==================== intersection_phase_ctrl
===== src/rtl/intersection_phase_ctrl.sv =====
// intersection_phase_ctrl
//   Actuated two-road intersection sequencer. It steps NS green/yellow, an
//   all-red clearance, EW green/yellow, a second all-red, and an optional
//   pedestrian WALK phase. Phase durations count tick_en strobes. A green is
//   held while the opposing road is idle and no pedestrian is waiting.
//   Light encoding: RED=2'b00, YELLOW=2'b01, GREEN=2'b10.
// Ports
//   clk       system clock, all state changes on posedge
//   rst       asynchronous active-high reset
//   tick_en   1-cycle timebase strobe; the phase counter advances only here
//   ns_car    vehicle waiting on the NS road (level)
//   ew_car    vehicle waiting on the EW road (level)
//   ped_req   pedestrian button (pulse or level)
//   ns_light  NS light (registered)
//   ew_light  EW light (registered)
//   walk      pedestrian WALK lamp (registered)
//   ped_wait  pedestrian request latched and not yet served
//   phase     current state code (debug)
module intersection_phase_ctrl #(
  parameter int unsigned GREEN_TICKS  = 5,
  parameter int unsigned YELLOW_TICKS = 2,
  parameter int unsigned ALLRED_TICKS = 1,
  parameter int unsigned WALK_TICKS   = 4,
  parameter int unsigned CNT_W        = 8
) (
  input  logic       clk,
  input  logic       rst,
  input  logic       tick_en,
  input  logic       ns_car,
  input  logic       ew_car,
  input  logic       ped_req,
  output logic [1:0] ns_light,
  output logic [1:0] ew_light,
  output logic       walk,
  output logic       ped_wait,
  output logic [2:0] phase
);

  typedef enum logic [2:0] {
    NS_G = 3'd0,
    NS_Y = 3'd1,
    AR_A = 3'd2,
    EW_G = 3'd3,
    EW_Y = 3'd4,
    AR_B = 3'd5,
    WALK = 3'd6
  } state_t;

  localparam logic [1:0] LT_RED    = 2'b00;
  localparam logic [1:0] LT_YELLOW = 2'b01;
  localparam logic [1:0] LT_GREEN  = 2'b10;

  localparam logic DIR_NS = 1'b0;
  localparam logic DIR_EW = 1'b1;

  localparam logic [CNT_W-1:0] CNT_ONE = {{(CNT_W-1){1'b0}}, 1'b1};

  state_t           state_r, state_s;
  logic [CNT_W-1:0] count_r, count_s;
  logic [CNT_W-1:0] last_s;
  logic             nxt_dir_r, nxt_dir_s;
  logic             ped_wait_r, ped_wait_s;
  logic             enter_walk_s;
  logic [1:0]       ns_s, ew_s;
  logic             walk_s;

  // Last count value of the current phase (duration minus one).
  always_comb begin
    last_s = '0;
    case (state_r)
      NS_G, EW_G: last_s = CNT_W'(GREEN_TICKS - 1);
      NS_Y, EW_Y: last_s = CNT_W'(YELLOW_TICKS - 1);
      AR_A, AR_B: last_s = CNT_W'(ALLRED_TICKS - 1);
      WALK:       last_s = CNT_W'(WALK_TICKS - 1);
      default:    last_s = '0;
    endcase
  end

  // Next-state, counter and direction-memory logic.
  always_comb begin
    state_s   = state_r;
    count_s   = count_r;
    nxt_dir_s = nxt_dir_r;
    if (tick_en) begin
      if (count_r == last_s) begin
        case (state_r)
          NS_G: begin
            if (ew_car || ped_wait_r) state_s = NS_Y;
            else                      state_s = NS_G;
          end
          NS_Y: state_s = AR_A;
          AR_A: begin
            if (ped_wait_r) begin
              state_s   = WALK;
              nxt_dir_s = DIR_EW;
            end else begin
              state_s   = EW_G;
            end
          end
          EW_G: begin
            if (ns_car || ped_wait_r) state_s = EW_Y;
            else                      state_s = EW_G;
          end
          EW_Y: state_s = AR_B;
          AR_B: begin
            if (ped_wait_r) begin
              state_s   = WALK;
              nxt_dir_s = DIR_NS;
            end else begin
              state_s   = NS_G;
            end
          end
          WALK: begin
            if (nxt_dir_r == DIR_NS) state_s = NS_G;
            else                     state_s = EW_G;
          end
          // Unused code 7: fall back to an all-red clearance.
          default: state_s = AR_B;
        endcase
        // A held green keeps its count at the last value so the hold
        // condition is re-evaluated on every later tick.
        if (state_s != state_r) count_s = '0;
        else                    count_s = count_r;
      end else begin
        count_s = count_r + CNT_ONE;
      end
    end else begin
      count_s = count_r;
    end
  end

  // Pedestrian latch: clearing on WALK entry takes priority over a new press.
  always_comb begin
    enter_walk_s = (state_s == WALK) && (state_r != WALK);
    if (enter_walk_s) ped_wait_s = 1'b0;
    else              ped_wait_s = ped_wait_r | ped_req;
  end

  // Light decode of the next state so the registered lights track the state.
  always_comb begin
    ns_s   = LT_RED;
    ew_s   = LT_RED;
    walk_s = 1'b0;
    case (state_s)
      NS_G:    ns_s   = LT_GREEN;
      NS_Y:    ns_s   = LT_YELLOW;
      EW_G:    ew_s   = LT_GREEN;
      EW_Y:    ew_s   = LT_YELLOW;
      WALK:    walk_s = 1'b1;
      default: walk_s = 1'b0;
    endcase
  end

  // State, counter and registered outputs.
  always_ff @(posedge clk or posedge rst) begin
    if (rst) begin
      state_r    <= AR_B;
      count_r    <= '0;
      nxt_dir_r  <= DIR_NS;
      ped_wait_r <= 1'b0;
      ns_light   <= LT_RED;
      ew_light   <= LT_RED;
      walk       <= 1'b0;
    end else begin
      state_r    <= state_s;
      count_r    <= count_s;
      nxt_dir_r  <= nxt_dir_s;
      ped_wait_r <= ped_wait_s;
      ns_light   <= ns_s;
      ew_light   <= ew_s;
      walk       <= walk_s;
    end
  end

  assign ped_wait = ped_wait_r;
  assign phase    = state_r;

endmodule


===== config.mk =====
export PLATFORM = sky130hd
export DESIGN_NAME = intersection_phase_ctrl
export DESIGN_NICKNAME = d
export VERILOG_FILES = /design/src/rtl/intersection_phase_ctrl.sv
export SDC_FILE = /design/constraint.sdc
export NUM_CORES = 1
export LEC_CHECK = 0
export CELL_PAD_IN_SITES_DETAIL_PLACEMENT = 2
export CELL_PAD_IN_SITES_GLOBAL_PLACEMENT = 2
export CORE_MARGIN = 2
export CORE_UTILIZATION = 37
export DETAILED_ROUTE_END_ITERATION = 7
export GPL_TIMING_DRIVEN = 0
export PLACE_DENSITY = 0.8
export SLEW_MARGIN = 20
export SYNTH_ARGS = -nofsm -noshare
export SYNTH_HDL_FRONTEND = slang
export SYNTH_SLANG_ARGS = --single-unit

===== constraint.sdc =====
create_clock -name clk -period 4.75 [get_ports clk]
set_input_delay 0.95 -clock clk [delete_from_list [all_inputs] [get_ports clk]]
set_output_delay 0.95 -clock clk [all_outputs]
set_load 0.01 [all_outputs]

Figure 1. Congestion heat map (intersection_phase_ctrl).
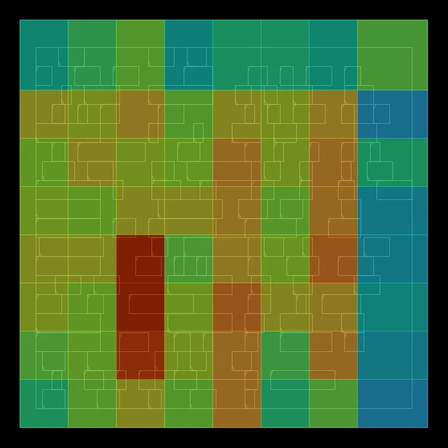
Avg WL per Cell: 20.1 microns
met2 GRT Util: 32.7%
met1 usage: 28.4%
GRT Util Overall: 20.9%

Figure 2. M2 wires (intersection_phase_ctrl).
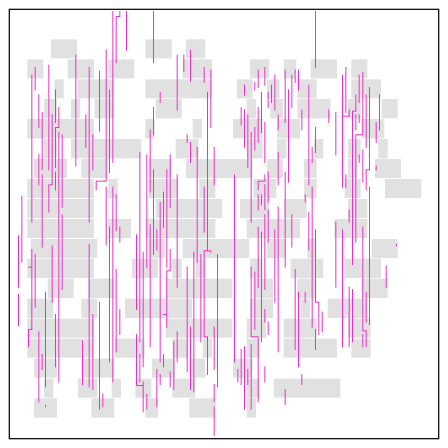
The layer carries 1470 microns of wire. The wires run mostly vertical. 123 nets have wire on it.
WL final: 3.06 mm
Vias: 885

==> job_summary.md <==
### Metrics collected by this job

| Metric | Value |
|---|---|
| Status | `completed` |
| TritonCTS clock tree | `yes` |
| Routed wl met2 | `1.47 mm` |
| ANT cells | `0` |
| Commonest flop | `dfrtp_1` |
| CP endpoint | `ew_light[1]` |
| Clk latency of the worst-skew pair | `0.31 ns` |
| Final Util | `a little under half` |
| Biggest area cells | `dfrtp_1 37%, xnor2_1 5.6%, dfstp_2 4.8%, a211oi_4 3.7%, and4bb_2 3.4%` |
| Buffers & Inverters on Critical Path | `1` |
| Vias per cell | `5.82` |
| CTS root buffer | `clkbuf_4` |
| R2R Setup Slk | `about 2.5 ns` |
| Placed cell areas | `approximately 1300 sq um` |
| Buffers outside the clock class | `19` |
| Leading power group | `combinational logic` |
| Min Tclk post-route | `2.63 ns` |
| Setup crit end kind | `flip-flop` |
| TNS Setup | `0 ns` |
| Worst Hold Depth | `1` |
| Power per Cell Area | `637 nW/um^2` |
| Top logic family | `simple AND/OR/NAND/NOR gates` |
| RR Startpoint | `phase[0]` |
| Critical path data arrival time | `2.87 ns` |
| Xor/xnor share | `5.61%` |
| Grt ovf | `0` |
| Most common logic cells in the final layout | `16 x dfrtp_1, 14 x clkdlybuf4s50_1, 7 x xnor2_1, 7 x nor2_1, 6 x inv_1` |
| DRT met1 WL | `1.46 mm` |
| Fin cells | `152` |
| Synth Register Bits | `18` |
| Worst hold path type | `flip-flop to flip-flop` |
| M3 GR Usage | `between 3 and 4%` |
| Synth top area share | `between 30% and 40%` |
| Simple share | `24.2%` |
| Worst-path clk slew | `0.11 ns` |
| Yosys top cell by area | `dfrtp_1` |
| Max reg flops | `8` |
| Comb/total area | `42.8%` |
| CP max stage cell | `clkdlybuf4s50_1` |
| Slew @ Worst Pin | `0.674 ns` |
| Register with the most flip-flops | `count_r` |
| Post-layout worst setup margin | `around 2.1 ns` |
| Die ar. | `around 3400 sq um` |
| Syn Area/Cell | `roughly 11 sq um` |

==================== alu_mc
### config.mk
export PLATFORM = sky130hd
export DESIGN_NAME = alu_mc
export DESIGN_NICKNAME = d
export VERILOG_FILES = /design/src/rtl/alu_mc.sv
export SDC_FILE = /design/constraint.sdc
export NUM_CORES = 1
export LEC_CHECK = 0
export ABC_CLOCK_PERIOD_IN_PS = 9000
export CAP_MARGIN = 10
export CORE_MARGIN = 8
export CORE_UTILIZATION = 60
export CTS_CLUSTER_SIZE = 20
export DETAILED_ROUTE_END_ITERATION = 6
export PLACE_DENSITY = 0.85
export SLEW_MARGIN = 20
export SYNTH_ARGS = -nofsm -noshare
export SYNTH_HDL_FRONTEND = slang
export SYNTH_SLANG_ARGS = --single-unit
### constraint.sdc
create_clock -name clk -period 9 [get_ports clk]
set_clock_uncertainty 0.05 [all_clocks]
set_input_delay 1.35 -clock clk [delete_from_list [all_inputs] [get_ports clk]]
set_output_delay 1.35 -clock clk [all_outputs]
set_load 0.01 [all_outputs]
### src/rtl/alu_mc.sv
// alu_mc: multi-cycle, valid/ready handshaked execute-stage ALU.
// Single-cycle ops produce a registered result one cycle after accept.
// Multiply (shift-add) and divide (restoring) need WIDTH+1 cycles from
// accept to result, and that latency does not depend on the operands.
module alu_mc #(
  parameter int WIDTH = 32,
  parameter int SHW   = $clog2(WIDTH)
) (
  input  logic             clk,
  input  logic             rst,
  input  logic             in_valid,
  output logic             in_ready,
  input  logic [WIDTH-1:0] a,
  input  logic [WIDTH-1:0] b,
  input  logic [3:0]       op,
  output logic             out_valid,
  input  logic             out_ready,
  output logic [WIDTH-1:0] y,
  output logic             busy
);

  localparam logic [3:0] OP_ADD   = 4'd0;
  localparam logic [3:0] OP_SUB   = 4'd1;
  localparam logic [3:0] OP_AND   = 4'd2;
  localparam logic [3:0] OP_OR    = 4'd3;
  localparam logic [3:0] OP_SLT   = 4'd4;
  localparam logic [3:0] OP_XOR   = 4'd5;
  localparam logic [3:0] OP_SLTS  = 4'd6;
  localparam logic [3:0] OP_SLL   = 4'd7;
  localparam logic [3:0] OP_SRL   = 4'd8;
  localparam logic [3:0] OP_SRA   = 4'd9;
  localparam logic [3:0] OP_MUL   = 4'd10;
  localparam logic [3:0] OP_MULHU = 4'd11;
  localparam logic [3:0] OP_DIVU  = 4'd12;
  localparam logic [3:0] OP_REMU  = 4'd13;

  localparam logic [SHW-1:0] CNT_LAST = SHW'(WIDTH - 1);

  typedef enum logic [1:0] {
    S_IDLE = 2'd0,
    S_BUSY = 2'd1,
    S_DONE = 2'd2
  } state_t;

  // Result of every op that completes in one cycle; reserved codes give 0.
  function automatic logic [WIDTH-1:0] single_op(input logic [3:0]       fop,
                                                 input logic [WIDTH-1:0] fa,
                                                 input logic [WIDTH-1:0] fb);
    logic signed [WIDTH-1:0] sa;
    logic signed [WIDTH-1:0] sb;
    logic [SHW-1:0]          sh;
    sa = $signed(fa);
    sb = $signed(fb);
    sh = fb[SHW-1:0];
    case (fop)
      OP_ADD:  single_op = fa + fb;
      OP_SUB:  single_op = fa - fb;
      OP_AND:  single_op = fa & fb;
      OP_OR:   single_op = fa | fb;
      OP_SLT:  single_op = {{(WIDTH-1){1'b0}}, (fa < fb)};
      OP_XOR:  single_op = fa ^ fb;
      OP_SLTS: single_op = {{(WIDTH-1){1'b0}}, (sa < sb)};
      OP_SLL:  single_op = fa << sh;
      OP_SRL:  single_op = fa >> sh;
      OP_SRA:  single_op = $unsigned(sa >>> sh);
      default: single_op = '0;
    endcase
  endfunction

  function automatic logic is_iterative(input logic [3:0] fop);
    is_iterative = (fop == OP_MUL) || (fop == OP_MULHU) ||
                   (fop == OP_DIVU) || (fop == OP_REMU);
  endfunction

  function automatic logic is_mult(input logic [3:0] fop);
    is_mult = (fop == OP_MUL) || (fop == OP_MULHU);
  endfunction

  state_t             state_q, state_d;
  logic [SHW-1:0]     cnt_q, cnt_d;
  logic [WIDTH-1:0]   y_q, y_d;
  logic [3:0]         op_q, op_d;
  // Multiplicand for MUL/MULHU, divisor for DIVU/REMU.
  logic [WIDTH-1:0]   opr_q, opr_d;
  // Shift-add accumulator: high half gathers sums, low half holds the
  // not-yet-consumed multiplier bits.
  logic [2*WIDTH-1:0] acc_q, acc_d;
  // Restoring divider: remainder and dividend/quotient shift register.
  logic [WIDTH-1:0]   rem_q, rem_d;
  logic [WIDTH-1:0]   quo_q, quo_d;

  logic               accept;
  logic [WIDTH:0]     mul_sum;
  logic [2*WIDTH-1:0] mul_next;
  logic [WIDTH:0]     trial;
  logic [WIDTH-1:0]   rem_next;
  logic [WIDTH-1:0]   quo_next;

  // One iteration step of the multiplier and of the divider.
  always_comb begin
    mul_sum  = {1'b0, acc_q[2*WIDTH-1:WIDTH]} + (acc_q[0] ? {1'b0, opr_q} : '0);
    mul_next = {mul_sum, acc_q[WIDTH-1:1]};
    trial    = {rem_q, quo_q[WIDTH-1]};
    rem_next = trial[WIDTH-1:0];
    quo_next = {quo_q[WIDTH-2:0], 1'b0};
    // A zero divisor always "fits", which naturally yields all-ones
    // quotient and the dividend as remainder.
    if (trial >= {1'b0, opr_q}) begin
      rem_next = WIDTH'(trial - {1'b0, opr_q});
      quo_next = {quo_q[WIDTH-2:0], 1'b1};
    end
  end

  // Next-state, handshake and datapath load/update control.
  always_comb begin
    in_ready = (state_q == S_IDLE) || ((state_q == S_DONE) && out_ready);
    accept   = in_valid && in_ready;
    state_d  = state_q;
    cnt_d    = cnt_q;
    y_d      = y_q;
    op_d     = op_q;
    opr_d    = opr_q;
    acc_d    = acc_q;
    rem_d    = rem_q;
    quo_d    = quo_q;
    case (state_q)
      S_BUSY: begin
        cnt_d = cnt_q + SHW'(1);
        if (is_mult(op_q)) begin
          acc_d = mul_next;
        end else begin
          rem_d = rem_next;
          quo_d = quo_next;
        end
        if (cnt_q == CNT_LAST) begin
          state_d = S_DONE;
          cnt_d   = '0;
          case (op_q)
            OP_MUL:   y_d = mul_next[WIDTH-1:0];
            OP_MULHU: y_d = mul_next[2*WIDTH-1:WIDTH];
            OP_DIVU:  y_d = quo_next;
            default:  y_d = rem_next;
          endcase
        end
      end
      default: begin
        if (accept) begin
          if (is_iterative(op)) begin
            state_d = S_BUSY;
            op_d    = op;
            cnt_d   = '0;
            acc_d   = {{WIDTH{1'b0}}, b};
            opr_d   = is_mult(op) ? a : b;
            rem_d   = '0;
            quo_d   = a;
          end else begin
            state_d = S_DONE;
            y_d     = single_op(op, a, b);
          end
        end else if ((state_q == S_DONE) && out_ready) begin
          state_d = S_IDLE;
        end
      end
    endcase
  end

  assign out_valid = (state_q == S_DONE);
  assign busy      = (state_q == S_BUSY);
  assign y         = y_q;

  // Control state and the visible result register, cleared by reset.
  always_ff @(posedge clk) begin
    if (rst) begin
      state_q <= S_IDLE;
      cnt_q   <= '0;
      y_q     <= '0;
    end else begin
      state_q <= state_d;
      cnt_q   <= cnt_d;
      y_q     <= y_d;
    end
  end

  // Iterative datapath registers; only meaningful while BUSY.
  always_ff @(posedge clk) begin
    op_q  <= op_d;
    opr_q <= opr_d;
    acc_q <= acc_d;
    rem_q <= rem_d;
    quo_q <= quo_d;
  end

endmodule

Figure 3. Congestion heat map (alu_mc).
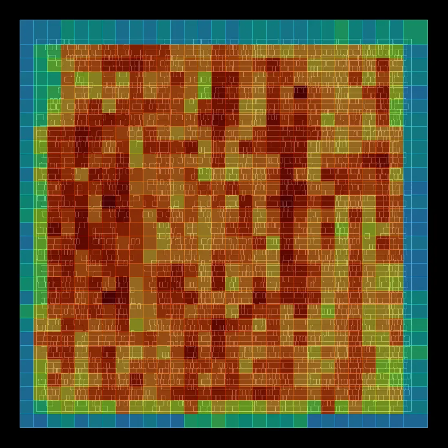
Final Util: 65.9%
M3 GR Usage: 7.93%
GRT Util Overall: 39.8%
met2 GRT Util: 60.8%
Avg WL per Cell: 27.6 microns

==> job_summary.md <==
### Metrics collected by this job

| Metric | Value |
|---|---|
| Status | `completed` |
| Most common logic cells in the final layout | `305 x nor2_1, 280 x nand2_1, 225 x o21ai_0` |
| Routed wl met2 | `roughly 38 mm` |
| Clk sinks | `203` |
| Internal | `0.00200 W` |
| CTS H-tree depth | `1` |
| Critical Path Fanout Max | `55` |
| Die Span Y | `205 microns` |
| Switch Pwr | `0.00118 W` |
| Normalized max-slew margin | `30.5%` |
| Critical Path Start | `b[4]` |
| Fin cells | `3153` |
| Final GP Congestion | `approximately 1.1` |
| Synth Register Bits | `slightly above 200` |
| Yosys top cell by area | `edfxtp_1` |
| IO Port Bufs | `106` |
| Worst Hold Depth | `2` |
| Xor/xnor share | `3.17%` |
| Hold buffer count at cts | `0` |
| Mapped Area | `21500 sq um` |
| Worst hold path type | `flip-flop to flip-flop` |
| Complex Gates by Area | `between 20% and 30%` |
| Max VDD drop | `0.143 mV` |
| Setup crit end kind | `flip-flop` |
| Combinational power | `about 0.0012 W` |
| Met1 usage | `51.7%` |
| DRC | `0` |
| Number of enable flip-flop cells | `164` |
| Setup slack at placement | `3.22 ns` |
| Max Clock Freq | `about 180 MHz` |
| Floorplan core density | `60.7%` |
| Buffers & Inverters on Critical Path | `4` |
| Simple share | `18.4%` |
| Gate Count Post-Synth | `2700` |
| Top routing layer in use | `met5` |
| Kind of critical path | `primary input to flip-flop` |
| Post-layout worst setup margin | `3.54 ns` |

==================== rom_fetch_arbiter_flat
Figure 4. M2 wires (rom_fetch_arbiter_flat).
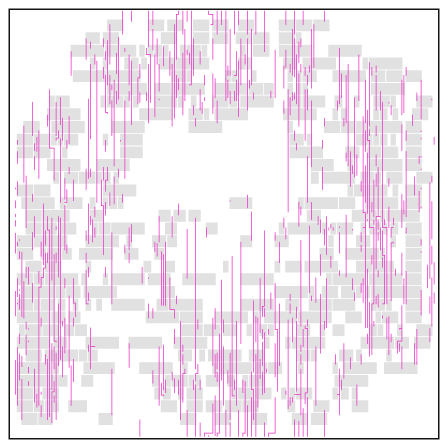
Figure 5. Congestion heat map (rom_fetch_arbiter_flat).
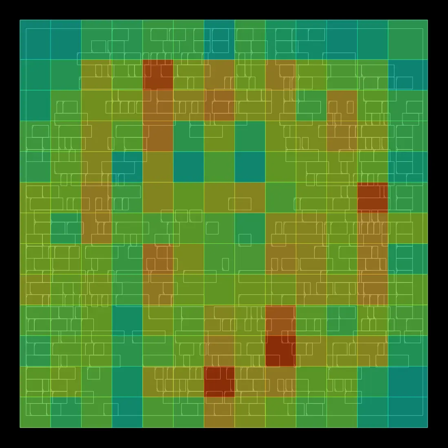
Figure 6. Metal layers overlaid (rom_fetch_arbiter_flat).
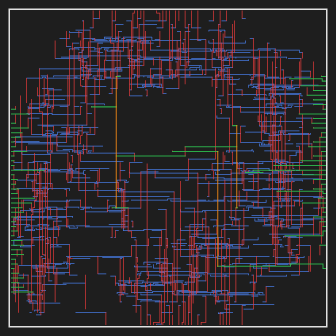
$ cat config.mk
export PLATFORM = sky130hd
export DESIGN_NAME = rom_fetch_arbiter_flat
export DESIGN_NICKNAME = d
export VERILOG_FILES = /design/src/rtl/rom_fetch_arbiter_if.sv /design/src/rtl/rom_fetch_arbiter.sv /design/src/flat_wrapper.sv
export SDC_FILE = /design/constraint.sdc
export NUM_CORES = 1
export LEC_CHECK = 0
export CELL_PAD_IN_SITES_DETAIL_PLACEMENT = 0
export CELL_PAD_IN_SITES_GLOBAL_PLACEMENT = 1
export CORE_MARGIN = 1
export CORE_UTILIZATION = 30
export DETAILED_ROUTE_END_ITERATION = 7
export HOLD_SLACK_MARGIN = 0.08
export MAX_ROUTING_LAYER = met4
export PLACE_DENSITY = 0.9
export SLEW_MARGIN = 10
export SYNTH_ARGS = -nofsm -noshare
export SYNTH_HDL_FRONTEND = slang
export SYNTH_SLANG_ARGS = --single-unit
$ cat constraint.sdc
create_clock -name clk -period 1.97 [get_ports clk]
set_input_delay 0.394 -clock clk [delete_from_list [all_inputs] [get_ports clk]]
set_output_delay 0.394 -clock clk [all_outputs]
set_load 0.05 [all_outputs]
$ cat src/rtl/rom_fetch_arbiter_if.sv
// rtl/rom_fetch_arbiter_if.sv - fetch request/response and ROM bus bundle for rom_fetch_arbiter
interface rom_fetch_arbiter_if #(
    parameter int INSTRUCTION_SIZE = 28,
    parameter int AW               = 8
);
    logic [1:0]                  i_req_valid;
    logic [1:0]                  o_req_ready;
    logic [AW-1:0]               i_req_addr0;
    logic [AW-1:0]               i_req_addr1;
    logic [1:0]                  o_rsp_valid;
    logic [INSTRUCTION_SIZE-1:0] o_rsp_instr0;
    logic [INSTRUCTION_SIZE-1:0] o_rsp_instr1;
    logic                        o_rom_en;
    logic [AW-1:0]               o_rom_addr;
    logic [INSTRUCTION_SIZE-1:0] i_rom_data;

    // Environment side: the two cores plus the ROM macro.
    modport master (
        output i_req_valid, i_req_addr0, i_req_addr1, i_rom_data,
        input  o_req_ready, o_rsp_valid, o_rsp_instr0, o_rsp_instr1, o_rom_en, o_rom_addr
    );

    modport slave (
        input  i_req_valid, i_req_addr0, i_req_addr1, i_rom_data,
        output o_req_ready, o_rsp_valid, o_rsp_instr0, o_rsp_instr1, o_rom_en, o_rom_addr
    );
endinterface

$ cat src/rtl/rom_fetch_arbiter.sv
// rtl/rom_fetch_arbiter.sv - round-robin two-port fetch arbiter in front of one synchronous instruction ROM
module rom_fetch_arbiter #(
    parameter int OP_CODE_SIZE     = 4,
    parameter int INSTRUCTION_SIZE = OP_CODE_SIZE + 8 + 8 + 8,
    parameter int ROM_DEPTH        = 256
) (
    input  logic              clk,
    input  logic              i_reset,
    rom_fetch_arbiter_if.slave bus
);
    localparam int AW = $clog2(ROM_DEPTH);

    logic                        grant_v;
    logic                        grant_id;

    logic                        prio_q, prio_d;
    logic                        tag_v_q, tag_v_d;
    logic                        tag_id_q, tag_id_d;
    logic [1:0]                  rsp_valid_q, rsp_valid_d;
    logic [INSTRUCTION_SIZE-1:0] rsp_instr0_q, rsp_instr0_d;
    logic [INSTRUCTION_SIZE-1:0] rsp_instr1_q, rsp_instr1_d;

    // Grant is suppressed during reset so nothing reaches the ROM or the tag pipe.
    always_comb begin
        grant_v  = 1'b0;
        grant_id = 1'b0;
        if (!i_reset) begin
            case (bus.i_req_valid)
                2'b01: begin
                    grant_v  = 1'b1;
                    grant_id = 1'b0;
                end
                2'b10: begin
                    grant_v  = 1'b1;
                    grant_id = 1'b1;
                end
                2'b11: begin
                    grant_v  = 1'b1;
                    grant_id = prio_q;
                end
                default: begin
                    grant_v  = 1'b0;
                    grant_id = 1'b0;
                end
            endcase
        end
    end

    assign bus.o_req_ready = {grant_v & grant_id, grant_v & ~grant_id};
    assign bus.o_rom_en    = grant_v;

    always_comb begin
        bus.o_rom_addr = '0;
        if (grant_v) begin
            bus.o_rom_addr = grant_id ? bus.i_req_addr1[AW-1:0] : bus.i_req_addr0[AW-1:0];
        end
    end

    always_comb begin
        prio_d       = grant_v ? ~grant_id : prio_q;
        tag_v_d      = grant_v;
        tag_id_d     = grant_id;
        rsp_valid_d  = 2'b00;
        rsp_instr0_d = rsp_instr0_q;
        rsp_instr1_d = rsp_instr1_q;
        // ROM data is valid exactly one cycle after its enable, which is when tag_v_q is set.
        if (tag_v_q) begin
            if (tag_id_q) begin
                rsp_valid_d  = 2'b10;
                rsp_instr1_d = bus.i_rom_data;
            end else begin
                rsp_valid_d  = 2'b01;
                rsp_instr0_d = bus.i_rom_data;
            end
        end
    end

    always_ff @(posedge clk) begin
        if (i_reset) begin
            prio_q       <= 1'b0;
            tag_v_q      <= 1'b0;
            tag_id_q     <= 1'b0;
            rsp_valid_q  <= 2'b00;
            rsp_instr0_q <= '0;
            rsp_instr1_q <= '0;
        end else begin
            prio_q       <= prio_d;
            tag_v_q      <= tag_v_d;
            tag_id_q     <= tag_id_d;
            rsp_valid_q  <= rsp_valid_d;
            rsp_instr0_q <= rsp_instr0_d;
            rsp_instr1_q <= rsp_instr1_d;
        end
    end

    assign bus.o_rsp_valid  = rsp_valid_q;
    assign bus.o_rsp_instr0 = rsp_instr0_q;
    assign bus.o_rsp_instr1 = rsp_instr1_q;
endmodule
$ cat src/flat_wrapper.sv
// flat-port wrapper written by rule: the top's interface ports become plain ports
module rom_fetch_arbiter_flat 
#(
    parameter int OP_CODE_SIZE     = 4,
    parameter int INSTRUCTION_SIZE = OP_CODE_SIZE + 8 + 8 + 8,
    parameter int ROM_DEPTH        = 256
)
  (clk, i_reset, bus_i_req_valid, bus_i_req_addr0, bus_i_req_addr1, bus_i_rom_data, bus_o_req_ready, bus_o_rsp_valid, bus_o_rsp_instr0, bus_o_rsp_instr1, bus_o_rom_en, bus_o_rom_addr);
  rom_fetch_arbiter_if #(.INSTRUCTION_SIZE(INSTRUCTION_SIZE)) bus_i ();
  input  logic clk;
  input  logic i_reset;
  input wire logic [$bits(bus_i.i_req_valid)-1:0] bus_i_req_valid;
  input wire logic [$bits(bus_i.i_req_addr0)-1:0] bus_i_req_addr0;
  input wire logic [$bits(bus_i.i_req_addr1)-1:0] bus_i_req_addr1;
  input wire logic [$bits(bus_i.i_rom_data)-1:0] bus_i_rom_data;
  output wire logic [$bits(bus_i.o_req_ready)-1:0] bus_o_req_ready;
  output wire logic [$bits(bus_i.o_rsp_valid)-1:0] bus_o_rsp_valid;
  output wire logic [$bits(bus_i.o_rsp_instr0)-1:0] bus_o_rsp_instr0;
  output wire logic [$bits(bus_i.o_rsp_instr1)-1:0] bus_o_rsp_instr1;
  output wire logic [$bits(bus_i.o_rom_en)-1:0] bus_o_rom_en;
  output wire logic [$bits(bus_i.o_rom_addr)-1:0] bus_o_rom_addr;
  assign bus_i.i_req_valid = bus_i_req_valid;
  assign bus_i.i_req_addr0 = bus_i_req_addr0;
  assign bus_i.i_req_addr1 = bus_i_req_addr1;
  assign bus_i.i_rom_data = bus_i_rom_data;
  assign bus_o_req_ready = bus_i.o_req_ready;
  assign bus_o_rsp_valid = bus_i.o_rsp_valid;
  assign bus_o_rsp_instr0 = bus_i.o_rsp_instr0;
  assign bus_o_rsp_instr1 = bus_i.o_rsp_instr1;
  assign bus_o_rom_en = bus_i.o_rom_en;
  assign bus_o_rom_addr = bus_i.o_rom_addr;
  rom_fetch_arbiter #(.OP_CODE_SIZE(OP_CODE_SIZE), .INSTRUCTION_SIZE(INSTRUCTION_SIZE), .ROM_DEPTH(ROM_DEPTH)) u_core (.clk(clk), .i_reset(i_reset), .bus(bus_i));
endmodule
==> job_summary.md <==
### Metrics collected by this job

| Metric | Value |
|---|---|
| Max Clock Freq | `529 MHz` |
| Vias in the first global route | `2229` |
| Layout cell share with drive strength beyond 1 | `19.6%` |
| Setup crit end kind | `primary output` |
| Final GP Congestion | `0.744` |
| TritonCTS clock tree | `yes` |
| R2R Setup Slk | `0.59 ns` |
| Core ar. | `7770 sq um` |
| M3 GR Usage | `3.90%` |
| Complex Gates by Area | `20.3%` |
| Commonest flop | `dfxtp_1` |
| Setup Buffers After CTS | `0` |
| Switching share of power | `29.3%` |
| Commonest cells post-synth | `112 x nand2_1, 61 x dfxtp_1, 33 x a21oi_2, 24 x a21oi_1, 13 x nor2_1` |
| Status | `completed` |
| Setup slack at placement | `-0.0920 ns` |
| Xor/xnor share | `0%` |
| Critical path data arrival time | `1.50 ns` |
## Picture notes: Figure 4
The wires run mostly vertical. 376 nets have wire on it. The layer holds 47% of the routed length. The longest straight run is 40.0 microns.

## Picture notes: Figure 5
grt peak-use layer: met2
met2 GRT Util: 26.6%
met1 usage: 20.9%

## Picture notes: Figure 6
Key: M3 = green [wire length 375 microns]; M1 = blue [wire length 3060 microns]; M2 = red [wire length 3090 microns]; M4 = orange [wire length 95.2 microns]
Avg WL per Cell: 13.1 microns
Vias: 2296
WL final: 6.62 mm
GRT Util Overall: 16.9%


==================== cpu_datamem_blk_wr
## src/rtl/cpu_datamem_blk_wr.sv

```systemverilog
// Block-write sequencer: splits one NWORDS x 32-bit block into sequential word writes on the shared data-memory port, always yielding to CPU writes.
// Optional macro CPU_DATAMEM_BLK_WR_BSWAP_EN byte-reverses every word before it is written (big-endian host layout).
module cpu_datamem_blk_wr #(
  parameter int                NWORDS   = 16,
  parameter int                ADDR_W   = 16,
  parameter logic [ADDR_W-1:0] MAX_BASE = 16'hFFC0
) (
  input  logic                   clk,
  input  logic                   rst,
  input  logic                   req_valid,
  output logic                   req_ready,
  input  logic [ADDR_W-1:0]      req_addr,
  input  logic [32*NWORDS-1:0]   req_data,
  output logic                   done,
  output logic                   err,
  output logic                   busy,
  input  logic [ADDR_W-1:0]      cpu_addr,
  input  logic [31:0]            cpu_wrt_data,
  input  logic                   cpu_wrt_en,
  output logic [ADDR_W-1:0]      mem_addr,
  output logic [31:0]            mem_wrt_data,
  output logic                   mem_wrt_en
);

  localparam int              CNT_W    = (NWORDS > 1) ? $clog2(NWORDS) : 1;
  localparam logic [CNT_W-1:0] LAST_CNT = CNT_W'(NWORDS - 1);

  localparam logic [1:0] S_IDLE  = 2'd0;
  localparam logic [1:0] S_WRITE = 2'd1;
  localparam logic [1:0] S_DONE  = 2'd2;

  logic [1:0]           state_q, state_d;
  logic [CNT_W-1:0]     cnt_q, cnt_d;
  logic [ADDR_W-1:0]    base_q, base_d;
  logic [32*NWORDS-1:0] blk_q, blk_d;
  logic                 done_q, done_d;
  logic                 err_q, err_d;

  logic [31:0]          blk_words [NWORDS];
  logic [ADDR_W-1:0]    seq_addr;
  logic                 in_write;
  logic                 seq_go;

  genvar gi;
  generate
    for (gi = 0; gi < NWORDS; gi++) begin : g_word
`ifdef CPU_DATAMEM_BLK_WR_BSWAP_EN
      assign blk_words[gi] = {blk_q[32*gi +: 8], blk_q[32*gi+8 +: 8],
                              blk_q[32*gi+16 +: 8], blk_q[32*gi+24 +: 8]};
`else
      assign blk_words[gi] = blk_q[32*gi +: 32];
`endif
    end
  endgenerate

  // rst gates everything combinational so an abort takes effect in the reset cycle itself.
  assign in_write = (state_q == S_WRITE) && !rst;
  assign seq_go   = in_write && !cpu_wrt_en;
  assign seq_addr = base_q + ADDR_W'({cnt_q, 2'b00});

  assign req_ready = (state_q == S_IDLE) && !rst;
  assign busy      = in_write;
  assign done      = done_q && !rst;
  assign err       = err_q && !rst;

  always_comb begin
    if (seq_go) begin
      mem_addr     = seq_addr;
      mem_wrt_data = blk_words[cnt_q];
      mem_wrt_en   = 1'b1;
    end else begin
      mem_addr     = cpu_addr;
      mem_wrt_data = cpu_wrt_data;
      mem_wrt_en   = cpu_wrt_en;
    end
  end

  always_comb begin
    state_d = state_q;
    cnt_d   = cnt_q;
    base_d  = base_q;
    blk_d   = blk_q;
    done_d  = 1'b0;
    err_d   = 1'b0;
    case (state_q)
      S_IDLE: begin
        if (req_valid) begin
          base_d = req_addr;
          blk_d  = req_data;
          if (req_addr > MAX_BASE) begin
            err_d = 1'b1;
          end else begin
            cnt_d   = '0;
            state_d = S_WRITE;
          end
        end
      end
      S_WRITE: begin
        if (!cpu_wrt_en) begin
          if (cnt_q == LAST_CNT) begin
            state_d = S_DONE;
            done_d  = 1'b1;
          end else begin
            cnt_d = cnt_q + CNT_W'(1);
          end
        end
      end
      S_DONE:  state_d = S_IDLE;
      default: state_d = S_IDLE;
    endcase
  end

  always_ff @(posedge clk) begin
    if (rst) begin
      state_q <= S_IDLE;
      cnt_q   <= '0;
      done_q  <= 1'b0;
      err_q   <= 1'b0;
    end else begin
      state_q <= state_d;
      cnt_q   <= cnt_d;
      done_q  <= done_d;
      err_q   <= err_d;
    end
  end

  // Block payload is only meaningful after an accept, so it carries no reset.
  always_ff @(posedge clk) begin
    base_q <= base_d;
    blk_q  <= blk_d;
  end

endmodule

```

## config.mk

```make
export PLATFORM = sky130hd
export DESIGN_NAME = cpu_datamem_blk_wr
export DESIGN_NICKNAME = d
export VERILOG_FILES = /design/src/rtl/cpu_datamem_blk_wr.sv
export SDC_FILE = /design/constraint.sdc
export NUM_CORES = 1
export LEC_CHECK = 0
export CORE_AREA = 3 3 247 249
export CTS_CLUSTER_DIAMETER = 40
export CTS_CLUSTER_SIZE = 30
export DETAILED_ROUTE_END_ITERATION = 8
export DIE_AREA = 0 0 250 252
export GPL_TIMING_DRIVEN = 0
export SLEW_MARGIN = 10
export SYNTH_ARGS = -nofsm -noshare
export SYNTH_HDL_FRONTEND = slang
export SYNTH_SLANG_ARGS = --single-unit
```

## constraint.sdc

```tcl
create_clock -name clk -period 150.1 [get_ports clk]
set_input_delay 30.02 -clock clk [delete_from_list [all_inputs] [get_ports clk]]
set_output_delay 30.02 -clock clk [all_outputs]
set_load 0.01 [all_outputs]
```

Figure 7. M2 wires (cpu_datamem_blk_wr).
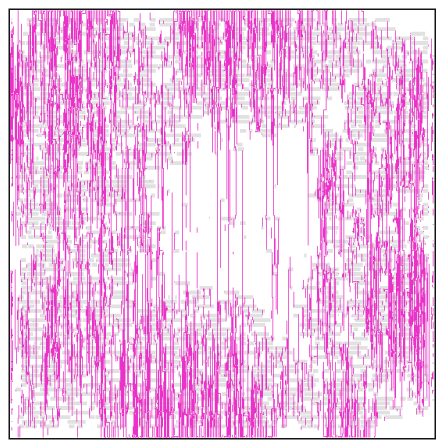
The wires run mostly vertical. The layer holds 53% of the routed length. The longest straight run is 154 microns.
WL final: 73.4 mm
met2 GRT Util: 41.4%

Figure 8. Congestion heat map (cpu_datamem_blk_wr).
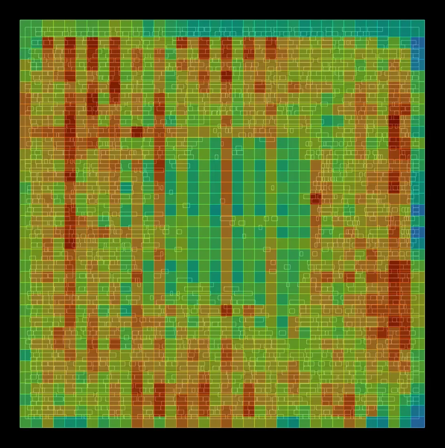
Avg WL per Cell: 28.3 microns
met1 usage: 25.8%
M3 GR Usage: 8.85%
grt peak-use layer: met2

==> job_summary.md <==
### Metrics collected by this job

| Metric | Value |
|---|---|
| Critical Path Start | `cpu_wrt_en` |
| CP most frequent cell | `clkdlybuf4s50_1` |
| Sequential power | `0.000177 W` |
| Sequential cell area share | `roughly half` |
| Status | `completed` |
| IO Port Bufs | `631` |
| Fin cells | `between 2000 and 3000` |
| Internal | `0.000318 W` |
| # setup viols final | `0` |
| Top routing layer in use | `met5` |
| Hold Crit Start | `state_q[0]` |
| Reg2Reg Capture Point | `blk_q[397]` |
| Hold slack | `0.597 ns` |
| R2R Setup Slk | `around 150 ns` |
| DRT met1 WL | `about 26 mm` |
| CTS H-tree depth | `3` |
| Cts bufs inserted | `a little over 90` |
| R2R depth | `10` |
| Distinct lib cells | `45` |
| Rows | `89` |
| Power per Cell Area | `roughly 13 nW/um^2` |
| Register area share after synthesis | `76.7%` |
| Clkbuf count | `96` |
| Overall power | `slightly above 0.0004 W` |
| Post-cts sizing count | `0` |
| Min Tclk post-route | `63.24 ns` |
| Die ar. | `63000 sq um` |
| First-pass GRT wire length | `101 mm` |
| Combinational power | `0.0000333 W` |
| Critical path depth | `7` |
| Gate Area | `approximately 4600 sq um` |
| Buffers outside the clock class | `734` |
| Tap cell count | `about 770` |
| GRT Util Overall | `23.1%` |

==================== bus_arbiter
### src/rtl/bus_arbiter.sv
// Round-robin, non-preemptive bus arbiter with one outstanding split transaction.
// Optional grant watchdog enabled by defining ARB_TIMEOUT_EN.
module bus_arbiter #(
  parameter int NUM_MASTERS    = 2,
  parameter int ID_WIDTH       = (NUM_MASTERS > 1) ? $clog2(NUM_MASTERS) : 1,
  parameter int TIMEOUT_CYCLES = 256
) (
  input  logic                   clk,
  input  logic                   rst,
  input  logic [NUM_MASTERS-1:0] breq,
  input  logic                   split_in,
  output logic [NUM_MASTERS-1:0] bgrant,
  output logic [ID_WIDTH-1:0]    owner_id,
  output logic                   bus_busy,
  output logic                   split_pending,
  output logic [ID_WIDTH-1:0]    split_id,
  output logic                   split_err,
  output logic                   timeout
);

  if (NUM_MASTERS < 2 || NUM_MASTERS > 8 || TIMEOUT_CYCLES < 1) begin : g_param_check
    $error("bus_arbiter: parameter out of range");
  end

  typedef enum logic [1:0] {ST_IDLE, ST_GRANT, ST_RELEASE} state_e;

  state_e                 state_q;
  logic [NUM_MASTERS-1:0] bgrant_q;
  logic [ID_WIDTH-1:0]    owner_q;
  logic [ID_WIDTH-1:0]    rr_q;
  logic [ID_WIDTH-1:0]    split_id_q;
  logic                   split_pending_q;
  logic                   split_err_q;
  logic                   split_in_q;

  logic [NUM_MASTERS-1:0] split_mask_d;
  logic [NUM_MASTERS-1:0] elig_d;
  logic [ID_WIDTH-1:0]    pick_d;
  logic                   pick_vld_d;
  logic                   split_rise;

  assign split_rise   = split_in & ~split_in_q;
  assign split_mask_d = split_pending_q ? (NUM_MASTERS'(1) << split_id_q) : '0;

`ifdef ARB_TIMEOUT_EN
  localparam int CNT_W = $clog2(TIMEOUT_CYCLES + 1);

  logic [CNT_W-1:0]       cnt_q;
  logic [NUM_MASTERS-1:0] to_mask_q;
  logic                   timeout_q;

  assign elig_d  = breq & ~split_mask_d & ~to_mask_q;
  assign timeout = timeout_q;
`else
  assign elig_d  = breq & ~split_mask_d;
  assign timeout = 1'b0;
`endif

  // First eligible master searching upward from rr_q+1, wrapping.
  always_comb begin
    int                  idx;
    logic [ID_WIDTH-1:0] idx_w;
    idx        = 0;
    idx_w      = '0;
    pick_d     = '0;
    pick_vld_d = 1'b0;
    for (int i = 1; i <= NUM_MASTERS; i++) begin
      idx   = (int'(rr_q) + i) % NUM_MASTERS;
      idx_w = ID_WIDTH'(idx);
      if (!pick_vld_d && elig_d[idx_w]) begin
        pick_vld_d = 1'b1;
        pick_d     = idx_w;
      end
    end
  end

  always_ff @(posedge clk or posedge rst) begin
    if (rst) begin
      state_q         <= ST_IDLE;
      bgrant_q        <= '0;
      owner_q         <= '0;
      rr_q            <= ID_WIDTH'(NUM_MASTERS - 1);
      split_id_q      <= '0;
      split_pending_q <= 1'b0;
      split_err_q     <= 1'b0;
      split_in_q      <= 1'b0;
`ifdef ARB_TIMEOUT_EN
      cnt_q           <= '0;
      to_mask_q       <= '0;
      timeout_q       <= 1'b0;
`endif
    end else begin
      split_in_q  <= split_in;
      split_err_q <= split_rise & split_pending_q;
`ifdef ARB_TIMEOUT_EN
      timeout_q <= 1'b0;
      to_mask_q <= to_mask_q & breq;
`endif
      case (state_q)
        ST_IDLE: begin
          if (split_pending_q && !split_in) begin
            bgrant_q        <= NUM_MASTERS'(1) << split_id_q;
            owner_q         <= split_id_q;
            split_pending_q <= 1'b0;
            state_q         <= ST_GRANT;
`ifdef ARB_TIMEOUT_EN
            cnt_q           <= '0;
`endif
          end else if (pick_vld_d) begin
            bgrant_q <= NUM_MASTERS'(1) << pick_d;
            owner_q  <= pick_d;
            rr_q     <= pick_d;
            state_q  <= ST_GRANT;
`ifdef ARB_TIMEOUT_EN
            cnt_q    <= '0;
`endif
          end
        end
        ST_GRANT: begin
          // A split rise wins over a simultaneous request drop.
          if (split_rise && !split_pending_q) begin
            split_pending_q <= 1'b1;
            split_id_q      <= owner_q;
            bgrant_q        <= '0;
            owner_q         <= '0;
            state_q         <= ST_RELEASE;
          end else if (!breq[owner_q]) begin
            bgrant_q <= '0;
            owner_q  <= '0;
            state_q  <= ST_RELEASE;
          end
`ifdef ARB_TIMEOUT_EN
          else if (cnt_q == CNT_W'(TIMEOUT_CYCLES - 1)) begin
            timeout_q          <= 1'b1;
            to_mask_q[owner_q] <= 1'b1;
            bgrant_q           <= '0;
            owner_q            <= '0;
            state_q            <= ST_RELEASE;
          end else begin
            cnt_q <= cnt_q + 1'b1;
          end
`endif
        end
        ST_RELEASE: state_q <= ST_IDLE;
        default:    state_q <= ST_IDLE;
      endcase
    end
  end

  assign bgrant        = bgrant_q;
  assign owner_id      = owner_q;
  assign bus_busy      = |bgrant_q;
  assign split_pending = split_pending_q;
  assign split_id      = split_id_q;
  assign split_err     = split_err_q;

endmodule

### config.mk
export PLATFORM = sky130hd
export DESIGN_NAME = bus_arbiter
export DESIGN_NICKNAME = d
export VERILOG_FILES = /design/src/rtl/bus_arbiter.sv
export SDC_FILE = /design/constraint.sdc
export NUM_CORES = 1
export LEC_CHECK = 0
export ABC_AREA = 0
export CAP_MARGIN = 0
export CELL_PAD_IN_SITES_DETAIL_PLACEMENT = 2
export CELL_PAD_IN_SITES_GLOBAL_PLACEMENT = 2
export CORE_UTILIZATION = 27
export CTS_BUF_LIST = sky130_fd_sc_hd__clkbuf_4 sky130_fd_sc_hd__clkbuf_8
export DETAILED_ROUTE_END_ITERATION = 10
export PLACE_DENSITY_LB_ADDON = 0.15
export SLEW_MARGIN = 20
export SYNTH_ARGS = -nofsm -noshare
export SYNTH_HDL_FRONTEND = slang
export SYNTH_SLANG_ARGS = --single-unit
### constraint.sdc
create_clock -name clk -period 1.5 [get_ports clk]
set_clock_uncertainty 0.1 [all_clocks]
set_input_delay 0.15 -clock clk [delete_from_list [all_inputs] [get_ports clk]]
set_output_delay 0.15 -clock clk [all_outputs]
set_load 0.05 [all_outputs]
Figure 9. Clock network drawn from the DEF (bus_arbiter).
Scale bar: 10 microns.
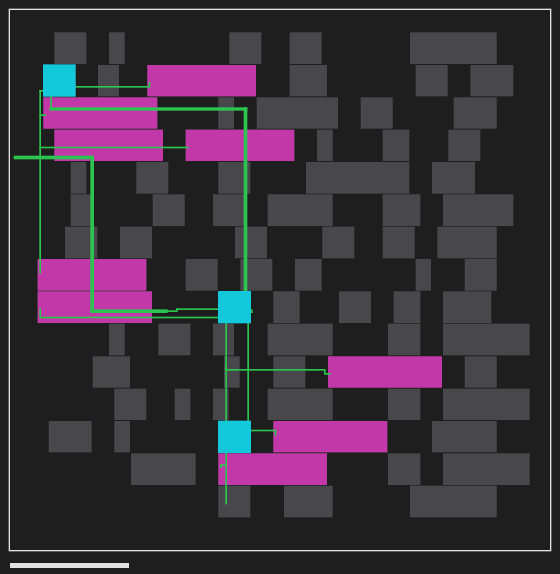
Key: clock-net drivers = cyan [count 3]; flip-flops = magenta [count 9]; clock wires = green [length 162 microns]
There are 4 routed clock nets.

Figure 10. Signal wires on met3 (bus_arbiter).
Scale bar: 10 microns.
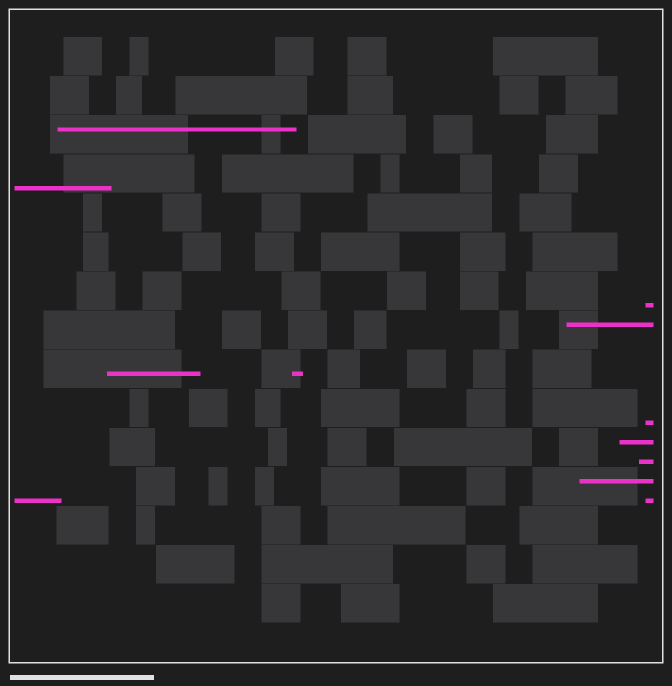
10 nets have wire on it. The layer carries 46.2 microns of wire. The layer holds 2.9% of the routed length. The longest straight run is 16.3 microns.
Vias: 475
M3 GR Usage: 4.76%

==> job_summary.md <==
### Metrics collected by this job

| Metric | Value |
|---|---|
| Worst-path clk slew | `0.06 ns` |
| Reg2Reg Capture Point | `bgrant[0]` |
| Starting DRT DRC Count | `0` |
| Net count reported at finish | `85` |
| Yosys cell count | `48` |
| Cts bufs inserted | `3` |
| Detail Placement HPWL | `1.14 mm` |
| Most common logic cells in the final layout | `18 x buf_4, 5 x dfrtp_1, 5 x buf_12` |
| Failing checks | `negative setup slack` |
| Adder Area Share | `0%` |
| # setup viols final | `1` |
| CTS root buffer | `clkbuf_4` |
| CP Launch Type | `flip-flop` |
| Commonest flop | `dfrtp_1` |
| Critical Path Fanout Max | `7` |
| Post-route cell area | `901 sq um` |
| Yosys warnings | `0` |
| Top logic family | `simple AND/OR/NAND/NOR gates` |
| Met2 GRT Util | `about a third` |
| R2R Setup Slk | `-0.0009 ns` |
| Placed Cells incl. Taps | `96` |
| Status | `complete, but fails checks` |
| Gate Area | `roughly 300 sq um` |
| Post-layout worst setup margin | `-0.000926 ns` |
| Complex Gates by Area | `10.3%` |
| Buffers outside the clock class | `29` |

==================== ac_motor_switch_deadtime
===== config.mk =====
export PLATFORM = sky130hd
export DESIGN_NAME = ac_motor_switch_deadtime
export DESIGN_NICKNAME = d
export VERILOG_FILES = /design/src/rtl/ac_motor_pkg.sv /design/src/rtl/ac_motor_leg_deadtime.sv /design/src/rtl/ac_motor_switch_deadtime.sv
export SDC_FILE = /design/constraint.sdc
export NUM_CORES = 1
export LEC_CHECK = 0
export CAP_MARGIN = 20
export CORE_ASPECT_RATIO = 1.2
export CORE_MARGIN = 2
export CORE_UTILIZATION = 40
export CTS_BUF_LIST = sky130_fd_sc_hd__clkbuf_8
export DETAILED_ROUTE_END_ITERATION = 16
export HOLD_SLACK_MARGIN = 0.06
export RECOVER_POWER = 50
export SYNTH_ARGS = -nofsm -noshare
export SYNTH_HDL_FRONTEND = slang
export SYNTH_SLANG_ARGS = --single-unit

===== constraint.sdc =====
create_clock -name clk_i -period 3.6 [get_ports clk_i]
set_input_delay 0.54 -clock clk_i [delete_from_list [all_inputs] [get_ports clk_i]]
set_output_delay 0.54 -clock clk_i [all_outputs]
set_load 0.005 [all_outputs]

===== src/rtl/ac_motor_pkg.sv =====
// Shared types and constants for the AC motor switch decoder with dead-time
// gate control: leg states, sector numbering, zero-vector policies.
package ac_motor_pkg;

  typedef logic [1:0] leg_state_t;

  localparam leg_state_t LEG_OFF  = 2'd0;
  localparam leg_state_t LEG_DEAD = 2'd1;
  localparam leg_state_t LEG_ON_H = 2'd2;
  localparam leg_state_t LEG_ON_L = 2'd3;

  localparam logic [2:0] SEC_0 = 3'd0;
  localparam logic [2:0] SEC_1 = 3'd1;
  localparam logic [2:0] SEC_2 = 3'd2;
  localparam logic [2:0] SEC_3 = 3'd3;
  localparam logic [2:0] SEC_4 = 3'd4;
  localparam logic [2:0] SEC_5 = 3'd5;

  localparam int ZM_V0  = 0;
  localparam int ZM_V7  = 1;
  localparam int ZM_ALT = 2;

  localparam logic [2:0] VEC_V0 = 3'b000;
  localparam logic [2:0] VEC_V7 = 3'b111;

  // Lower active vector of a sector, bit order (S_3,S_2,S_1).
  function automatic logic [2:0] sector_vec(input logic [2:0] sector);
    logic [2:0] v;
    case (sector)
      SEC_0:   v = 3'b001;
      SEC_1:   v = 3'b011;
      SEC_2:   v = 3'b010;
      SEC_3:   v = 3'b110;
      SEC_4:   v = 3'b100;
      SEC_5:   v = 3'b101;
      default: v = VEC_V0;
    endcase
    return v;
  endfunction

endpackage


===== src/rtl/ac_motor_leg_deadtime.sv =====
// One inverter leg: complementary gate pair with a dead-time counter between
// every change of conducting side, and immediate shutdown on fault/disable.
module ac_motor_leg_deadtime
  import ac_motor_pkg::*;
#(
  parameter int DEAD_CYCLES = 8,
  parameter int DT_W        = 8
) (
  input  logic clk_i,
  input  logic rst_ni,
  input  logic enable_i,
  input  logic fault_i,
  input  logic target_i,
  output logic g_h_o,
  output logic g_l_o
);

  localparam logic [DT_W-1:0] DEAD_LOAD = DT_W'(DEAD_CYCLES);
  localparam logic [DT_W-1:0] CNT_LAST  = DT_W'(1);

  leg_state_t      state_q, state_d;
  logic [DT_W-1:0] cnt_q, cnt_d;

  always_comb begin
    // NOTE: every combinational output gets a default first so no latch is inferred.
    state_d = state_q;
    cnt_d   = cnt_q;
    if (fault_i || !enable_i) begin
      state_d = LEG_OFF;
      cnt_d   = '0;
    end else begin
      case (state_q)
        LEG_OFF: begin
          state_d = LEG_DEAD;
          cnt_d   = DEAD_LOAD;
        end
        LEG_DEAD: begin
          cnt_d = cnt_q - CNT_LAST;
          if (cnt_q == CNT_LAST) state_d = target_i ? LEG_ON_H : LEG_ON_L;
        end
        LEG_ON_H: if (!target_i) begin
          state_d = LEG_DEAD;
          cnt_d   = DEAD_LOAD;
        end
        LEG_ON_L: if (target_i) begin
          state_d = LEG_DEAD;
          cnt_d   = DEAD_LOAD;
        end
        default: begin
          state_d = LEG_OFF;
          cnt_d   = '0;
        end
      endcase
    end
  end

  always_ff @(posedge clk_i) begin
    // NOTE: state registers use non-blocking assignments so all flops update together.
    if (!rst_ni) begin
      state_q <= LEG_OFF;
      cnt_q   <= '0;
    end else begin
      state_q <= state_d;
      cnt_q   <= cnt_d;
    end
  end

  // Gates decode from a single state register, so both can never be on together.
  assign g_h_o = (state_q == LEG_ON_H);
  assign g_l_o = (state_q == LEG_ON_L);

endmodule


===== src/rtl/ac_motor_switch_deadtime.sv =====
// SVM sector/select decoder driving N_PHASE dead-time protected gate legs,
// with zero-vector policy and a sticky invalid-input flag.
module ac_motor_switch_deadtime
  import ac_motor_pkg::*;
#(
  parameter int N_PHASE     = 3,
  parameter int DEAD_CYCLES = 8,
  parameter int DT_W        = 8,
  parameter int ZERO_MODE   = 2
) (
  input  logic               clk_i,
  input  logic               rst_ni,
  input  logic               enable_i,
  input  logic               fault_i,
  input  logic [2:0]         sector_i,
  input  logic               u_0_i,
  input  logic               u_low_i,
  input  logic               u_high_i,
  output logic [N_PHASE-1:0] g_h_o,
  output logic [N_PHASE-1:0] g_l_o,
  output logic [2:0]         vec_o,
  output logic               in_err_o
);

  if (N_PHASE != 3) begin : g_bad_phase
    $error("ac_motor_switch_deadtime: only N_PHASE=3 is decoded");
  end
  if (DEAD_CYCLES < 1 || DEAD_CYCLES > (2**DT_W) - 1) begin : g_bad_dead
    $error("ac_motor_switch_deadtime: DEAD_CYCLES out of range for DT_W");
  end

  logic [2:0] vec_q, vec_d;
  logic       alt_q, alt_d;
  logic       err_q, err_d;

  logic [1:0] sel_cnt;
  logic       sel_bad;
  logic       vec_active;
  logic [2:0] sector_up;

  assign sel_cnt    = 2'(u_0_i) + 2'(u_low_i) + 2'(u_high_i);
  assign sel_bad    = (sel_cnt > 2'd1) || ((sector_i > SEC_5) && (u_low_i || u_high_i));
  assign vec_active = (vec_q != VEC_V0) && (vec_q != VEC_V7);
  // The upper vector of sector k is the lower vector of sector k+1.
  assign sector_up  = (sector_i == SEC_5) ? SEC_0 : sector_i + 3'd1;

  always_comb begin
    vec_d = vec_q;
    alt_d = alt_q;
    err_d = err_q;
    if (sel_bad) begin
      err_d = 1'b1;
    end else if (u_0_i) begin
      case (ZERO_MODE)
        ZM_V0:   vec_d = VEC_V0;
        ZM_V7:   vec_d = VEC_V7;
        default: if (vec_active) begin
          vec_d = alt_q ? VEC_V7 : VEC_V0;
          alt_d = ~alt_q;
        end
      endcase
    end else if (u_low_i) begin
      vec_d = sector_vec(sector_i);
    end else if (u_high_i) begin
      vec_d = sector_vec(sector_up);
    end
  end

  always_ff @(posedge clk_i) begin
    if (!rst_ni) begin
      vec_q <= VEC_V0;
      alt_q <= 1'b0;
      err_q <= 1'b0;
    end else begin
      vec_q <= vec_d;
      alt_q <= alt_d;
      err_q <= err_d;
    end
  end

  assign vec_o    = vec_q;
  assign in_err_o = err_q;

  for (genvar i = 0; i < N_PHASE; i++) begin : g_leg
    ac_motor_leg_deadtime #(
      .DEAD_CYCLES(DEAD_CYCLES),
      .DT_W       (DT_W)
    ) u_leg (
      .clk_i   (clk_i),
      .rst_ni  (rst_ni),
      .enable_i(enable_i),
      .fault_i (fault_i),
      .target_i(vec_q[i % 3]),
      .g_h_o   (g_h_o[i]),
      .g_l_o   (g_l_o[i])
    );
  end

endmodule


Figure 11. Metal layers overlaid (ac_motor_switch_deadtime).
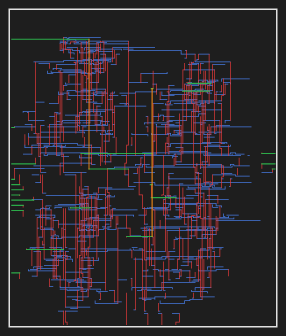
Key: M2 = red [wire length 1900 microns]; M1 = blue [wire length 1900 microns]; M4 = orange [wire length 72.8 microns]; M3 = green [wire length 127 microns]
GRT Util Overall: 14.8%
WL final: 4.00 mm
Avg WL per Cell: 12.7 microns
Vias: 1713

Figure 12. M2 wires (ac_motor_switch_deadtime).
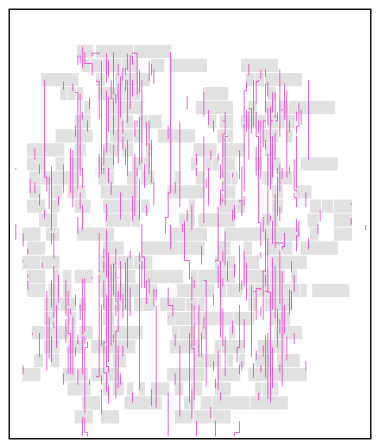
The wires run mostly vertical. The layer holds 48% of the routed length. The longest straight run is 27.2 microns. The layer carries 1900 microns of wire.

==> job_summary.md <==
### Metrics collected by this job

| Metric | Value |
|---|---|
| Status | `completed` |
| Clock buffer depth | `2` |
| TritonCTS clock tree | `yes` |
| CP peak stage delay | `about 0.54 ns` |
| Hold EP | `in_err_o` |
| Clock group share of total power | `37.1%` |
| Setup Buffers After CTS | `0` |
| Post-cts sizing count | `0` |
| IO Port Bufs | `19` |
| Hold Crit Start | `in_err_o` |
| Initial antenna violation count | `0` |
| Layout cell share with drive strength beyond 1 | `9.84%` |
| Switching share of power | `25.8%` |
| Filler cells | `524` |
| Floorplan Nets | `261` |
| Hold buffer count at cts | `0` |
| Die X | `69.7 microns` |
| Setup slack at placement | `~0.91 ns` |
| Flop area | `between 700 and 800 sq um` |
| Complex Gates by Area | `25.0%` |
| Net count reported at finish | `271` |
| M3 GR Usage | `~3.5%` |
| Max reg flops | `24` |
| R2R Setup Slk | `about 1.9 ns` |
| Top routing layer in use | `met4` |
| Vias in the first global route | `1563` |
| RR Startpoint | `g_leg[2].u_leg.cnt_q[0]` |
| Post-route cell area | `2330 sq um` |
| Most common logic cells in the final layout | `35 x dfxtp_1, 27 x nor2_1, 27 x a21oi_1` |
| Clk latency of the worst-skew pair | `0.29 ns` |
| Sequential cell area share | `~30%` |
| Tap cell count | `60` |
| Placed cell areas | `around 2200 sq um` |
| Gate Area | `between 1000 and 1500 sq um` |

==================== sm_const_mult_pipe_flat
## config.mk

```make
export PLATFORM = sky130hd
export DESIGN_NAME = sm_const_mult_pipe_flat
export DESIGN_NICKNAME = d
export VERILOG_FILES = /design/src/rtl/sm_const_mult_pipe_if.sv /design/src/rtl/sm_const_mult_pipe.sv /design/src/flat_wrapper.sv
export SDC_FILE = /design/constraint.sdc
export NUM_CORES = 1
export LEC_CHECK = 0
export CORE_MARGIN = 8
export CORE_UTILIZATION = 50
export DETAILED_ROUTE_END_ITERATION = 12
export PLACE_DENSITY = 0.7
export SETUP_SLACK_MARGIN = 0.05
export SYNTH_ARGS = -nofsm -noshare
export SYNTH_HDL_FRONTEND = slang
export SYNTH_SLANG_ARGS = --single-unit
```

## constraint.sdc

```tcl
create_clock -name clk -period 6.91 [get_ports clk]
set_input_delay 1.382 -clock clk [delete_from_list [all_inputs] [get_ports clk]]
set_output_delay 1.382 -clock clk [all_outputs]
set_load 0.02 [all_outputs]
```

## src/rtl/sm_const_mult_pipe_if.sv

```systemverilog
// Streaming port bundle for sm_const_mult_pipe.
//   in_valid/in_ready/in_data    : operand stream (sign-magnitude, WIDTH bits)
//   out_valid/out_ready/out_data : product stream (sign-magnitude, WIDTH bits)
//   out_sat                      : qualifies out_data, magnitude was clamped
// master = producer/consumer side (testbench or neighbouring stages),
// slave  = the multiplier itself.
interface sm_const_mult_pipe_if #(
  parameter int WIDTH = 32
);
  logic             in_valid;
  logic             in_ready;
  logic [WIDTH-1:0] in_data;
  logic             out_valid;
  logic             out_ready;
  logic [WIDTH-1:0] out_data;
  logic             out_sat;

  modport master (
    output in_valid, in_data, out_ready,
    input  in_ready, out_valid, out_data, out_sat
  );

  modport slave (
    input  in_valid, in_data, out_ready,
    output in_ready, out_valid, out_data, out_sat
  );
endinterface

```

## src/rtl/sm_const_mult_pipe.sv

```systemverilog
// Pipelined sign-magnitude constant multiplier.
//   out = sign(in) * sum_{k : COEF_MASK[k]} (|in| >> k)
// Terms are spread over STAGES register stages (term k lives in stage
// k*STAGES/WIDTH); each stage carries the running sum, the sign and the
// operand magnitude. The whole pipe advances together when the output slot
// is free or being consumed, so latency is STAGES cycles and throughput is
// one sample per cycle.
// Ports:
//   clk   : rising-edge clock
//   rst_n : asynchronous active-low reset, empties the pipe
//   bus   : sm_const_mult_pipe_if.slave (in/out valid-ready streams, out_sat)
// Build option:
//   SM_CMUL_ROUND_EN : terms are accumulated as exact fixed point and the
//                      result is rounded to nearest (ties up); default build
//                      sums individually floored terms.
// Results above 2^(WIDTH-1)-1 clamp to all ones with out_sat=1; a zero
// magnitude always leaves with sign 0.
module sm_const_mult_pipe #(
  parameter int               WIDTH     = 32,
  parameter logic [WIDTH-1:0] COEF_MASK = 32'hFBA9_C0E4,
  parameter int               STAGES    = 4
) (
  input  logic                 clk,
  input  logic                 rst_n,
  sm_const_mult_pipe_if.slave  bus
);
  localparam int MAG_W = WIDTH - 1;
  localparam int CW    = $clog2(WIDTH + 1);
`ifdef SM_CMUL_ROUND_EN
  // Binary point sits MAG_W bits up so every term is exact.
  localparam int ACC_W = 2 * MAG_W + CW;
`else
  localparam int ACC_W = MAG_W + CW;
`endif

  typedef logic [ACC_W-1:0] acc_t;

  // Sum of the terms owned by stage s; the mask and stage are constants,
  // so this collapses to a fixed shift-add tree per stage.
  function automatic acc_t stage_sum(input logic [MAG_W-1:0] m, input int s);
    acc_t sum;
    sum = '0;
    for (int k = 0; k < MAG_W; k++)
      if (COEF_MASK[k] && ((k * STAGES) / WIDTH == s))
`ifdef SM_CMUL_ROUND_EN
        sum = sum + (acc_t'(m) << (MAG_W - k));
`else
        sum = sum + (acc_t'(m) >> k);
`endif
    return sum;
  endfunction

  logic [STAGES-1:0] vld_pipe;
  logic              adv;

  assign adv          = !vld_pipe[STAGES-1] || bus.out_ready;
  assign bus.in_ready = adv;

  // Bubbles shift along with data; nothing moves while stalled.
  always_ff @(posedge clk or negedge rst_n) begin
    if (!rst_n)   vld_pipe <= '0;
    else if (adv) vld_pipe <= (vld_pipe << 1) | STAGES'(bus.in_valid);
  end

  for (genvar s = 0; s < STAGES; s++) begin : g_stg
    acc_t             acc_i;
    logic             sgn_i;
    logic [MAG_W-1:0] mag_i;
    acc_t             acc_q;
    logic             sgn_q;

    if (s == 0) begin : g_src
      assign acc_i = '0;
      assign sgn_i = bus.in_data[WIDTH-1];
      assign mag_i = bus.in_data[MAG_W-1:0];
    end else begin : g_src
      assign acc_i = g_stg[s-1].acc_q;
      assign sgn_i = g_stg[s-1].sgn_q;
      assign mag_i = g_stg[s-1].g_mag.mag_q;
    end

    always_ff @(posedge clk or negedge rst_n) begin
      if (!rst_n) begin
        acc_q <= '0;
        sgn_q <= 1'b0;
      end else if (adv) begin
        acc_q <= acc_i + stage_sum(mag_i, s);
        sgn_q <= sgn_i;
      end
    end

    // The last stage has no consumer for the magnitude.
    if (s < STAGES - 1) begin : g_mag
      logic [MAG_W-1:0] mag_q;
      always_ff @(posedge clk or negedge rst_n) begin
        if (!rst_n)   mag_q <= '0;
        else if (adv) mag_q <= mag_i;
      end
    end
  end

  acc_t             res;
  logic             sat;
  logic [MAG_W-1:0] mag_o;

`ifdef SM_CMUL_ROUND_EN
  acc_t rnd;
  assign rnd = g_stg[STAGES-1].acc_q + (acc_t'(1) << (MAG_W - 1));
  assign res = rnd >> MAG_W;
`else
  assign res = g_stg[STAGES-1].acc_q;
`endif

  // Output is decoded from the frozen last-stage register, so it holds
  // steady under backpressure and reads as zero straight out of reset.
  assign sat           = |res[ACC_W-1:MAG_W];
  assign mag_o         = sat ? {MAG_W{1'b1}} : res[MAG_W-1:0];
  assign bus.out_valid = vld_pipe[STAGES-1];
  assign bus.out_sat   = sat;
  assign bus.out_data  = {g_stg[STAGES-1].sgn_q & (|mag_o), mag_o};
endmodule

```

## src/flat_wrapper.sv

```systemverilog
// flat-port wrapper written by rule: the top's interface ports become plain ports
module sm_const_mult_pipe_flat 
#(
  parameter int               WIDTH     = 32,
  parameter logic [WIDTH-1:0] COEF_MASK = 32'hFBA9_C0E4,
  parameter int               STAGES    = 4
)
  (clk, rst_n, bus_in_valid, bus_in_data, bus_out_ready, bus_in_ready, bus_out_valid, bus_out_data, bus_out_sat);
  sm_const_mult_pipe_if #(.WIDTH(WIDTH)) bus_i ();
  input  logic clk;
  input  logic rst_n;
  input wire logic [$bits(bus_i.in_valid)-1:0] bus_in_valid;
  input wire logic [$bits(bus_i.in_data)-1:0] bus_in_data;
  input wire logic [$bits(bus_i.out_ready)-1:0] bus_out_ready;
  output wire logic [$bits(bus_i.in_ready)-1:0] bus_in_ready;
  output wire logic [$bits(bus_i.out_valid)-1:0] bus_out_valid;
  output wire logic [$bits(bus_i.out_data)-1:0] bus_out_data;
  output wire logic [$bits(bus_i.out_sat)-1:0] bus_out_sat;
  assign bus_i.in_valid = bus_in_valid;
  assign bus_i.in_data = bus_in_data;
  assign bus_i.out_ready = bus_out_ready;
  assign bus_in_ready = bus_i.in_ready;
  assign bus_out_valid = bus_i.out_valid;
  assign bus_out_data = bus_i.out_data;
  assign bus_out_sat = bus_i.out_sat;
  sm_const_mult_pipe #(.WIDTH(WIDTH), .COEF_MASK(COEF_MASK), .STAGES(STAGES)) u_core (.clk(clk), .rst_n(rst_n), .bus(bus_i));
endmodule
```

==> job_summary.md <==
### Metrics collected by this job

| Metric | Value |
|---|---|
| Slew @ Worst Pin | `about 1.1 ns` |
| Syn-to-layout area delta | `19.0%` |
| Required @ worst endpoint | `7.21 ns` |
| Syn Area/Cell | `8.23 sq um` |
| Post-layout worst setup margin | `0.251 ns` |
| CP peak stage delay | `0.55 ns` |
| Mi-comb count | `approximately 1700` |
| CTS root buffer | `clkbuf_16` |
| Complex Gates by Area | `21.0%` |
| Filler cells | `2914` |
| Die ar. | `38500 sq um` |
| Inverters | `83` |
| Buffers outside the clock class | `221` |
| Buffers & Inverters on Critical Path | `5` |
| Core ar. | `approximately 32000 sq um` |
| Vias in the first global route | `14026` |
| Synth Register Bits | `181` |
| Status | `completed` |
| Biggest area cells | `dfrtp_1 28%, ha_1 15%, xnor2_1 7.0%, nand2_1 6.7%, a21oi_1 5.1%` |
Figure 13. Metal layers overlaid (sm_const_mult_pipe_flat).
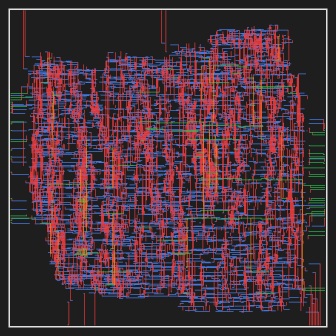
Key: M2 = red [wire length 18600 microns]; M3 = green [wire length 1050 microns]; M1 = blue [wire length 17000 microns]; M4 = orange [wire length 804 microns]
Vias: 14168
Avg WL per Cell: 14.3 microns

Figure 14. Signal wires on met3 (sm_const_mult_pipe_flat).
Scale bar: 50 microns.
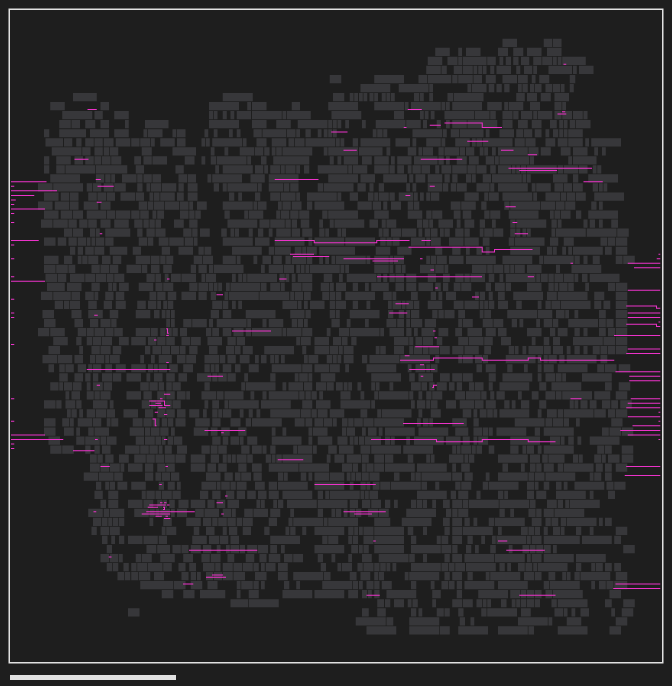
The longest straight run is 31.3 microns. 123 nets have wire on it. The wires run mostly horizontal. The layer carries 1050 microns of wire.
WL final: 37.5 mm
M3 GR Usage: 2.55%


==================== mux_stream_arb_flat
Figure 15. Signal wires on met3 (mux_stream_arb_flat).
Scale bar: 20 microns.
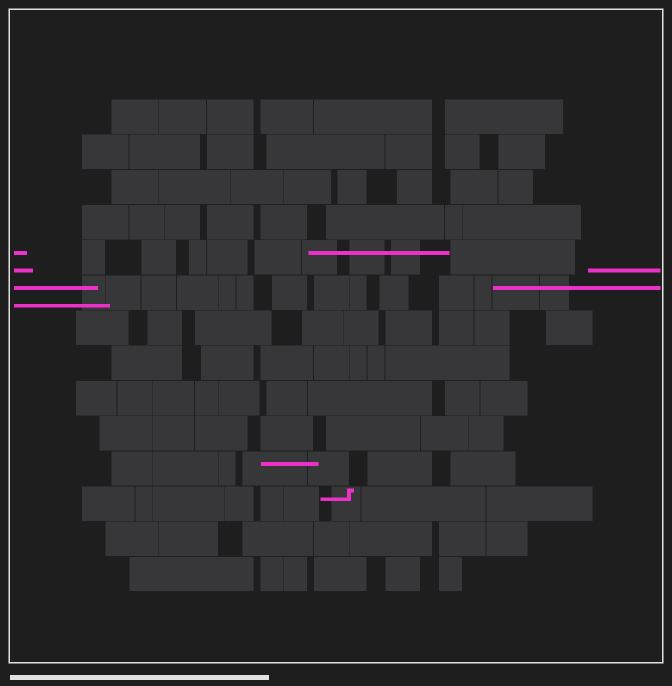
### config.mk
export PLATFORM = sky130hd
export DESIGN_NAME = mux_stream_arb_flat
export DESIGN_NICKNAME = d
export VERILOG_FILES = /design/src/rtl/mux_stream_arb_if.sv /design/src/rtl/mux_stream_arb.sv /design/src/flat_wrapper.sv
export SDC_FILE = /design/constraint.sdc
export NUM_CORES = 1
export LEC_CHECK = 0
export CAP_MARGIN = 20
export CORE_MARGIN = 5
export CORE_UTILIZATION = 42
export DETAILED_ROUTE_END_ITERATION = 12
export PLACE_DENSITY = 0.87
export SLEW_MARGIN = 20
export SYNTH_ARGS = -nofsm -noshare
export SYNTH_HDL_FRONTEND = slang
export SYNTH_SLANG_ARGS = --single-unit
### constraint.sdc
create_clock -name clk -period 3.9 [get_ports clk]
set_clock_uncertainty 0.1 [all_clocks]
set_input_delay 1.17 -clock clk [delete_from_list [all_inputs] [get_ports clk]]
set_output_delay 1.17 -clock clk [all_outputs]
set_load 0.01 [all_outputs]
### src/rtl/mux_stream_arb_if.sv
// Stream mux bundle: N producer channels in, one registered stream out, plus force controls.
// No storage; carries the signals only.
// Flow control is plain valid/ready on both sides.
interface mux_stream_arb_if #(
    parameter int N  = 4,
    parameter int W  = 2,
    parameter int SW = (N <= 2) ? 1 : $clog2(N)
);
    logic [N-1:0]   in_valid;
    logic [N*W-1:0] in_data;
    logic [N-1:0]   in_ready;
    logic           force_en;
    logic [SW-1:0]  force_sel;
    logic           out_valid;
    logic [W-1:0]   out_data;
    logic [SW-1:0]  out_ch;
    logic           out_ready;

    // Environment side: producers, force control and the consumer's ready.
    modport master (
        output in_valid, in_data, force_en, force_sel, out_ready,
        input  in_ready, out_valid, out_data, out_ch
    );

    // Arbiter side.
    modport slave (
        input  in_valid, in_data, force_en, force_sel, out_ready,
        output in_ready, out_valid, out_data, out_ch
    );
endinterface

### src/rtl/mux_stream_arb.sv
// N-channel stream mux: round-robin / fixed-priority / forced grant into a one-entry output register.
// Latency 1 cycle from input handshake to out_data; full throughput of 1 word/cycle.
// Backpressure: out_ready=0 with a held word freezes the register, pointer and drops all in_ready.
module mux_stream_arb #(
    parameter int N        = 4,
    parameter int W        = 2,
    parameter int ARB_MODE = 1
) (
    input  logic            clk,
    input  logic            rst_n,
    mux_stream_arb_if.slave bus
);
    localparam int SW = (N <= 2) ? 1 : $clog2(N);

    logic [SW-1:0]  ptr;
    logic [N-1:0]   elig;
    logic [2*N-1:0] elig_dbl;
    logic [SW:0]    rot_amt;
    logic [N-1:0]   elig_rot;
    logic           grant_vld;
    logic [SW-1:0]  grant;
    logic [W-1:0]   grant_dat;
    logic           load_en;
    logic           hs;

    // Register can take a word when empty or being drained this cycle.
    assign load_en = !bus.out_valid || bus.out_ready;

    // Eligible set; an out-of-range force_sel matches no channel, so nothing is eligible.
    always_comb begin
        elig = '0;
        if (bus.force_en) begin
            for (int k = 0; k < N; k++) begin
                if (bus.force_sel == SW'(k)) elig[k] = bus.in_valid[k];
            end
        end else begin
            elig = bus.in_valid;
        end
    end

    // Rotate the eligible set so bit 0 is the channel just after the pointer.
    assign rot_amt  = {1'b0, ptr} + (SW+1)'(1);
    assign elig_dbl = {elig, elig} >> rot_amt;
    assign elig_rot = elig_dbl[N-1:0];

    // Grant: lowest eligible index, or first eligible after the pointer; descending loop lets the winner assign last.
    always_comb begin
        grant_vld = 1'b0;
        grant     = '0;
        if (ARB_MODE == 0) begin
            for (int k = N - 1; k >= 0; k--) begin
                if (elig[k]) begin
                    grant_vld = 1'b1;
                    grant     = SW'(k);
                end
            end
        end else begin
            for (int j = N - 1; j >= 0; j--) begin
                if (elig_rot[j]) begin
                    grant_vld = 1'b1;
                    grant     = SW'((int'(ptr) + 1 + j) % N);
                end
            end
        end
    end

    // Data of the granted channel.
    always_comb begin
        grant_dat = '0;
        for (int k = 0; k < N; k++) begin
            if (grant == SW'(k)) grant_dat = bus.in_data[k*W +: W];
        end
    end

    // One-hot ready to the granted channel only, held low through reset.
    assign bus.in_ready = (rst_n && load_en && grant_vld) ? (N'(1) << grant) : '0;
    assign hs           = |(bus.in_valid & bus.in_ready);

    // Output register and round-robin pointer; pointer moves only on a handshake.
    always_ff @(posedge clk or negedge rst_n) begin
        if (!rst_n) begin
            bus.out_valid <= 1'b0;
            bus.out_data  <= '0;
            bus.out_ch    <= '0;
            ptr           <= SW'(N - 1);
        end else if (hs) begin
            bus.out_valid <= 1'b1;
            bus.out_data  <= grant_dat;
            bus.out_ch    <= grant;
            ptr           <= grant;
        end else if (bus.out_ready) begin
            bus.out_valid <= 1'b0;
        end
    end
endmodule

### src/flat_wrapper.sv
// flat-port wrapper written by rule: the top's interface ports become plain ports
module mux_stream_arb_flat 
#(
    parameter int N        = 4,
    parameter int W        = 2,
    parameter int ARB_MODE = 1
)
  (clk, rst_n, bus_in_valid, bus_in_data, bus_force_en, bus_force_sel, bus_out_ready, bus_in_ready, bus_out_valid, bus_out_data, bus_out_ch);
  mux_stream_arb_if #(.N(N), .W(W)) bus_i ();
  input  logic clk;
  input  logic rst_n;
  input wire logic [$bits(bus_i.in_valid)-1:0] bus_in_valid;
  input wire logic [$bits(bus_i.in_data)-1:0] bus_in_data;
  input wire logic [$bits(bus_i.force_en)-1:0] bus_force_en;
  input wire logic [$bits(bus_i.force_sel)-1:0] bus_force_sel;
  input wire logic [$bits(bus_i.out_ready)-1:0] bus_out_ready;
  output wire logic [$bits(bus_i.in_ready)-1:0] bus_in_ready;
  output wire logic [$bits(bus_i.out_valid)-1:0] bus_out_valid;
  output wire logic [$bits(bus_i.out_data)-1:0] bus_out_data;
  output wire logic [$bits(bus_i.out_ch)-1:0] bus_out_ch;
  assign bus_i.in_valid = bus_in_valid;
  assign bus_i.in_data = bus_in_data;
  assign bus_i.force_en = bus_force_en;
  assign bus_i.force_sel = bus_force_sel;
  assign bus_i.out_ready = bus_out_ready;
  assign bus_in_ready = bus_i.in_ready;
  assign bus_out_valid = bus_i.out_valid;
  assign bus_out_data = bus_i.out_data;
  assign bus_out_ch = bus_i.out_ch;
  mux_stream_arb #(.N(N), .W(W), .ARB_MODE(ARB_MODE)) u_core (.clk(clk), .rst_n(rst_n), .bus(bus_i));
endmodule
==> job_summary.md <==
### Metrics collected by this job

| Metric | Value |
|---|---|
| Routed wl met2 | `1.21 mm` |
| Vias | `726` |
| Clock Power | `around 0.000070 W` |
| Kind of critical path | `primary input to primary output` |
| Clock-cell share | `2.18%` |
| Metal3 WL | `50 microns` |
| Critical path data arrival time | `2.76 ns` |
| Setup slack at placement | `-0.956 ns` |
| Hold buffer count at cts | `0` |
| RSZ-0062 raised after global routing | `yes` |
| # setup viols final | `4` |
| Synth Register Bits | `7` |
| Critical Path Start | `bus_force_sel[1]` |
| Simple share | `24.5%` |
| Sequential cell area share | `between 10 and 15%` |
| Post-route ant nets | `0` |
| Max Clock Freq | `248 MHz` |
| Required @ worst endpoint | `~2.6 ns` |
| Yosys top cell by area | `dfrtp_1` |
| Tally of OpenROAD warnings | `28` |
| Core ar. | `1520 sq um` |
| Min Tclk post-route | `4.03 ns` |
| Die X | `~50 microns` |
| Top routing layer in use | `met3` |
| Post-layout worst setup margin | `-0.131 ns` |
| DRT met1 WL | `a little over 1 mm` |
| Status | `complete, but fails checks` |
| Met1 usage | `21.7%` |
| Hold slack | `0.377 ns` |
| Failing checks | `negative setup slack` |
| Sequential power | `0.000158 W` |
| Overall power | `0.000776 W` |
| Met2 GRT Util | `31.8%` |
| Adder Area Share | `0%` |
| Avg WL per Cell | `17.6 microns` |
| Tap cell count | `16` |
| Mux cell area share after synthesis | `13.5%` |
| ANT cells | `0` |
| Xor/xnor share | `0%` |
| Cell leakage power | `0.536 nW` |
| Rows | `14` |
| Buffers & Inverters on Critical Path | `3` |
| Layout cell share with drive strength beyond 1 | `a little over half` |
Notes on Figure 15 above:
9 nets have wire on it. The layer holds 2.2% of the routed length. The layer carries 50.8 microns of wire. The wires run mostly horizontal. The longest straight run is 12.6 microns.
WL final: 2.27 mm
M3 GR Usage: 1.78%


==================== split_verdict_collector
## src/rtl/split_pkg.sv

```systemverilog
// split_pkg: shared types and default sizing for the split verdict collector
package split_pkg;
  localparam int NUM_SPLITS_DEF = 16;
  localparam int ID_W_DEF = 16;
  localparam int MAX_RETRY_DEF = 1024;
  localparam int CNT_W_DEF = 32;
  typedef logic [ID_W_DEF-1:0] sample_id_t;
  typedef enum logic {RUN, HALT} state_t;
endpackage

```

## src/rtl/split_id_fifo.sv

```systemverilog
// split_id_fifo: synchronous FIFO of accepted sample IDs with wrap-bit full/empty
module split_id_fifo import split_pkg::*; #(
  parameter int W = ID_W_DEF,
  parameter int DEPTH = 8
) (
  input  logic         clk,
  input  logic         rst,
  input  logic         push,
  input  logic [W-1:0] din,
  input  logic         pop,
  output logic         full,
  output logic         empty,
  output logic [W-1:0] dout
);
  localparam int PW = $clog2(DEPTH);
  logic [PW:0] wr_q, wr_d, rd_q, rd_d;
  logic [W-1:0] mem_q [DEPTH];
  logic do_push, do_pop;
  // pointer update; a pop frees the slot a same-cycle push into a full FIFO needs
  always_comb begin
    empty = wr_q == rd_q;
    full = (wr_q[PW] != rd_q[PW]) && (wr_q[PW-1:0] == rd_q[PW-1:0]);
    do_pop = pop && !empty;
    do_push = push && (!full || do_pop);
    wr_d = do_push ? wr_q + (PW+1)'(1) : wr_q;
    rd_d = do_pop ? rd_q + (PW+1)'(1) : rd_q;
    dout = empty ? '0 : mem_q[rd_q[PW-1:0]];
  end
  // pointer registers
  always_ff @(posedge clk) begin
    if (rst) begin
      wr_q <= '0;
      rd_q <= '0;
    end else begin
      wr_q <= wr_d;
      rd_q <= rd_d;
    end
  end
  // storage write; contents need no reset since empty masks the head
  always_ff @(posedge clk) begin
    if (do_push) mem_q[wr_q[PW-1:0]] <= din;
  end
endmodule

```

## src/rtl/split_verdict_collector.sv

```systemverilog
// split_verdict_collector: ANDs split verdicts, queues accepted IDs, tracks rejects (SPLIT_VERDICT_MASK_EN adds split_mask)
module split_verdict_collector import split_pkg::*; #(
  parameter int NUM_SPLITS = NUM_SPLITS_DEF,
  parameter int ID_W = ID_W_DEF,
  parameter int DEPTH = 8,
  parameter int MAX_RETRY = MAX_RETRY_DEF,
  parameter int CNT_W = CNT_W_DEF
) (
  input  logic                  clk,
  input  logic                  rst,
  input  logic                  in_valid,
  output logic                  in_ready,
  input  logic [ID_W-1:0]       in_id,
  input  logic [NUM_SPLITS-1:0] split_x,
`ifdef SPLIT_VERDICT_MASK_EN
  input  logic [NUM_SPLITS-1:0] split_mask,
`endif
  output logic                  out_valid,
  input  logic                  out_ready,
  output logic [ID_W-1:0]       out_id,
  output logic                  unsat,
  input  logic                  clear_unsat,
  output logic [CNT_W-1:0]      accept_cnt,
  output logic [CNT_W-1:0]      reject_cnt
);
  localparam int CW = $clog2(MAX_RETRY + 1);
  state_t state_q, state_d;
  logic [CW-1:0] consec_q, consec_d;
  logic [CNT_W-1:0] acc_q, acc_d, rej_q, rej_d;
  logic full, empty, verdict, fire, accept, reject;
  // handshake, verdict and next-state; in_ready never depends on split_x
  always_comb begin
`ifdef SPLIT_VERDICT_MASK_EN
    verdict = &(split_x | ~split_mask);
`else
    verdict = &split_x;
`endif
    out_valid = !empty;
    in_ready = !rst && state_q == RUN && (!full || (!empty && out_ready));
    fire = in_valid && in_ready;
    accept = fire && verdict;
    reject = fire && !verdict;
    acc_d = accept && acc_q != '1 ? acc_q + CNT_W'(1) : acc_q;
    rej_d = reject && rej_q != '1 ? rej_q + CNT_W'(1) : rej_q;
    consec_d = (state_q == HALT && clear_unsat) || accept ? '0
             : reject && consec_q != CW'(MAX_RETRY) ? consec_q + CW'(1) : consec_q;
    state_d = state_q == HALT ? (clear_unsat ? RUN : HALT)
            : (reject && consec_d == CW'(MAX_RETRY) ? HALT : RUN);
    unsat = state_q == HALT;
    accept_cnt = acc_q;
    reject_cnt = rej_q;
  end
  // state and statistics registers
  always_ff @(posedge clk) begin
    if (rst) begin
      state_q <= RUN;
      consec_q <= '0;
      acc_q <= '0;
      rej_q <= '0;
    end else begin
      state_q <= state_d;
      consec_q <= consec_d;
      acc_q <= acc_d;
      rej_q <= rej_d;
    end
  end
  split_id_fifo #(.W(ID_W), .DEPTH(DEPTH)) u_fifo (
    .clk(clk),
    .rst(rst),
    .push(accept),
    .din(in_id),
    .pop(out_ready),
    .full(full),
    .empty(empty),
    .dout(out_id)
  );
endmodule

```

## config.mk

```make
export PLATFORM = sky130hd
export DESIGN_NAME = split_verdict_collector
export DESIGN_NICKNAME = d
export VERILOG_FILES = /design/src/rtl/split_pkg.sv /design/src/rtl/split_id_fifo.sv /design/src/rtl/split_verdict_collector.sv
export SDC_FILE = /design/constraint.sdc
export NUM_CORES = 1
export LEC_CHECK = 0
export ABC_AREA = 1
export CAP_MARGIN = 20
export CORE_AREA = 8 8 151 139
export DETAILED_ROUTE_END_ITERATION = 12
export DIE_AREA = 0 0 159 147
export PLACE_DENSITY = 0.86
export REMOVE_ABC_BUFFERS = 1
export SYNTH_ARGS = -nofsm -noshare
export SYNTH_HDL_FRONTEND = slang
export SYNTH_SLANG_ARGS = --single-unit
export TNS_END_PERCENT = 10
```

## constraint.sdc

```tcl
create_clock -name clk -period 3.6 [get_ports clk]
set_input_delay 0.36 -clock clk [delete_from_list [all_inputs] [get_ports clk]]
set_output_delay 0.36 -clock clk [all_outputs]
set_load 0.01 [all_outputs]
```

Figure 16. Metal layers overlaid (split_verdict_collector).
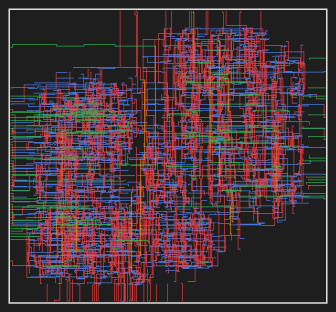
Key: M2 = red [wire length 12500 microns]; M4 = orange [wire length 501 microns]; M3 = green [wire length 2370 microns]; M1 = blue [wire length 10900 microns]
WL final: 26.3 mm
GRT Util Overall: 21.7%

==> job_summary.md <==
### Metrics collected by this job

| Metric | Value |
|---|---|
| Top logic family | `simple AND/OR/NAND/NOR gates` |
| Post-cts sizing count | `0` |
| Worst-path clk slew | `approximately 0.06 ns` |
| TritonCTS clock tree | `yes` |
| CP peak stage delay | `0.55 ns` |
| Buffers & Inverters on Critical Path | `3` |
| Biggest area cells | `edfxtp_1 39%, dfxtp_1 18%, nor2_1 7.2%, nand2_1 6.3%, o21ai_0 5.4%` |
| Worst Hold Depth | `4` |
| Routed wl met2 | `~13 mm` |
| Post-route ant nets | `0` |
| Syn Area/Cell | `8.94 sq um` |
| Most common logic cells in the final layout | `190 x nor2_1, 165 x nand2_1, 128 x edfxtp_1` |
| Hold slack | `0.357 ns` |
| Drt pass-1 iters | `5` |
| Floorplan core density | `53.1%` |
| Worst hold path type | `primary input to flip-flop` |
| Critical path data arrival time | `2.95 ns` |
| Net count reported at finish | `1276` |
| Synth top area share | `between 30% and 40%` |
| Commonest Layout Cell | `nor2_1` |
| Clock-cell share | `6.60%` |
| Hold Violations, Final | `0` |
| Seq_cells | `215` |
| Syn-to-layout area delta | `23.9%` |
| Non-clock buffer share | `approximately 11%` |
| R2R Setup Slk | `1.05 ns` |
| Cell leakage power | `4.24 nW` |
| CP Launch Type | `flip-flop` |
| Yosys cell count | `between 1000 and 1500` |
| Sequential cell area share | `a little under half` |
| RR Startpoint | `accept_cnt[0]` |
| CP endpoint | `out_id[1]` |
| Adder Area Share | `0.760%` |
| Most frequent cell after synthesis | `nor2_1` |
| Distinct lib cells | `45` |
| Clock Power | `between 0.002 and 0.0025 W` |
| Status | `completed` |
| Switch Pwr | `0.00127 W` |
| Placed Cells incl. Taps | `1456` |
| Switching share of power | `22.7%` |
Figure 17. Congestion heat map (split_verdict_collector).
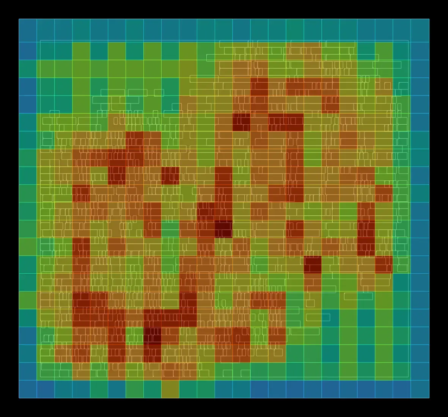
Final Util: 65.7%
M3 GR Usage: 5.01%
Avg WL per Cell: 17.5 microns
met2 GRT Util: 36.4%
grt peak-use layer: met2


==================== cdb_arbiter
[src/rtl/cdb_pkg.sv]
// rtl/cdb_pkg.sv - shared CDB types, bus constants and combo arbiter addresses
package cdb_pkg;

    typedef logic [7:0] cdb_addr_t;

    localparam cdb_addr_t CDB_IDLE_ADDRESS = 8'hFF;
    localparam int        CDB_BUS_COUNT    = 2;

    // Address each execution combo's local arbiter compares against the selects
    localparam cdb_addr_t CDB_ADDR_ALU0   = 8'd0;
    localparam cdb_addr_t CDB_ADDR_ALU1   = 8'd1;
    localparam cdb_addr_t CDB_ADDR_ALU2   = 8'd2;
    localparam cdb_addr_t CDB_ADDR_ALU3   = 8'd3;
    localparam cdb_addr_t CDB_ADDR_BRANCH = 8'd4;
    localparam cdb_addr_t CDB_ADDR_LOAD   = 8'd5;
    localparam cdb_addr_t CDB_ADDR_STORE  = 8'd6;
    localparam cdb_addr_t CDB_ADDR_MULDIV = 8'd7;

endpackage

[src/rtl/rr_pick2.sv]
// rtl/rr_pick2.sv - round-robin pick of the first two eligible requesters
module rr_pick2 #(
    parameter int N     = 8,
    parameter int IDX_W = $clog2(N)
) (
    input  logic [N-1:0]     elig,
    input  logic [IDX_W-1:0] ptr,
    output logic [IDX_W-1:0] first_idx,
    output logic             first_valid,
    output logic [IDX_W-1:0] second_idx,
    output logic             second_valid
);

    // Two copies back to back let a window starting at ptr run past N-1 without wrap logic
    logic [2*N-1:0] w_dbl;
    assign w_dbl = {elig, elig};

    // Scan the N-wide window [ptr, ptr+N) of the doubled vector, keeping the first two hits
    always_comb begin
        first_idx    = '0;
        first_valid  = 1'b0;
        second_idx   = '0;
        second_valid = 1'b0;
        for (int j = 0; j < 2 * N; j++) begin
            if ((j >= int'(ptr)) && (j < int'(ptr) + N) && w_dbl[j]) begin
                if (!first_valid) begin
                    first_valid = 1'b1;
                    first_idx   = IDX_W'(j % N);
                end else if (!second_valid) begin
                    second_valid = 1'b1;
                    second_idx   = IDX_W'(j % N);
                end
            end
        end
    end

endmodule

[src/rtl/cdb_arbiter.sv]
// rtl/cdb_arbiter.sv - two-bus CDB scheduler: masking, bus mapping, flush and pointer
module cdb_arbiter
    import cdb_pkg::*;
#(
    parameter int        N            = 8,
    parameter cdb_addr_t IDLE_ADDRESS = CDB_IDLE_ADDRESS
) (
    input  logic                     clk,
    input  logic                     reset,
    input  logic [N-1:0]             get_bus,
    input  logic [CDB_BUS_COUNT-1:0] bus_enable,
    input  logic                     flush,
    output cdb_addr_t                select_0,
    output cdb_addr_t                select_1,
    output logic [N-1:0]             grant_vec
);

    localparam int PTR_W = $clog2(N);

    logic [PTR_W-1:0] r_rr_ptr;
    cdb_addr_t        r_select_0;
    cdb_addr_t        r_select_1;
    logic [N-1:0]     r_grant_vec;

    logic [N-1:0]     w_elig;
    logic [PTR_W-1:0] w_a_idx;
    logic             w_a_valid;
    logic [PTR_W-1:0] w_b_idx;
    logic             w_b_valid;

    cdb_addr_t        w_select_0_n;
    cdb_addr_t        w_select_1_n;
    logic [N-1:0]     w_grant_vec_n;
    logic [PTR_W-1:0] w_rr_ptr_n;

    // A requester on the bus this cycle still shows get_bus for that same result
    assign w_elig = get_bus & ~r_grant_vec;

    rr_pick2 #(
        .N     (N),
        .IDX_W (PTR_W)
    ) u_pick (
        .elig         (w_elig),
        .ptr          (r_rr_ptr),
        .first_idx    (w_a_idx),
        .first_valid  (w_a_valid),
        .second_idx   (w_b_idx),
        .second_valid (w_b_valid)
    );

    function automatic logic [PTR_W-1:0] ptr_after(input logic [PTR_W-1:0] idx);
        if (idx == PTR_W'(N - 1)) begin
            return '0;
        end
        return idx + 1'b1;
    endfunction

    // Map picks onto enabled buses; the pointer follows the last requester actually granted
    always_comb begin
        w_select_0_n  = IDLE_ADDRESS;
        w_select_1_n  = IDLE_ADDRESS;
        w_grant_vec_n = '0;
        w_rr_ptr_n    = r_rr_ptr;
        if (!flush) begin
            case (bus_enable)
                2'b11: begin
                    if (w_a_valid) begin
                        w_select_0_n           = cdb_addr_t'(w_a_idx);
                        w_grant_vec_n[w_a_idx] = 1'b1;
                        w_rr_ptr_n             = ptr_after(w_a_idx);
                    end
                    if (w_b_valid) begin
                        w_select_1_n           = cdb_addr_t'(w_b_idx);
                        w_grant_vec_n[w_b_idx] = 1'b1;
                        w_rr_ptr_n             = ptr_after(w_b_idx);
                    end
                end
                2'b01: begin
                    if (w_a_valid) begin
                        w_select_0_n           = cdb_addr_t'(w_a_idx);
                        w_grant_vec_n[w_a_idx] = 1'b1;
                        w_rr_ptr_n             = ptr_after(w_a_idx);
                    end
                end
                2'b10: begin
                    if (w_a_valid) begin
                        w_select_1_n           = cdb_addr_t'(w_a_idx);
                        w_grant_vec_n[w_a_idx] = 1'b1;
                        w_rr_ptr_n             = ptr_after(w_a_idx);
                    end
                end
                default: begin
                    w_select_0_n = IDLE_ADDRESS;
                end
            endcase
        end
    end

    // Grant registers; reset drops both buses to idle immediately
    always_ff @(posedge clk or posedge reset) begin
        if (reset) begin
            r_rr_ptr    <= '0;
            r_select_0  <= IDLE_ADDRESS;
            r_select_1  <= IDLE_ADDRESS;
            r_grant_vec <= '0;
        end else begin
            r_rr_ptr    <= w_rr_ptr_n;
            r_select_0  <= w_select_0_n;
            r_select_1  <= w_select_1_n;
            r_grant_vec <= w_grant_vec_n;
        end
    end

    assign select_0  = r_select_0;
    assign select_1  = r_select_1;
    assign grant_vec = r_grant_vec;

endmodule

[config.mk]
export PLATFORM = sky130hd
export DESIGN_NAME = cdb_arbiter
export DESIGN_NICKNAME = d
export VERILOG_FILES = /design/src/rtl/cdb_pkg.sv /design/src/rtl/rr_pick2.sv /design/src/rtl/cdb_arbiter.sv
export SDC_FILE = /design/constraint.sdc
export NUM_CORES = 1
export LEC_CHECK = 0
export CAP_MARGIN = 5
export CORE_ASPECT_RATIO = 0.75
export CORE_UTILIZATION = 41
export DETAILED_ROUTE_END_ITERATION = 10
export PLACE_DENSITY_LB_ADDON = 0.12
export RECOVER_POWER = 25
export SLEW_MARGIN = 15
export SYNTH_ARGS = -nofsm -noshare
export SYNTH_HDL_FRONTEND = slang
export SYNTH_SLANG_ARGS = --single-unit
[constraint.sdc]
create_clock -name clk -period 4 [get_ports clk]
set_input_delay 1 -clock clk [delete_from_list [all_inputs] [get_ports clk]]
set_output_delay 1 -clock clk [all_outputs]
set_load 0.05 [all_outputs]
Figure 18. Congestion heat map (cdb_arbiter).
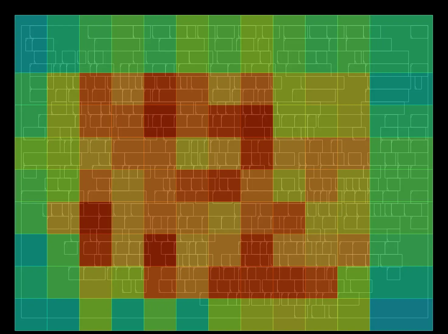
M3 GR Usage: 7.82%
Avg WL per Cell: 17.8 microns
grt peak-use layer: met1

Figure 19. Metal layers overlaid (cdb_arbiter).
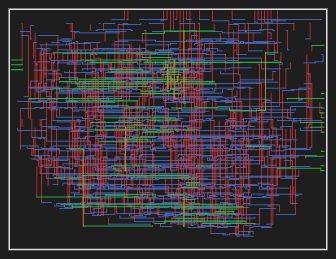
Key: M1 = blue [wire length 4070 microns]; M4 = orange [wire length 102 microns]; M3 = green [wire length 964 microns]; M2 = red [wire length 3560 microns]

==> job_summary.md <==
### Metrics collected by this job

| Metric | Value |
|---|---|
| Status | `completed` |
| Max reg flops | `8` |
| Net count reported at finish | `440` |
| Floorplan core density | `a little over two fifths` |
| Detail Placement HPWL | `6.89 mm` |
| Most frequent cell after synthesis | `nor2_1` |
| Fin cells | `488` |
| Syn-to-layout area delta | `55.3%` |
| Simple share | `28.6%` |
| Number of enable flip-flop cells | `0` |
| Final Util | `67.0%` |
| Sequential power | `about 0.00030 W` |
| Required @ worst endpoint | `between 4 and 5 ns` |
| Placed Cells incl. Taps | `between 400 and 500` |
| Leading power group | `combinational logic` |
| Setup slack at placement | `-0.419 ns` |
| Max VDD drop | `0.362 mV` |
| Hold Crit Start | `r_rr_ptr[1]` |
| Clock-cell share | `under 10%` |
| Die ar. | `6030 sq um` |
Figure 20. Clock network drawn from the DEF (cdb_arbiter).
Scale bar: 20 microns.
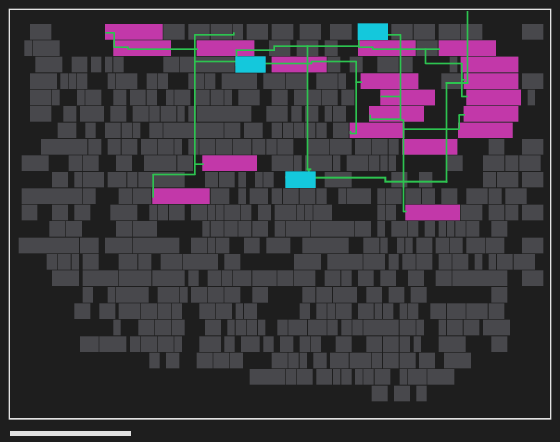
Key: clock-net drivers = cyan [count 3]; flip-flops = magenta [count 19]; clock wires = green [length 291 microns]
There are 4 routed clock nets.
final setup skew: 0.00554 ns
Clock Power: 0.000137 W
clk latency of the worst-skew pair: 0.26 ns


==================== ex_mem_pipe
File: src/rtl/ex_mem_pipe.sv
// rtl/ex_mem_pipe.sv - EX->MEM stage register with valid/ready handshake and 2-entry skid buffer
// Optional stall/flush counters are enabled by defining EX_MEM_STAT_EN.
module ex_mem_pipe #(
    parameter int DATA_W    = 32,
    parameter int REG_AW    = 5,
    parameter bit ZERO_SUPP = 1'b1,
    parameter int STAT_W    = 16
) (
    input  logic              clk,
    input  logic              rst_n,
    input  logic              flush,
    input  logic              ex_valid,
    output logic              ex_ready,
    input  logic              mem_write_in,
    input  logic              mem_read_in,
    input  logic              mem_to_reg_in,
    input  logic              reg_write_in,
    input  logic [DATA_W-1:0] alu_result_in,
    input  logic [DATA_W-1:0] write_data_in,
    input  logic [REG_AW-1:0] rd_in,
    output logic              mem_valid,
    input  logic              mem_ready,
    output logic              mem_write_out,
    output logic              mem_read_out,
    output logic              mem_to_reg_out,
    output logic              reg_write_out,
    output logic [DATA_W-1:0] alu_result_out,
    output logic [DATA_W-1:0] write_data_out,
    output logic [REG_AW-1:0] rd_out
`ifdef EX_MEM_STAT_EN
    ,
    output logic [STAT_W-1:0] stall_cnt,
    output logic [STAT_W-1:0] flush_cnt
`endif
);

    if (STAT_W < 1) begin : gBadStatW
        $error("STAT_W must be at least 1");
    end

    typedef enum logic [1:0] {EMPTY = 2'd0, ONE = 2'd1, FULL = 2'd2} state_t;

    typedef struct packed {
        logic              memWrite;
        logic              memRead;
        logic              memToReg;
        logic              regWrite;
        logic [DATA_W-1:0] aluResult;
        logic [DATA_W-1:0] writeData;
        logic [REG_AW-1:0] rd;
    } entry_t;

    state_t state, nextState;
    entry_t mainReg, skidReg, inEntry;
    logic   acc, drn;
    logic   loadMainIn, loadMainSkid, loadSkid;

    assign inEntry = '{memWrite: mem_write_in, memRead: mem_read_in, memToReg: mem_to_reg_in,
                       regWrite: reg_write_in, aluResult: alu_result_in,
                       writeData: write_data_in, rd: rd_in};

    // ex_ready depends only on registered state so MEM back-pressure never reaches EX combinationally.
    assign ex_ready  = rst_n & (state != FULL);
    assign mem_valid = (state != EMPTY);
    assign acc       = ex_valid & ex_ready;
    assign drn       = mem_valid & mem_ready;

    always_ff @(posedge clk) begin
        if (!rst_n) begin
            state <= EMPTY;
        end else begin
            state <= nextState;
        end
    end

    always_comb begin
        nextState    = state;
        loadMainIn   = 1'b0;
        loadMainSkid = 1'b0;
        loadSkid     = 1'b0;
        case (state)
            EMPTY: begin
                if (acc) begin
                    nextState  = ONE;
                    loadMainIn = 1'b1;
                end
            end
            ONE: begin
                if (acc && drn) begin
                    loadMainIn = 1'b1;
                end else if (acc) begin
                    nextState = FULL;
                    loadSkid  = 1'b1;
                end else if (drn) begin
                    nextState = EMPTY;
                end
            end
            FULL: begin
                if (drn) begin
                    nextState    = ONE;
                    loadMainSkid = 1'b1;
                end
            end
            default: nextState = EMPTY;
        endcase
        // A squash drops everything held and any same-cycle accept; a same-cycle drain already left.
        if (flush) begin
            nextState    = EMPTY;
            loadMainIn   = 1'b0;
            loadMainSkid = 1'b0;
            loadSkid     = 1'b0;
        end
    end

    always_ff @(posedge clk) begin
        if (!rst_n) begin
            mainReg <= '0;
            skidReg <= '0;
        end else begin
            if (loadMainIn) begin
                mainReg <= inEntry;
            end else if (loadMainSkid) begin
                mainReg <= skidReg;
            end
            if (loadSkid) begin
                skidReg <= inEntry;
            end
        end
    end

    assign mem_write_out  = mainReg.memWrite & mem_valid;
    assign mem_read_out   = mainReg.memRead & mem_valid;
    assign mem_to_reg_out = mainReg.memToReg & mem_valid;
    assign reg_write_out  = mainReg.regWrite & mem_valid & ~(ZERO_SUPP && (mainReg.rd == '0));
    assign alu_result_out = mainReg.aluResult;
    assign write_data_out = mainReg.writeData;
    assign rd_out         = mainReg.rd;

`ifdef EX_MEM_STAT_EN
    always_ff @(posedge clk) begin
        if (!rst_n) begin
            stall_cnt <= '0;
            flush_cnt <= '0;
        end else begin
            if (mem_valid && !mem_ready && (stall_cnt != '1)) begin
                stall_cnt <= stall_cnt + 1'b1;
            end
            if (flush && (state != EMPTY) && (flush_cnt != '1)) begin
                flush_cnt <= flush_cnt + 1'b1;
            end
        end
    end
`endif

endmodule

File: config.mk
export PLATFORM = sky130hd
export DESIGN_NAME = ex_mem_pipe
export DESIGN_NICKNAME = d
export VERILOG_FILES = /design/src/rtl/ex_mem_pipe.sv
export SDC_FILE = /design/constraint.sdc
export NUM_CORES = 1
export LEC_CHECK = 0
export ABC_CLOCK_PERIOD_IN_PS = 1600
export CAP_MARGIN = 30
export CORE_UTILIZATION = 53
export CTS_BUF_LIST = sky130_fd_sc_hd__clkbuf_8
export DETAILED_ROUTE_END_ITERATION = 8
export HOLD_SLACK_MARGIN = 0.12
export PLACE_DENSITY = 0.91
export SLEW_MARGIN = 40
export SYNTH_ARGS = -nofsm -noshare
export SYNTH_HDL_FRONTEND = slang
export SYNTH_SLANG_ARGS = --single-unit
File: constraint.sdc
create_clock -name clk -period 1.6 [get_ports clk]
set_input_delay 0.16 -clock clk [delete_from_list [all_inputs] [get_ports clk]]
set_output_delay 0.16 -clock clk [all_outputs]
set_load 0.01 [all_outputs]
Figure 21. Signal wires on met3 (ex_mem_pipe).
Scale bar: 20 microns.
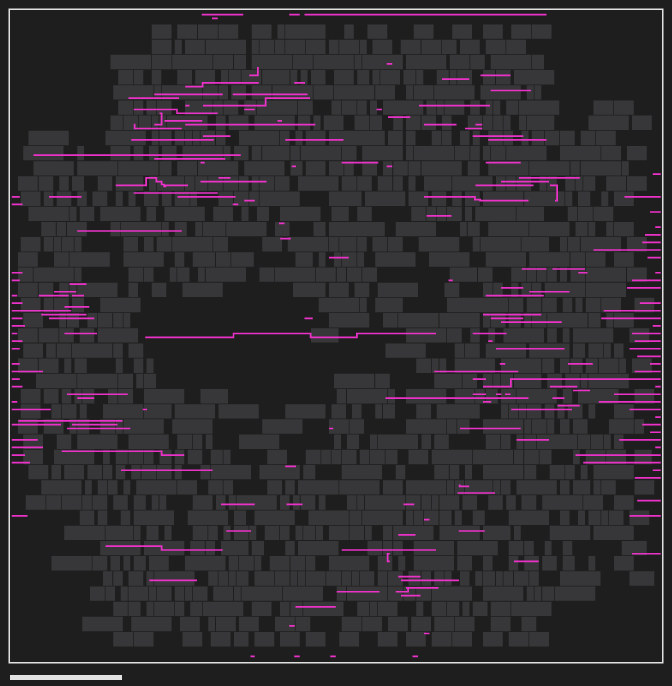
The wires run mostly horizontal. 137 nets have wire on it. The longest straight run is 43.0 microns. The layer carries 1230 microns of wire.
WL final: 18.3 mm
Vias: 6473
M3 GR Usage: 5.50%

==> job_summary.md <==
### Metrics collected by this job

| Metric | Value |
|---|---|
| Layout cell share with drive strength beyond 1 | `9.73%` |
| Register with the most flip-flops | `skidReg` |
| Status | `complete, but fails checks` |
| Max VDD drop | `0.638 mV` |
| Inverters | `2` |
| Mux cell area share after synthesis | `less than 1%` |
| Sequential power | `slightly below 0.004 W` |
| Max reg flops | `73` |
| Vias in the first global route | `5943` |
| Register area share after synthesis | `42.5%` |
| Cts bufs inserted | `17` |
| Placed cell areas | `8360 sq um` |
| Overall power | `0.00741 W` |
| Synth Register Bits | `148` |
| Kind of critical path | `flip-flop to primary output` |
| Sequential power share | `51.9%` |
| Yosys warnings | `0` |
| CP delay by family, top | `simple AND/OR/NAND/NOR gates` |
| Grt peak-use layer | `met2` |
| Hold Violations, Final | `0` |
| R2R Setup Slk | `0.10 ns` |
| # setup viols final | `1` |
| Synth top area share | `42.5%` |
| Failing checks | `negative setup slack` |
| Largest net degree at the start of global routing | `148` |
| Post-layout worst setup margin | `-0.103 ns` |
| Critical Path Fanout Max | `2` |

==================== day1_line_parser
Figure 22. Signal wires on met3 (day1_line_parser).
Scale bar: 20 microns.
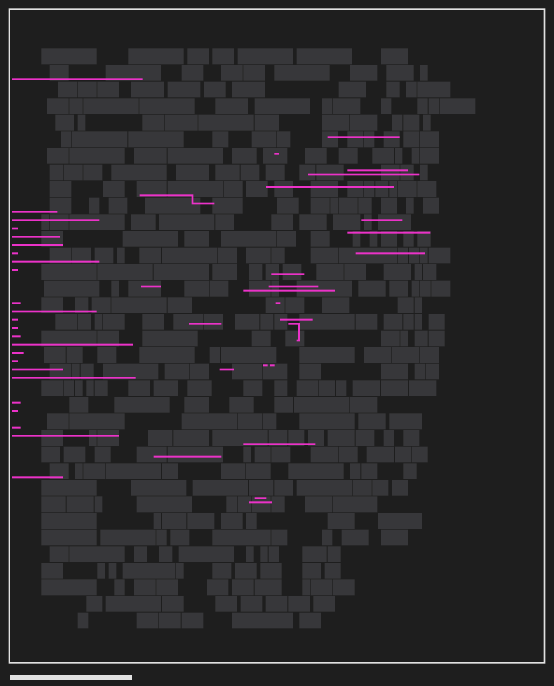
Figure 23. Congestion heat map (day1_line_parser).
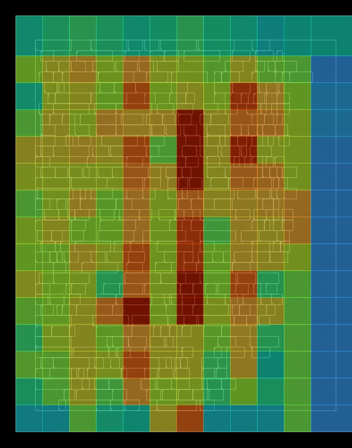
Figure 24. M2 wires (day1_line_parser).
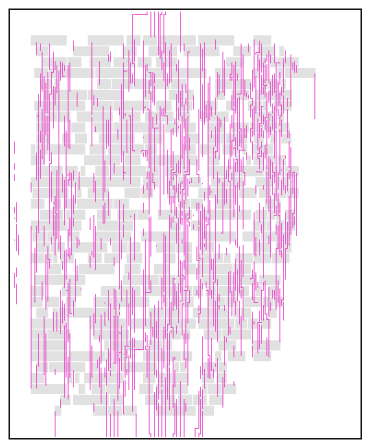
`src/rtl/day1_pkg.sv`:
```
// Shared constants and state encoding for the day-1 line parser.
package day1_pkg;

   localparam int unsigned VAL_W = 16;

   localparam logic [7:0] ASCII_0  = 8'h30;
   localparam logic [7:0] ASCII_9  = 8'h39;
   localparam logic [7:0] ASCII_LF = 8'h0A;
   localparam logic [7:0] ASCII_CR = 8'h0D;

   typedef enum logic [1:0] {
      ACCUM  = 2'd0,
      SETUP  = 2'd1,
      STROBE = 2'd2
   } state_e;

endpackage

```
`src/rtl/day1_digit_acc.sv`:
```
// Combinational acc*10 + d with saturation at the value width.
module day1_digit_acc
   import day1_pkg::*;
(
   input  logic [VAL_W-1:0] acc,
   input  logic [3:0]       d,
   output logic [VAL_W-1:0] next_acc,
   output logic             ovf
);

   logic [19:0] wide_acc;
   logic [19:0] sum;

   assign wide_acc = {4'b0, acc};
   // 65535*10 + 9 still fits in 20 bits, so the sum itself never wraps.
   assign sum      = (wide_acc << 3) + (wide_acc << 1) + {16'b0, d};
   assign ovf      = (sum > 20'h0FFFF);
   assign next_acc = ovf ? {VAL_W{1'b1}} : sum[VAL_W-1:0];

endmodule

```
`src/rtl/day1_line_parser.sv`:
```
// Byte-stream decimal line parser: one value per line, blank line emitted as 0.
module day1_line_parser
   import day1_pkg::*;
(
   input  logic             clk,
   input  logic             rst_n,
   input  logic [7:0]       in_byte,
   input  logic             in_valid,
   input  logic             in_last,
   output logic             in_ready,
   output logic [VAL_W-1:0] par_input,
   output logic             next_val,
   output logic [15:0]      line_count,
   output logic             done,
   output logic             err_overflow,
   output logic             err_char
);

   state_e           state_q, state_d;
   logic [VAL_W-1:0] acc_q, acc_d;
   logic             have_digit_q, have_digit_d;
   logic [VAL_W-1:0] par_q, par_d;
   logic             next_val_q, next_val_d;
   logic [15:0]      line_count_q, line_count_d;
   logic             done_q, done_d;
   logic             err_ovf_q, err_ovf_d;
   logic             err_char_q, err_char_d;
   logic             last_pend_q, last_pend_d;

   logic             accept;
   logic             is_digit;
   logic [VAL_W-1:0] dig_next;
   logic             dig_ovf;
   logic [VAL_W-1:0] acc_post;
   logic             hd_post;
   logic             emit;

   assign in_ready = (state_q == ACCUM) && !done_q;
   assign accept   = in_valid && in_ready;
   assign is_digit = (in_byte >= ASCII_0) && (in_byte <= ASCII_9);

   day1_digit_acc u_digit_acc (
      .acc      (acc_q),
      .d        (in_byte[3:0]),
      .next_acc (dig_next),
      .ovf      (dig_ovf)
   );

   always_comb begin
      state_d      = state_q;
      acc_d        = acc_q;
      have_digit_d = have_digit_q;
      par_d        = par_q;
      next_val_d   = 1'b0;
      line_count_d = line_count_q;
      done_d       = done_q;
      err_ovf_d    = err_ovf_q;
      err_char_d   = err_char_q;
      last_pend_d  = last_pend_q;
      acc_post     = acc_q;
      hd_post      = have_digit_q;
      emit         = 1'b0;

      unique case (state_q)
         ACCUM: begin
            if (accept) begin
               if (is_digit) begin
                  acc_post = dig_next;
                  hd_post  = 1'b1;
                  if (dig_ovf) err_ovf_d = 1'b1;
               end else if ((in_byte != ASCII_LF) && (in_byte != ASCII_CR)) begin
                  err_char_d = 1'b1;
               end
               // in_last flushes a pending value even without a trailing LF.
               emit         = (in_byte == ASCII_LF) || (in_last && hd_post);
               acc_d        = acc_post;
               have_digit_d = hd_post;
               if (emit) begin
                  // acc_post is 0 whenever no digit was seen, giving the separator.
                  par_d        = acc_post;
                  if (hd_post && (acc_post == '0)) err_char_d = 1'b1;
                  acc_d        = '0;
                  have_digit_d = 1'b0;
                  last_pend_d  = in_last;
                  state_d      = SETUP;
               end else if (in_last) begin
                  done_d = 1'b1;
               end
            end
         end
         SETUP: begin
            next_val_d   = 1'b1;
            line_count_d = line_count_q + 16'd1;
            state_d      = STROBE;
         end
         STROBE: begin
            state_d = ACCUM;
            if (last_pend_q) begin
               done_d      = 1'b1;
               last_pend_d = 1'b0;
            end
         end
         default: state_d = ACCUM;
      endcase
   end

   always_ff @(posedge clk or negedge rst_n) begin
      if (!rst_n) begin
         state_q      <= ACCUM;
         acc_q        <= '0;
         have_digit_q <= 1'b0;
         par_q        <= '0;
         next_val_q   <= 1'b0;
         line_count_q <= '0;
         done_q       <= 1'b0;
         err_ovf_q    <= 1'b0;
         err_char_q   <= 1'b0;
         last_pend_q  <= 1'b0;
      end else begin
         state_q      <= state_d;
         acc_q        <= acc_d;
         have_digit_q <= have_digit_d;
         par_q        <= par_d;
         next_val_q   <= next_val_d;
         line_count_q <= line_count_d;
         done_q       <= done_d;
         err_ovf_q    <= err_ovf_d;
         err_char_q   <= err_char_d;
         last_pend_q  <= last_pend_d;
      end
   end

   assign par_input    = par_q;
   assign next_val     = next_val_q;
   assign line_count   = line_count_q;
   assign done         = done_q;
   assign err_overflow = err_ovf_q;
   assign err_char     = err_char_q;

endmodule
```
`config.mk`:
```
export PLATFORM = sky130hd
export DESIGN_NAME = day1_line_parser
export DESIGN_NICKNAME = d
export VERILOG_FILES = /design/src/rtl/day1_pkg.sv /design/src/rtl/day1_digit_acc.sv /design/src/rtl/day1_line_parser.sv
export SDC_FILE = /design/constraint.sdc
export NUM_CORES = 1
export LEC_CHECK = 0
export CORE_ASPECT_RATIO = 1.25
export CORE_MARGIN = 5
export CORE_UTILIZATION = 51
export CTS_CLUSTER_DIAMETER = 100
export DETAILED_ROUTE_END_ITERATION = 10
export GPL_ROUTABILITY_DRIVEN = 0
export PLACE_DENSITY = 0.74
export SKIP_LAST_GASP = 1
export SYNTH_ARGS = -nofsm -noshare
export SYNTH_HDL_FRONTEND = slang
export SYNTH_HIERARCHICAL = 1
export SYNTH_SLANG_ARGS = --single-unit
```
`constraint.sdc`:
```
create_clock -name clk -period 8.8 [get_ports clk]
set_input_delay 2.64 -clock clk [delete_from_list [all_inputs] [get_ports clk]]
set_output_delay 2.64 -clock clk [all_outputs]
set_load 0.005 [all_outputs]
```
==> job_summary.md <==
### Metrics collected by this job

| Metric | Value |
|---|---|
| Status | `completed` |
| Asr flop ratio synth | `100%` |
| Hold buffer count at cts | `0` |
| Simple share | `approximately 16%` |
| Leading power group | `sequential cells` |
| Io pins | `between 40 and 50` |
| Rows | `35` |
| Fin cells | `approximately 470` |
| TritonCTS clock tree | `yes` |
| Min Tclk post-route | `7.12 ns` |
| Normalized max-slew margin | `20.2%` |
| Worst Hold Depth | `1` |
| Post-route ant nets | `0` |
| Cts bufs inserted | `5` |
| Mapped Area | `approximately 3800 sq um` |
| Critical Path Start | `in_byte[3]` |
| Starting DRT DRC Count | `126` |
| RR Startpoint | `acc_q[0]` |
| Top logic family | `AND-OR/OR-AND gates` |
| Commonest Layout Cell | `dfrtp_1` |
| R2R depth | `13` |
| CP peak stage delay | `a little under 0.8 ns` |
| Final Util | `60.3%` |
| Clk sinks | `56` |
| Distinct lib cells | `70` |
| Hold Crit Start | `err_overflow` |
| Floorplan Nets | `379` |
| Setup slack at placement | `1.40 ns` |
## Picture notes: Figure 22
The layer holds 4.0% of the routed length. The wires run mostly horizontal.

## Picture notes: Figure 23
met1 usage: 26.1%
Avg WL per Cell: 18.3 microns
M3 GR Usage: 2.84%

## Picture notes: Figure 24
380 nets have wire on it. The layer carries 4400 microns of wire. The longest straight run is 44.5 microns.
Vias: 2858
met2 GRT Util: 33.4%
WL final: 8.64 mm


==================== rr_arbiter_nport
Figure 25. M2 wires (rr_arbiter_nport).
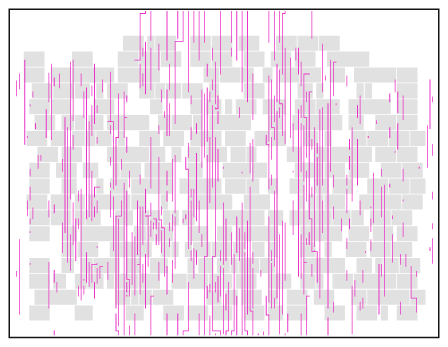
Figure 26. Congestion heat map (rr_arbiter_nport).
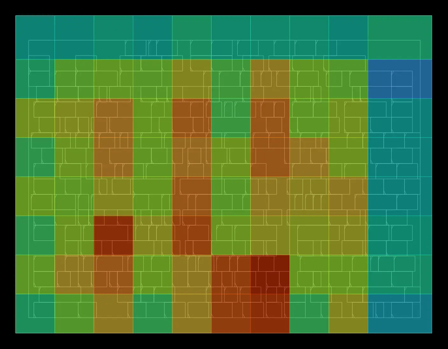
==> src/rtl/rr_arbiter_nport.sv <==
// rtl/rr_arbiter_nport.sv - N-input round-robin arbiter with registered valid/ready output stage
// Optional packet lock (grant held until prev_last_i) enabled by defining RR_ARB_PKT_LOCK_EN.
module rr_arbiter_nport #(
    parameter int N_PORTS    = 4,
    parameter int DATA_WIDTH = 16,
    parameter int IDX_WIDTH  = ($clog2(N_PORTS) > 0 ? $clog2(N_PORTS) : 1)
) (
    input  logic                          aclk,
    input  logic                          areset_n,
    input  logic [N_PORTS-1:0]            prev_valid_i,
    input  logic [N_PORTS*DATA_WIDTH-1:0] prev_data_i,
    output logic [N_PORTS-1:0]            prev_ready_o,
`ifdef RR_ARB_PKT_LOCK_EN
    input  logic [N_PORTS-1:0]            prev_last_i,
    output logic                          next_last_o,
`endif
    output logic                          next_valid_o,
    output logic [DATA_WIDTH-1:0]         next_data_o,
    output logic [IDX_WIDTH-1:0]          next_grant_o,
    input  logic                          next_ready_i
);

    logic [IDX_WIDTH-1:0]  ptr;
    logic [IDX_WIDTH-1:0]  win;
    logic                  found;
    logic                  can_load;
    logic                  load;
    logic [DATA_WIDTH-1:0] data_arr [N_PORTS];

`ifdef RR_ARB_PKT_LOCK_EN
    logic                  locked;
    logic [IDX_WIDTH-1:0]  lock_port;
`endif

    for (genvar g = 0; g < N_PORTS; g++) begin : g_unpack
        assign data_arr[g] = prev_data_i[g*DATA_WIDTH +: DATA_WIDTH];
    end

    // Two descending passes: ports above ptr first, then wrap to ports up to ptr.
    // Descending order lets the lowest qualifying index be the last assignment.
    always_comb begin
        found = 1'b0;
        win   = '0;
        for (int i = N_PORTS - 1; i >= 0; i--) begin
            if (prev_valid_i[i] && (i > int'(ptr))) begin
                found = 1'b1;
                win   = IDX_WIDTH'(i);
            end
        end
        if (!found) begin
            for (int i = N_PORTS - 1; i >= 0; i--) begin
                if (prev_valid_i[i] && (i <= int'(ptr))) begin
                    found = 1'b1;
                    win   = IDX_WIDTH'(i);
                end
            end
        end
`ifdef RR_ARB_PKT_LOCK_EN
        if (locked) begin
            found = prev_valid_i[lock_port];
            win   = lock_port;
        end
`endif
    end

    assign can_load = !next_valid_o || next_ready_i;
    assign load     = areset_n && found && can_load;

    always_comb begin
        prev_ready_o = '0;
        for (int i = 0; i < N_PORTS; i++) begin
            prev_ready_o[i] = load && (int'(win) == i);
        end
    end

    always_ff @(posedge aclk) begin
        if (!areset_n) begin
            next_valid_o <= 1'b0;
            next_data_o  <= '0;
            next_grant_o <= '0;
            ptr          <= IDX_WIDTH'(N_PORTS - 1);
`ifdef RR_ARB_PKT_LOCK_EN
            next_last_o  <= 1'b0;
            locked       <= 1'b0;
            lock_port    <= '0;
`endif
        end else if (load) begin
            next_valid_o <= 1'b1;
            next_data_o  <= data_arr[win];
            next_grant_o <= win;
            ptr          <= win;
`ifdef RR_ARB_PKT_LOCK_EN
            next_last_o  <= prev_last_i[win];
            locked       <= !prev_last_i[win];
            lock_port    <= win;
`endif
        end else if (next_ready_i) begin
            next_valid_o <= 1'b0;
        end
    end

endmodule

==> config.mk <==
export PLATFORM = sky130hd
export DESIGN_NAME = rr_arbiter_nport
export DESIGN_NICKNAME = d
export VERILOG_FILES = /design/src/rtl/rr_arbiter_nport.sv
export SDC_FILE = /design/constraint.sdc
export NUM_CORES = 1
export LEC_CHECK = 0
export ABC_CLOCK_PERIOD_IN_PS = 2550
export CORE_ASPECT_RATIO = 0.75
export CORE_MARGIN = 2
export CORE_UTILIZATION = 38
export DETAILED_ROUTE_END_ITERATION = 10
export HOLD_SLACK_MARGIN = 0.08
export PLACE_DENSITY = 0.83
export RECOVER_POWER = 50
export SETUP_SLACK_MARGIN = 0.4
export SLEW_MARGIN = 10
export SYNTH_ARGS = -nofsm -noshare
export SYNTH_HDL_FRONTEND = slang
export SYNTH_SLANG_ARGS = --single-unit
==> constraint.sdc <==
create_clock -name aclk -period 2.55 [get_ports aclk]
set_input_delay 0.3825 -clock aclk [delete_from_list [all_inputs] [get_ports aclk]]
set_output_delay 0.3825 -clock aclk [all_outputs]
set_load 0.05 [all_outputs]
==> job_summary.md <==
### Metrics collected by this job

| Metric | Value |
|---|---|
| Number of enable flip-flop cells | `0` |
| Layout cell share with drive strength beyond 1 | `13.6%` |
| Critical path data arrival time | `1.76 ns` |
| Tally of OpenROAD warnings | `27` |
| Status | `completed` |
| Critical Path Start | `prev_valid_i[3]` |
| Final setup skew | `approximately 0.0044 ns` |
| Setup Buffers After CTS | `0` |
| Distinct lib cells | `32` |
| Max reg flops | `16` |
| Top logic family | `AND-OR/OR-AND gates` |
| Internal | `between 0.0007 and 0.0008 W` |
| Slew @ Worst Pin | `between 0.6 and 0.7 ns` |
| Most common logic cells in the final layout | `72 x clkdlybuf4s50_1, 20 x nand2_1, 20 x dfxtp_1` |
| Clock group share of total power | `17.6%` |
| Final GP Congestion | `0.855` |
| CP Launch Type | `primary input` |
| Metal3 WL | `380 microns` |
| Clkbuf count | `4` |
| Critical path cell sequence | `dlygate4sd2_1 > or4_1 > and2_4 > nand3_4 > nor2_1 > buf_6` |
| CP endpoint | `prev_ready_o[3]` |
| First-pass GRT wire length | `6.78 mm` |
| Io pins | `94` |
| DRT met1 WL | `1.93 mm` |
| Simple share | `a little over a fifth` |
| CP peak stage delay | `just under 0.6 ns` |
| Overall power | `0.00122 W` |
| Sequential power share | `32.5%` |
| Post-route cell area | `2460 sq um` |
| Yosys warnings | `0` |
| Floorplan Nets | `between 200 and 250` |
| Switch Pwr | `0.000453 W` |
| Grt ovf | `0` |
| Synth top area share | `30.7%` |
| TritonCTS clock tree | `yes` |
| Floorplan core density | `40.6%` |
| Asr flop ratio synth | `0%` |
| Yosys top cell by area | `dfxtp_1` |
| Cell leakage power | `a little over 1 nW` |
| Leading power group | `combinational logic` |
Notes on Figure 25 above:
268 nets have wire on it. The layer holds 47% of the routed length. The wires run mostly vertical. The layer carries 2070 microns of wire.
Vias: 1546
met2 GRT Util: 35.4%
WL final: 4.40 mm

Notes on Figure 26 above:
grt peak-use layer: met2
GRT Util Overall: 21.1%
met1 usage: 25.5%
Final Util: 72.9%
Avg WL per Cell: 14.5 microns



==> gallery <==
Congestion heat map.
(a)
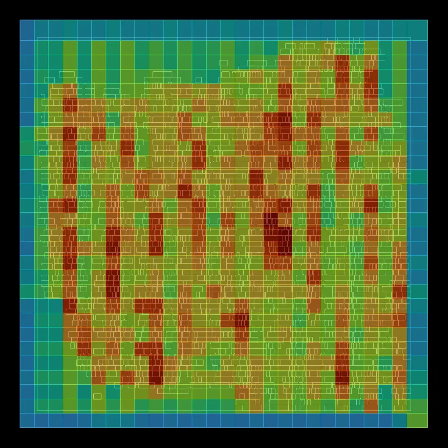
(b)
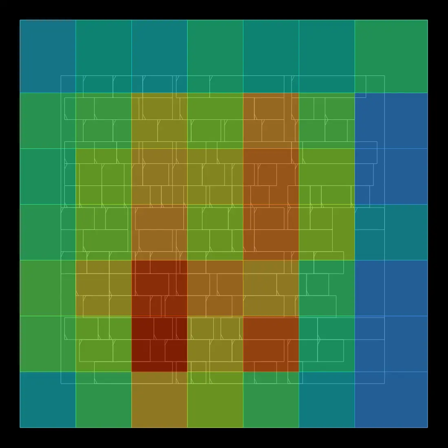
(c)
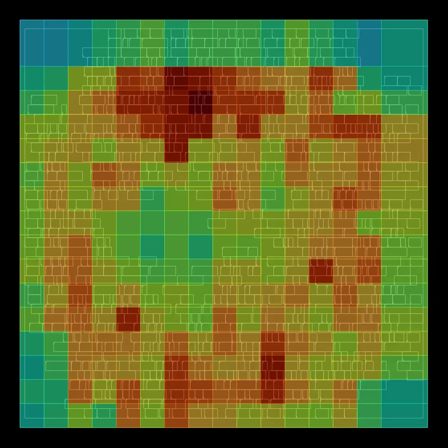
sm_const_mult_pipe_flat -> (a)
ex_mem_pipe -> (c)
mux_stream_arb_flat -> (b)
Of these, least wire per cell: (a)
Of these, highest utilization: (b)


==> layout pictures side by side <==
Clock network drawn from the DEF.
Plate I
Scale bar: 50 microns.
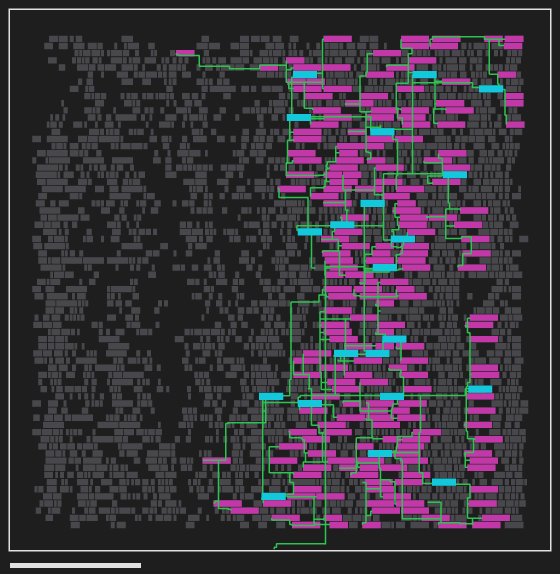
Plate II
Scale bar: 20 microns.
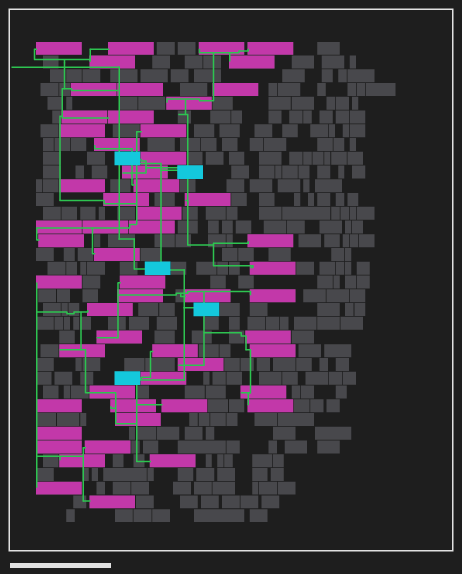
Plate III
Scale bar: 20 microns.
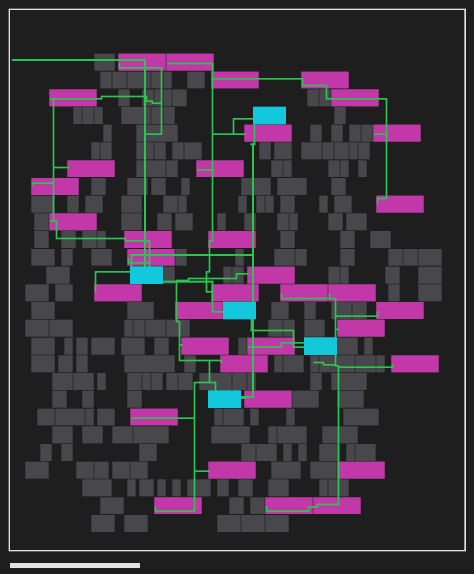
Plate IV
Scale bar: 50 microns.
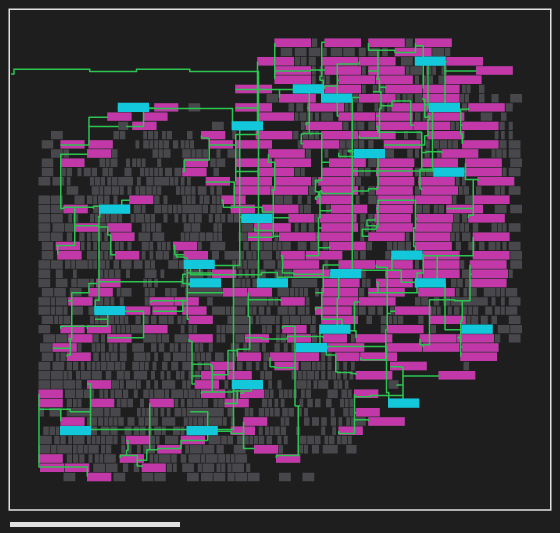
Plate V
Scale bar: 20 microns.
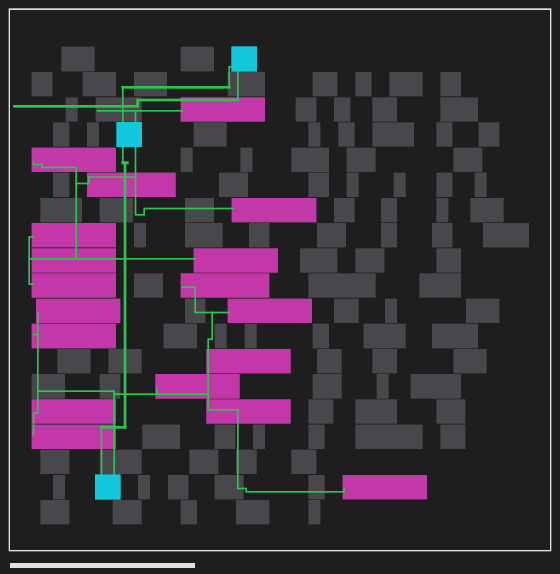
Plate VI
Scale bar: 20 microns.
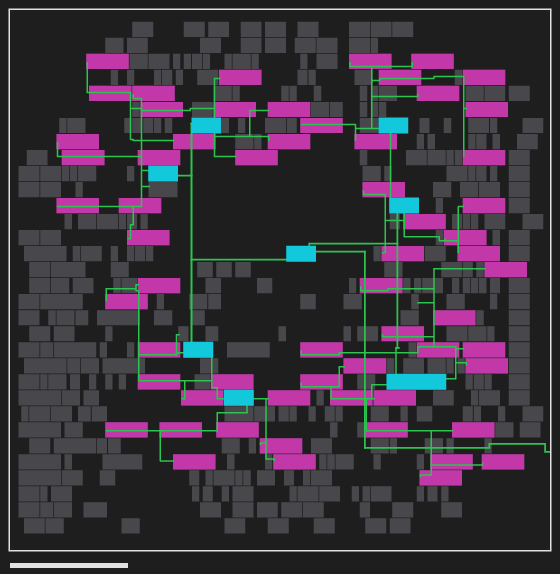
rom_fetch_arbiter_flat is Plate VI.
ac_motor_switch_deadtime is Plate III.
alu_mc is Plate I.
intersection_phase_ctrl is Plate V.
split_verdict_collector is Plate IV.
day1_line_parser is Plate II.
- smallest die: Plate V

Key to Plate I:
Key: clock wires = green [length 2400 microns]; flip-flops = magenta [count 203]; clock-net drivers = cyan [count 21]
There are 22 routed clock nets.

Power and IR drop assume default switching activity.
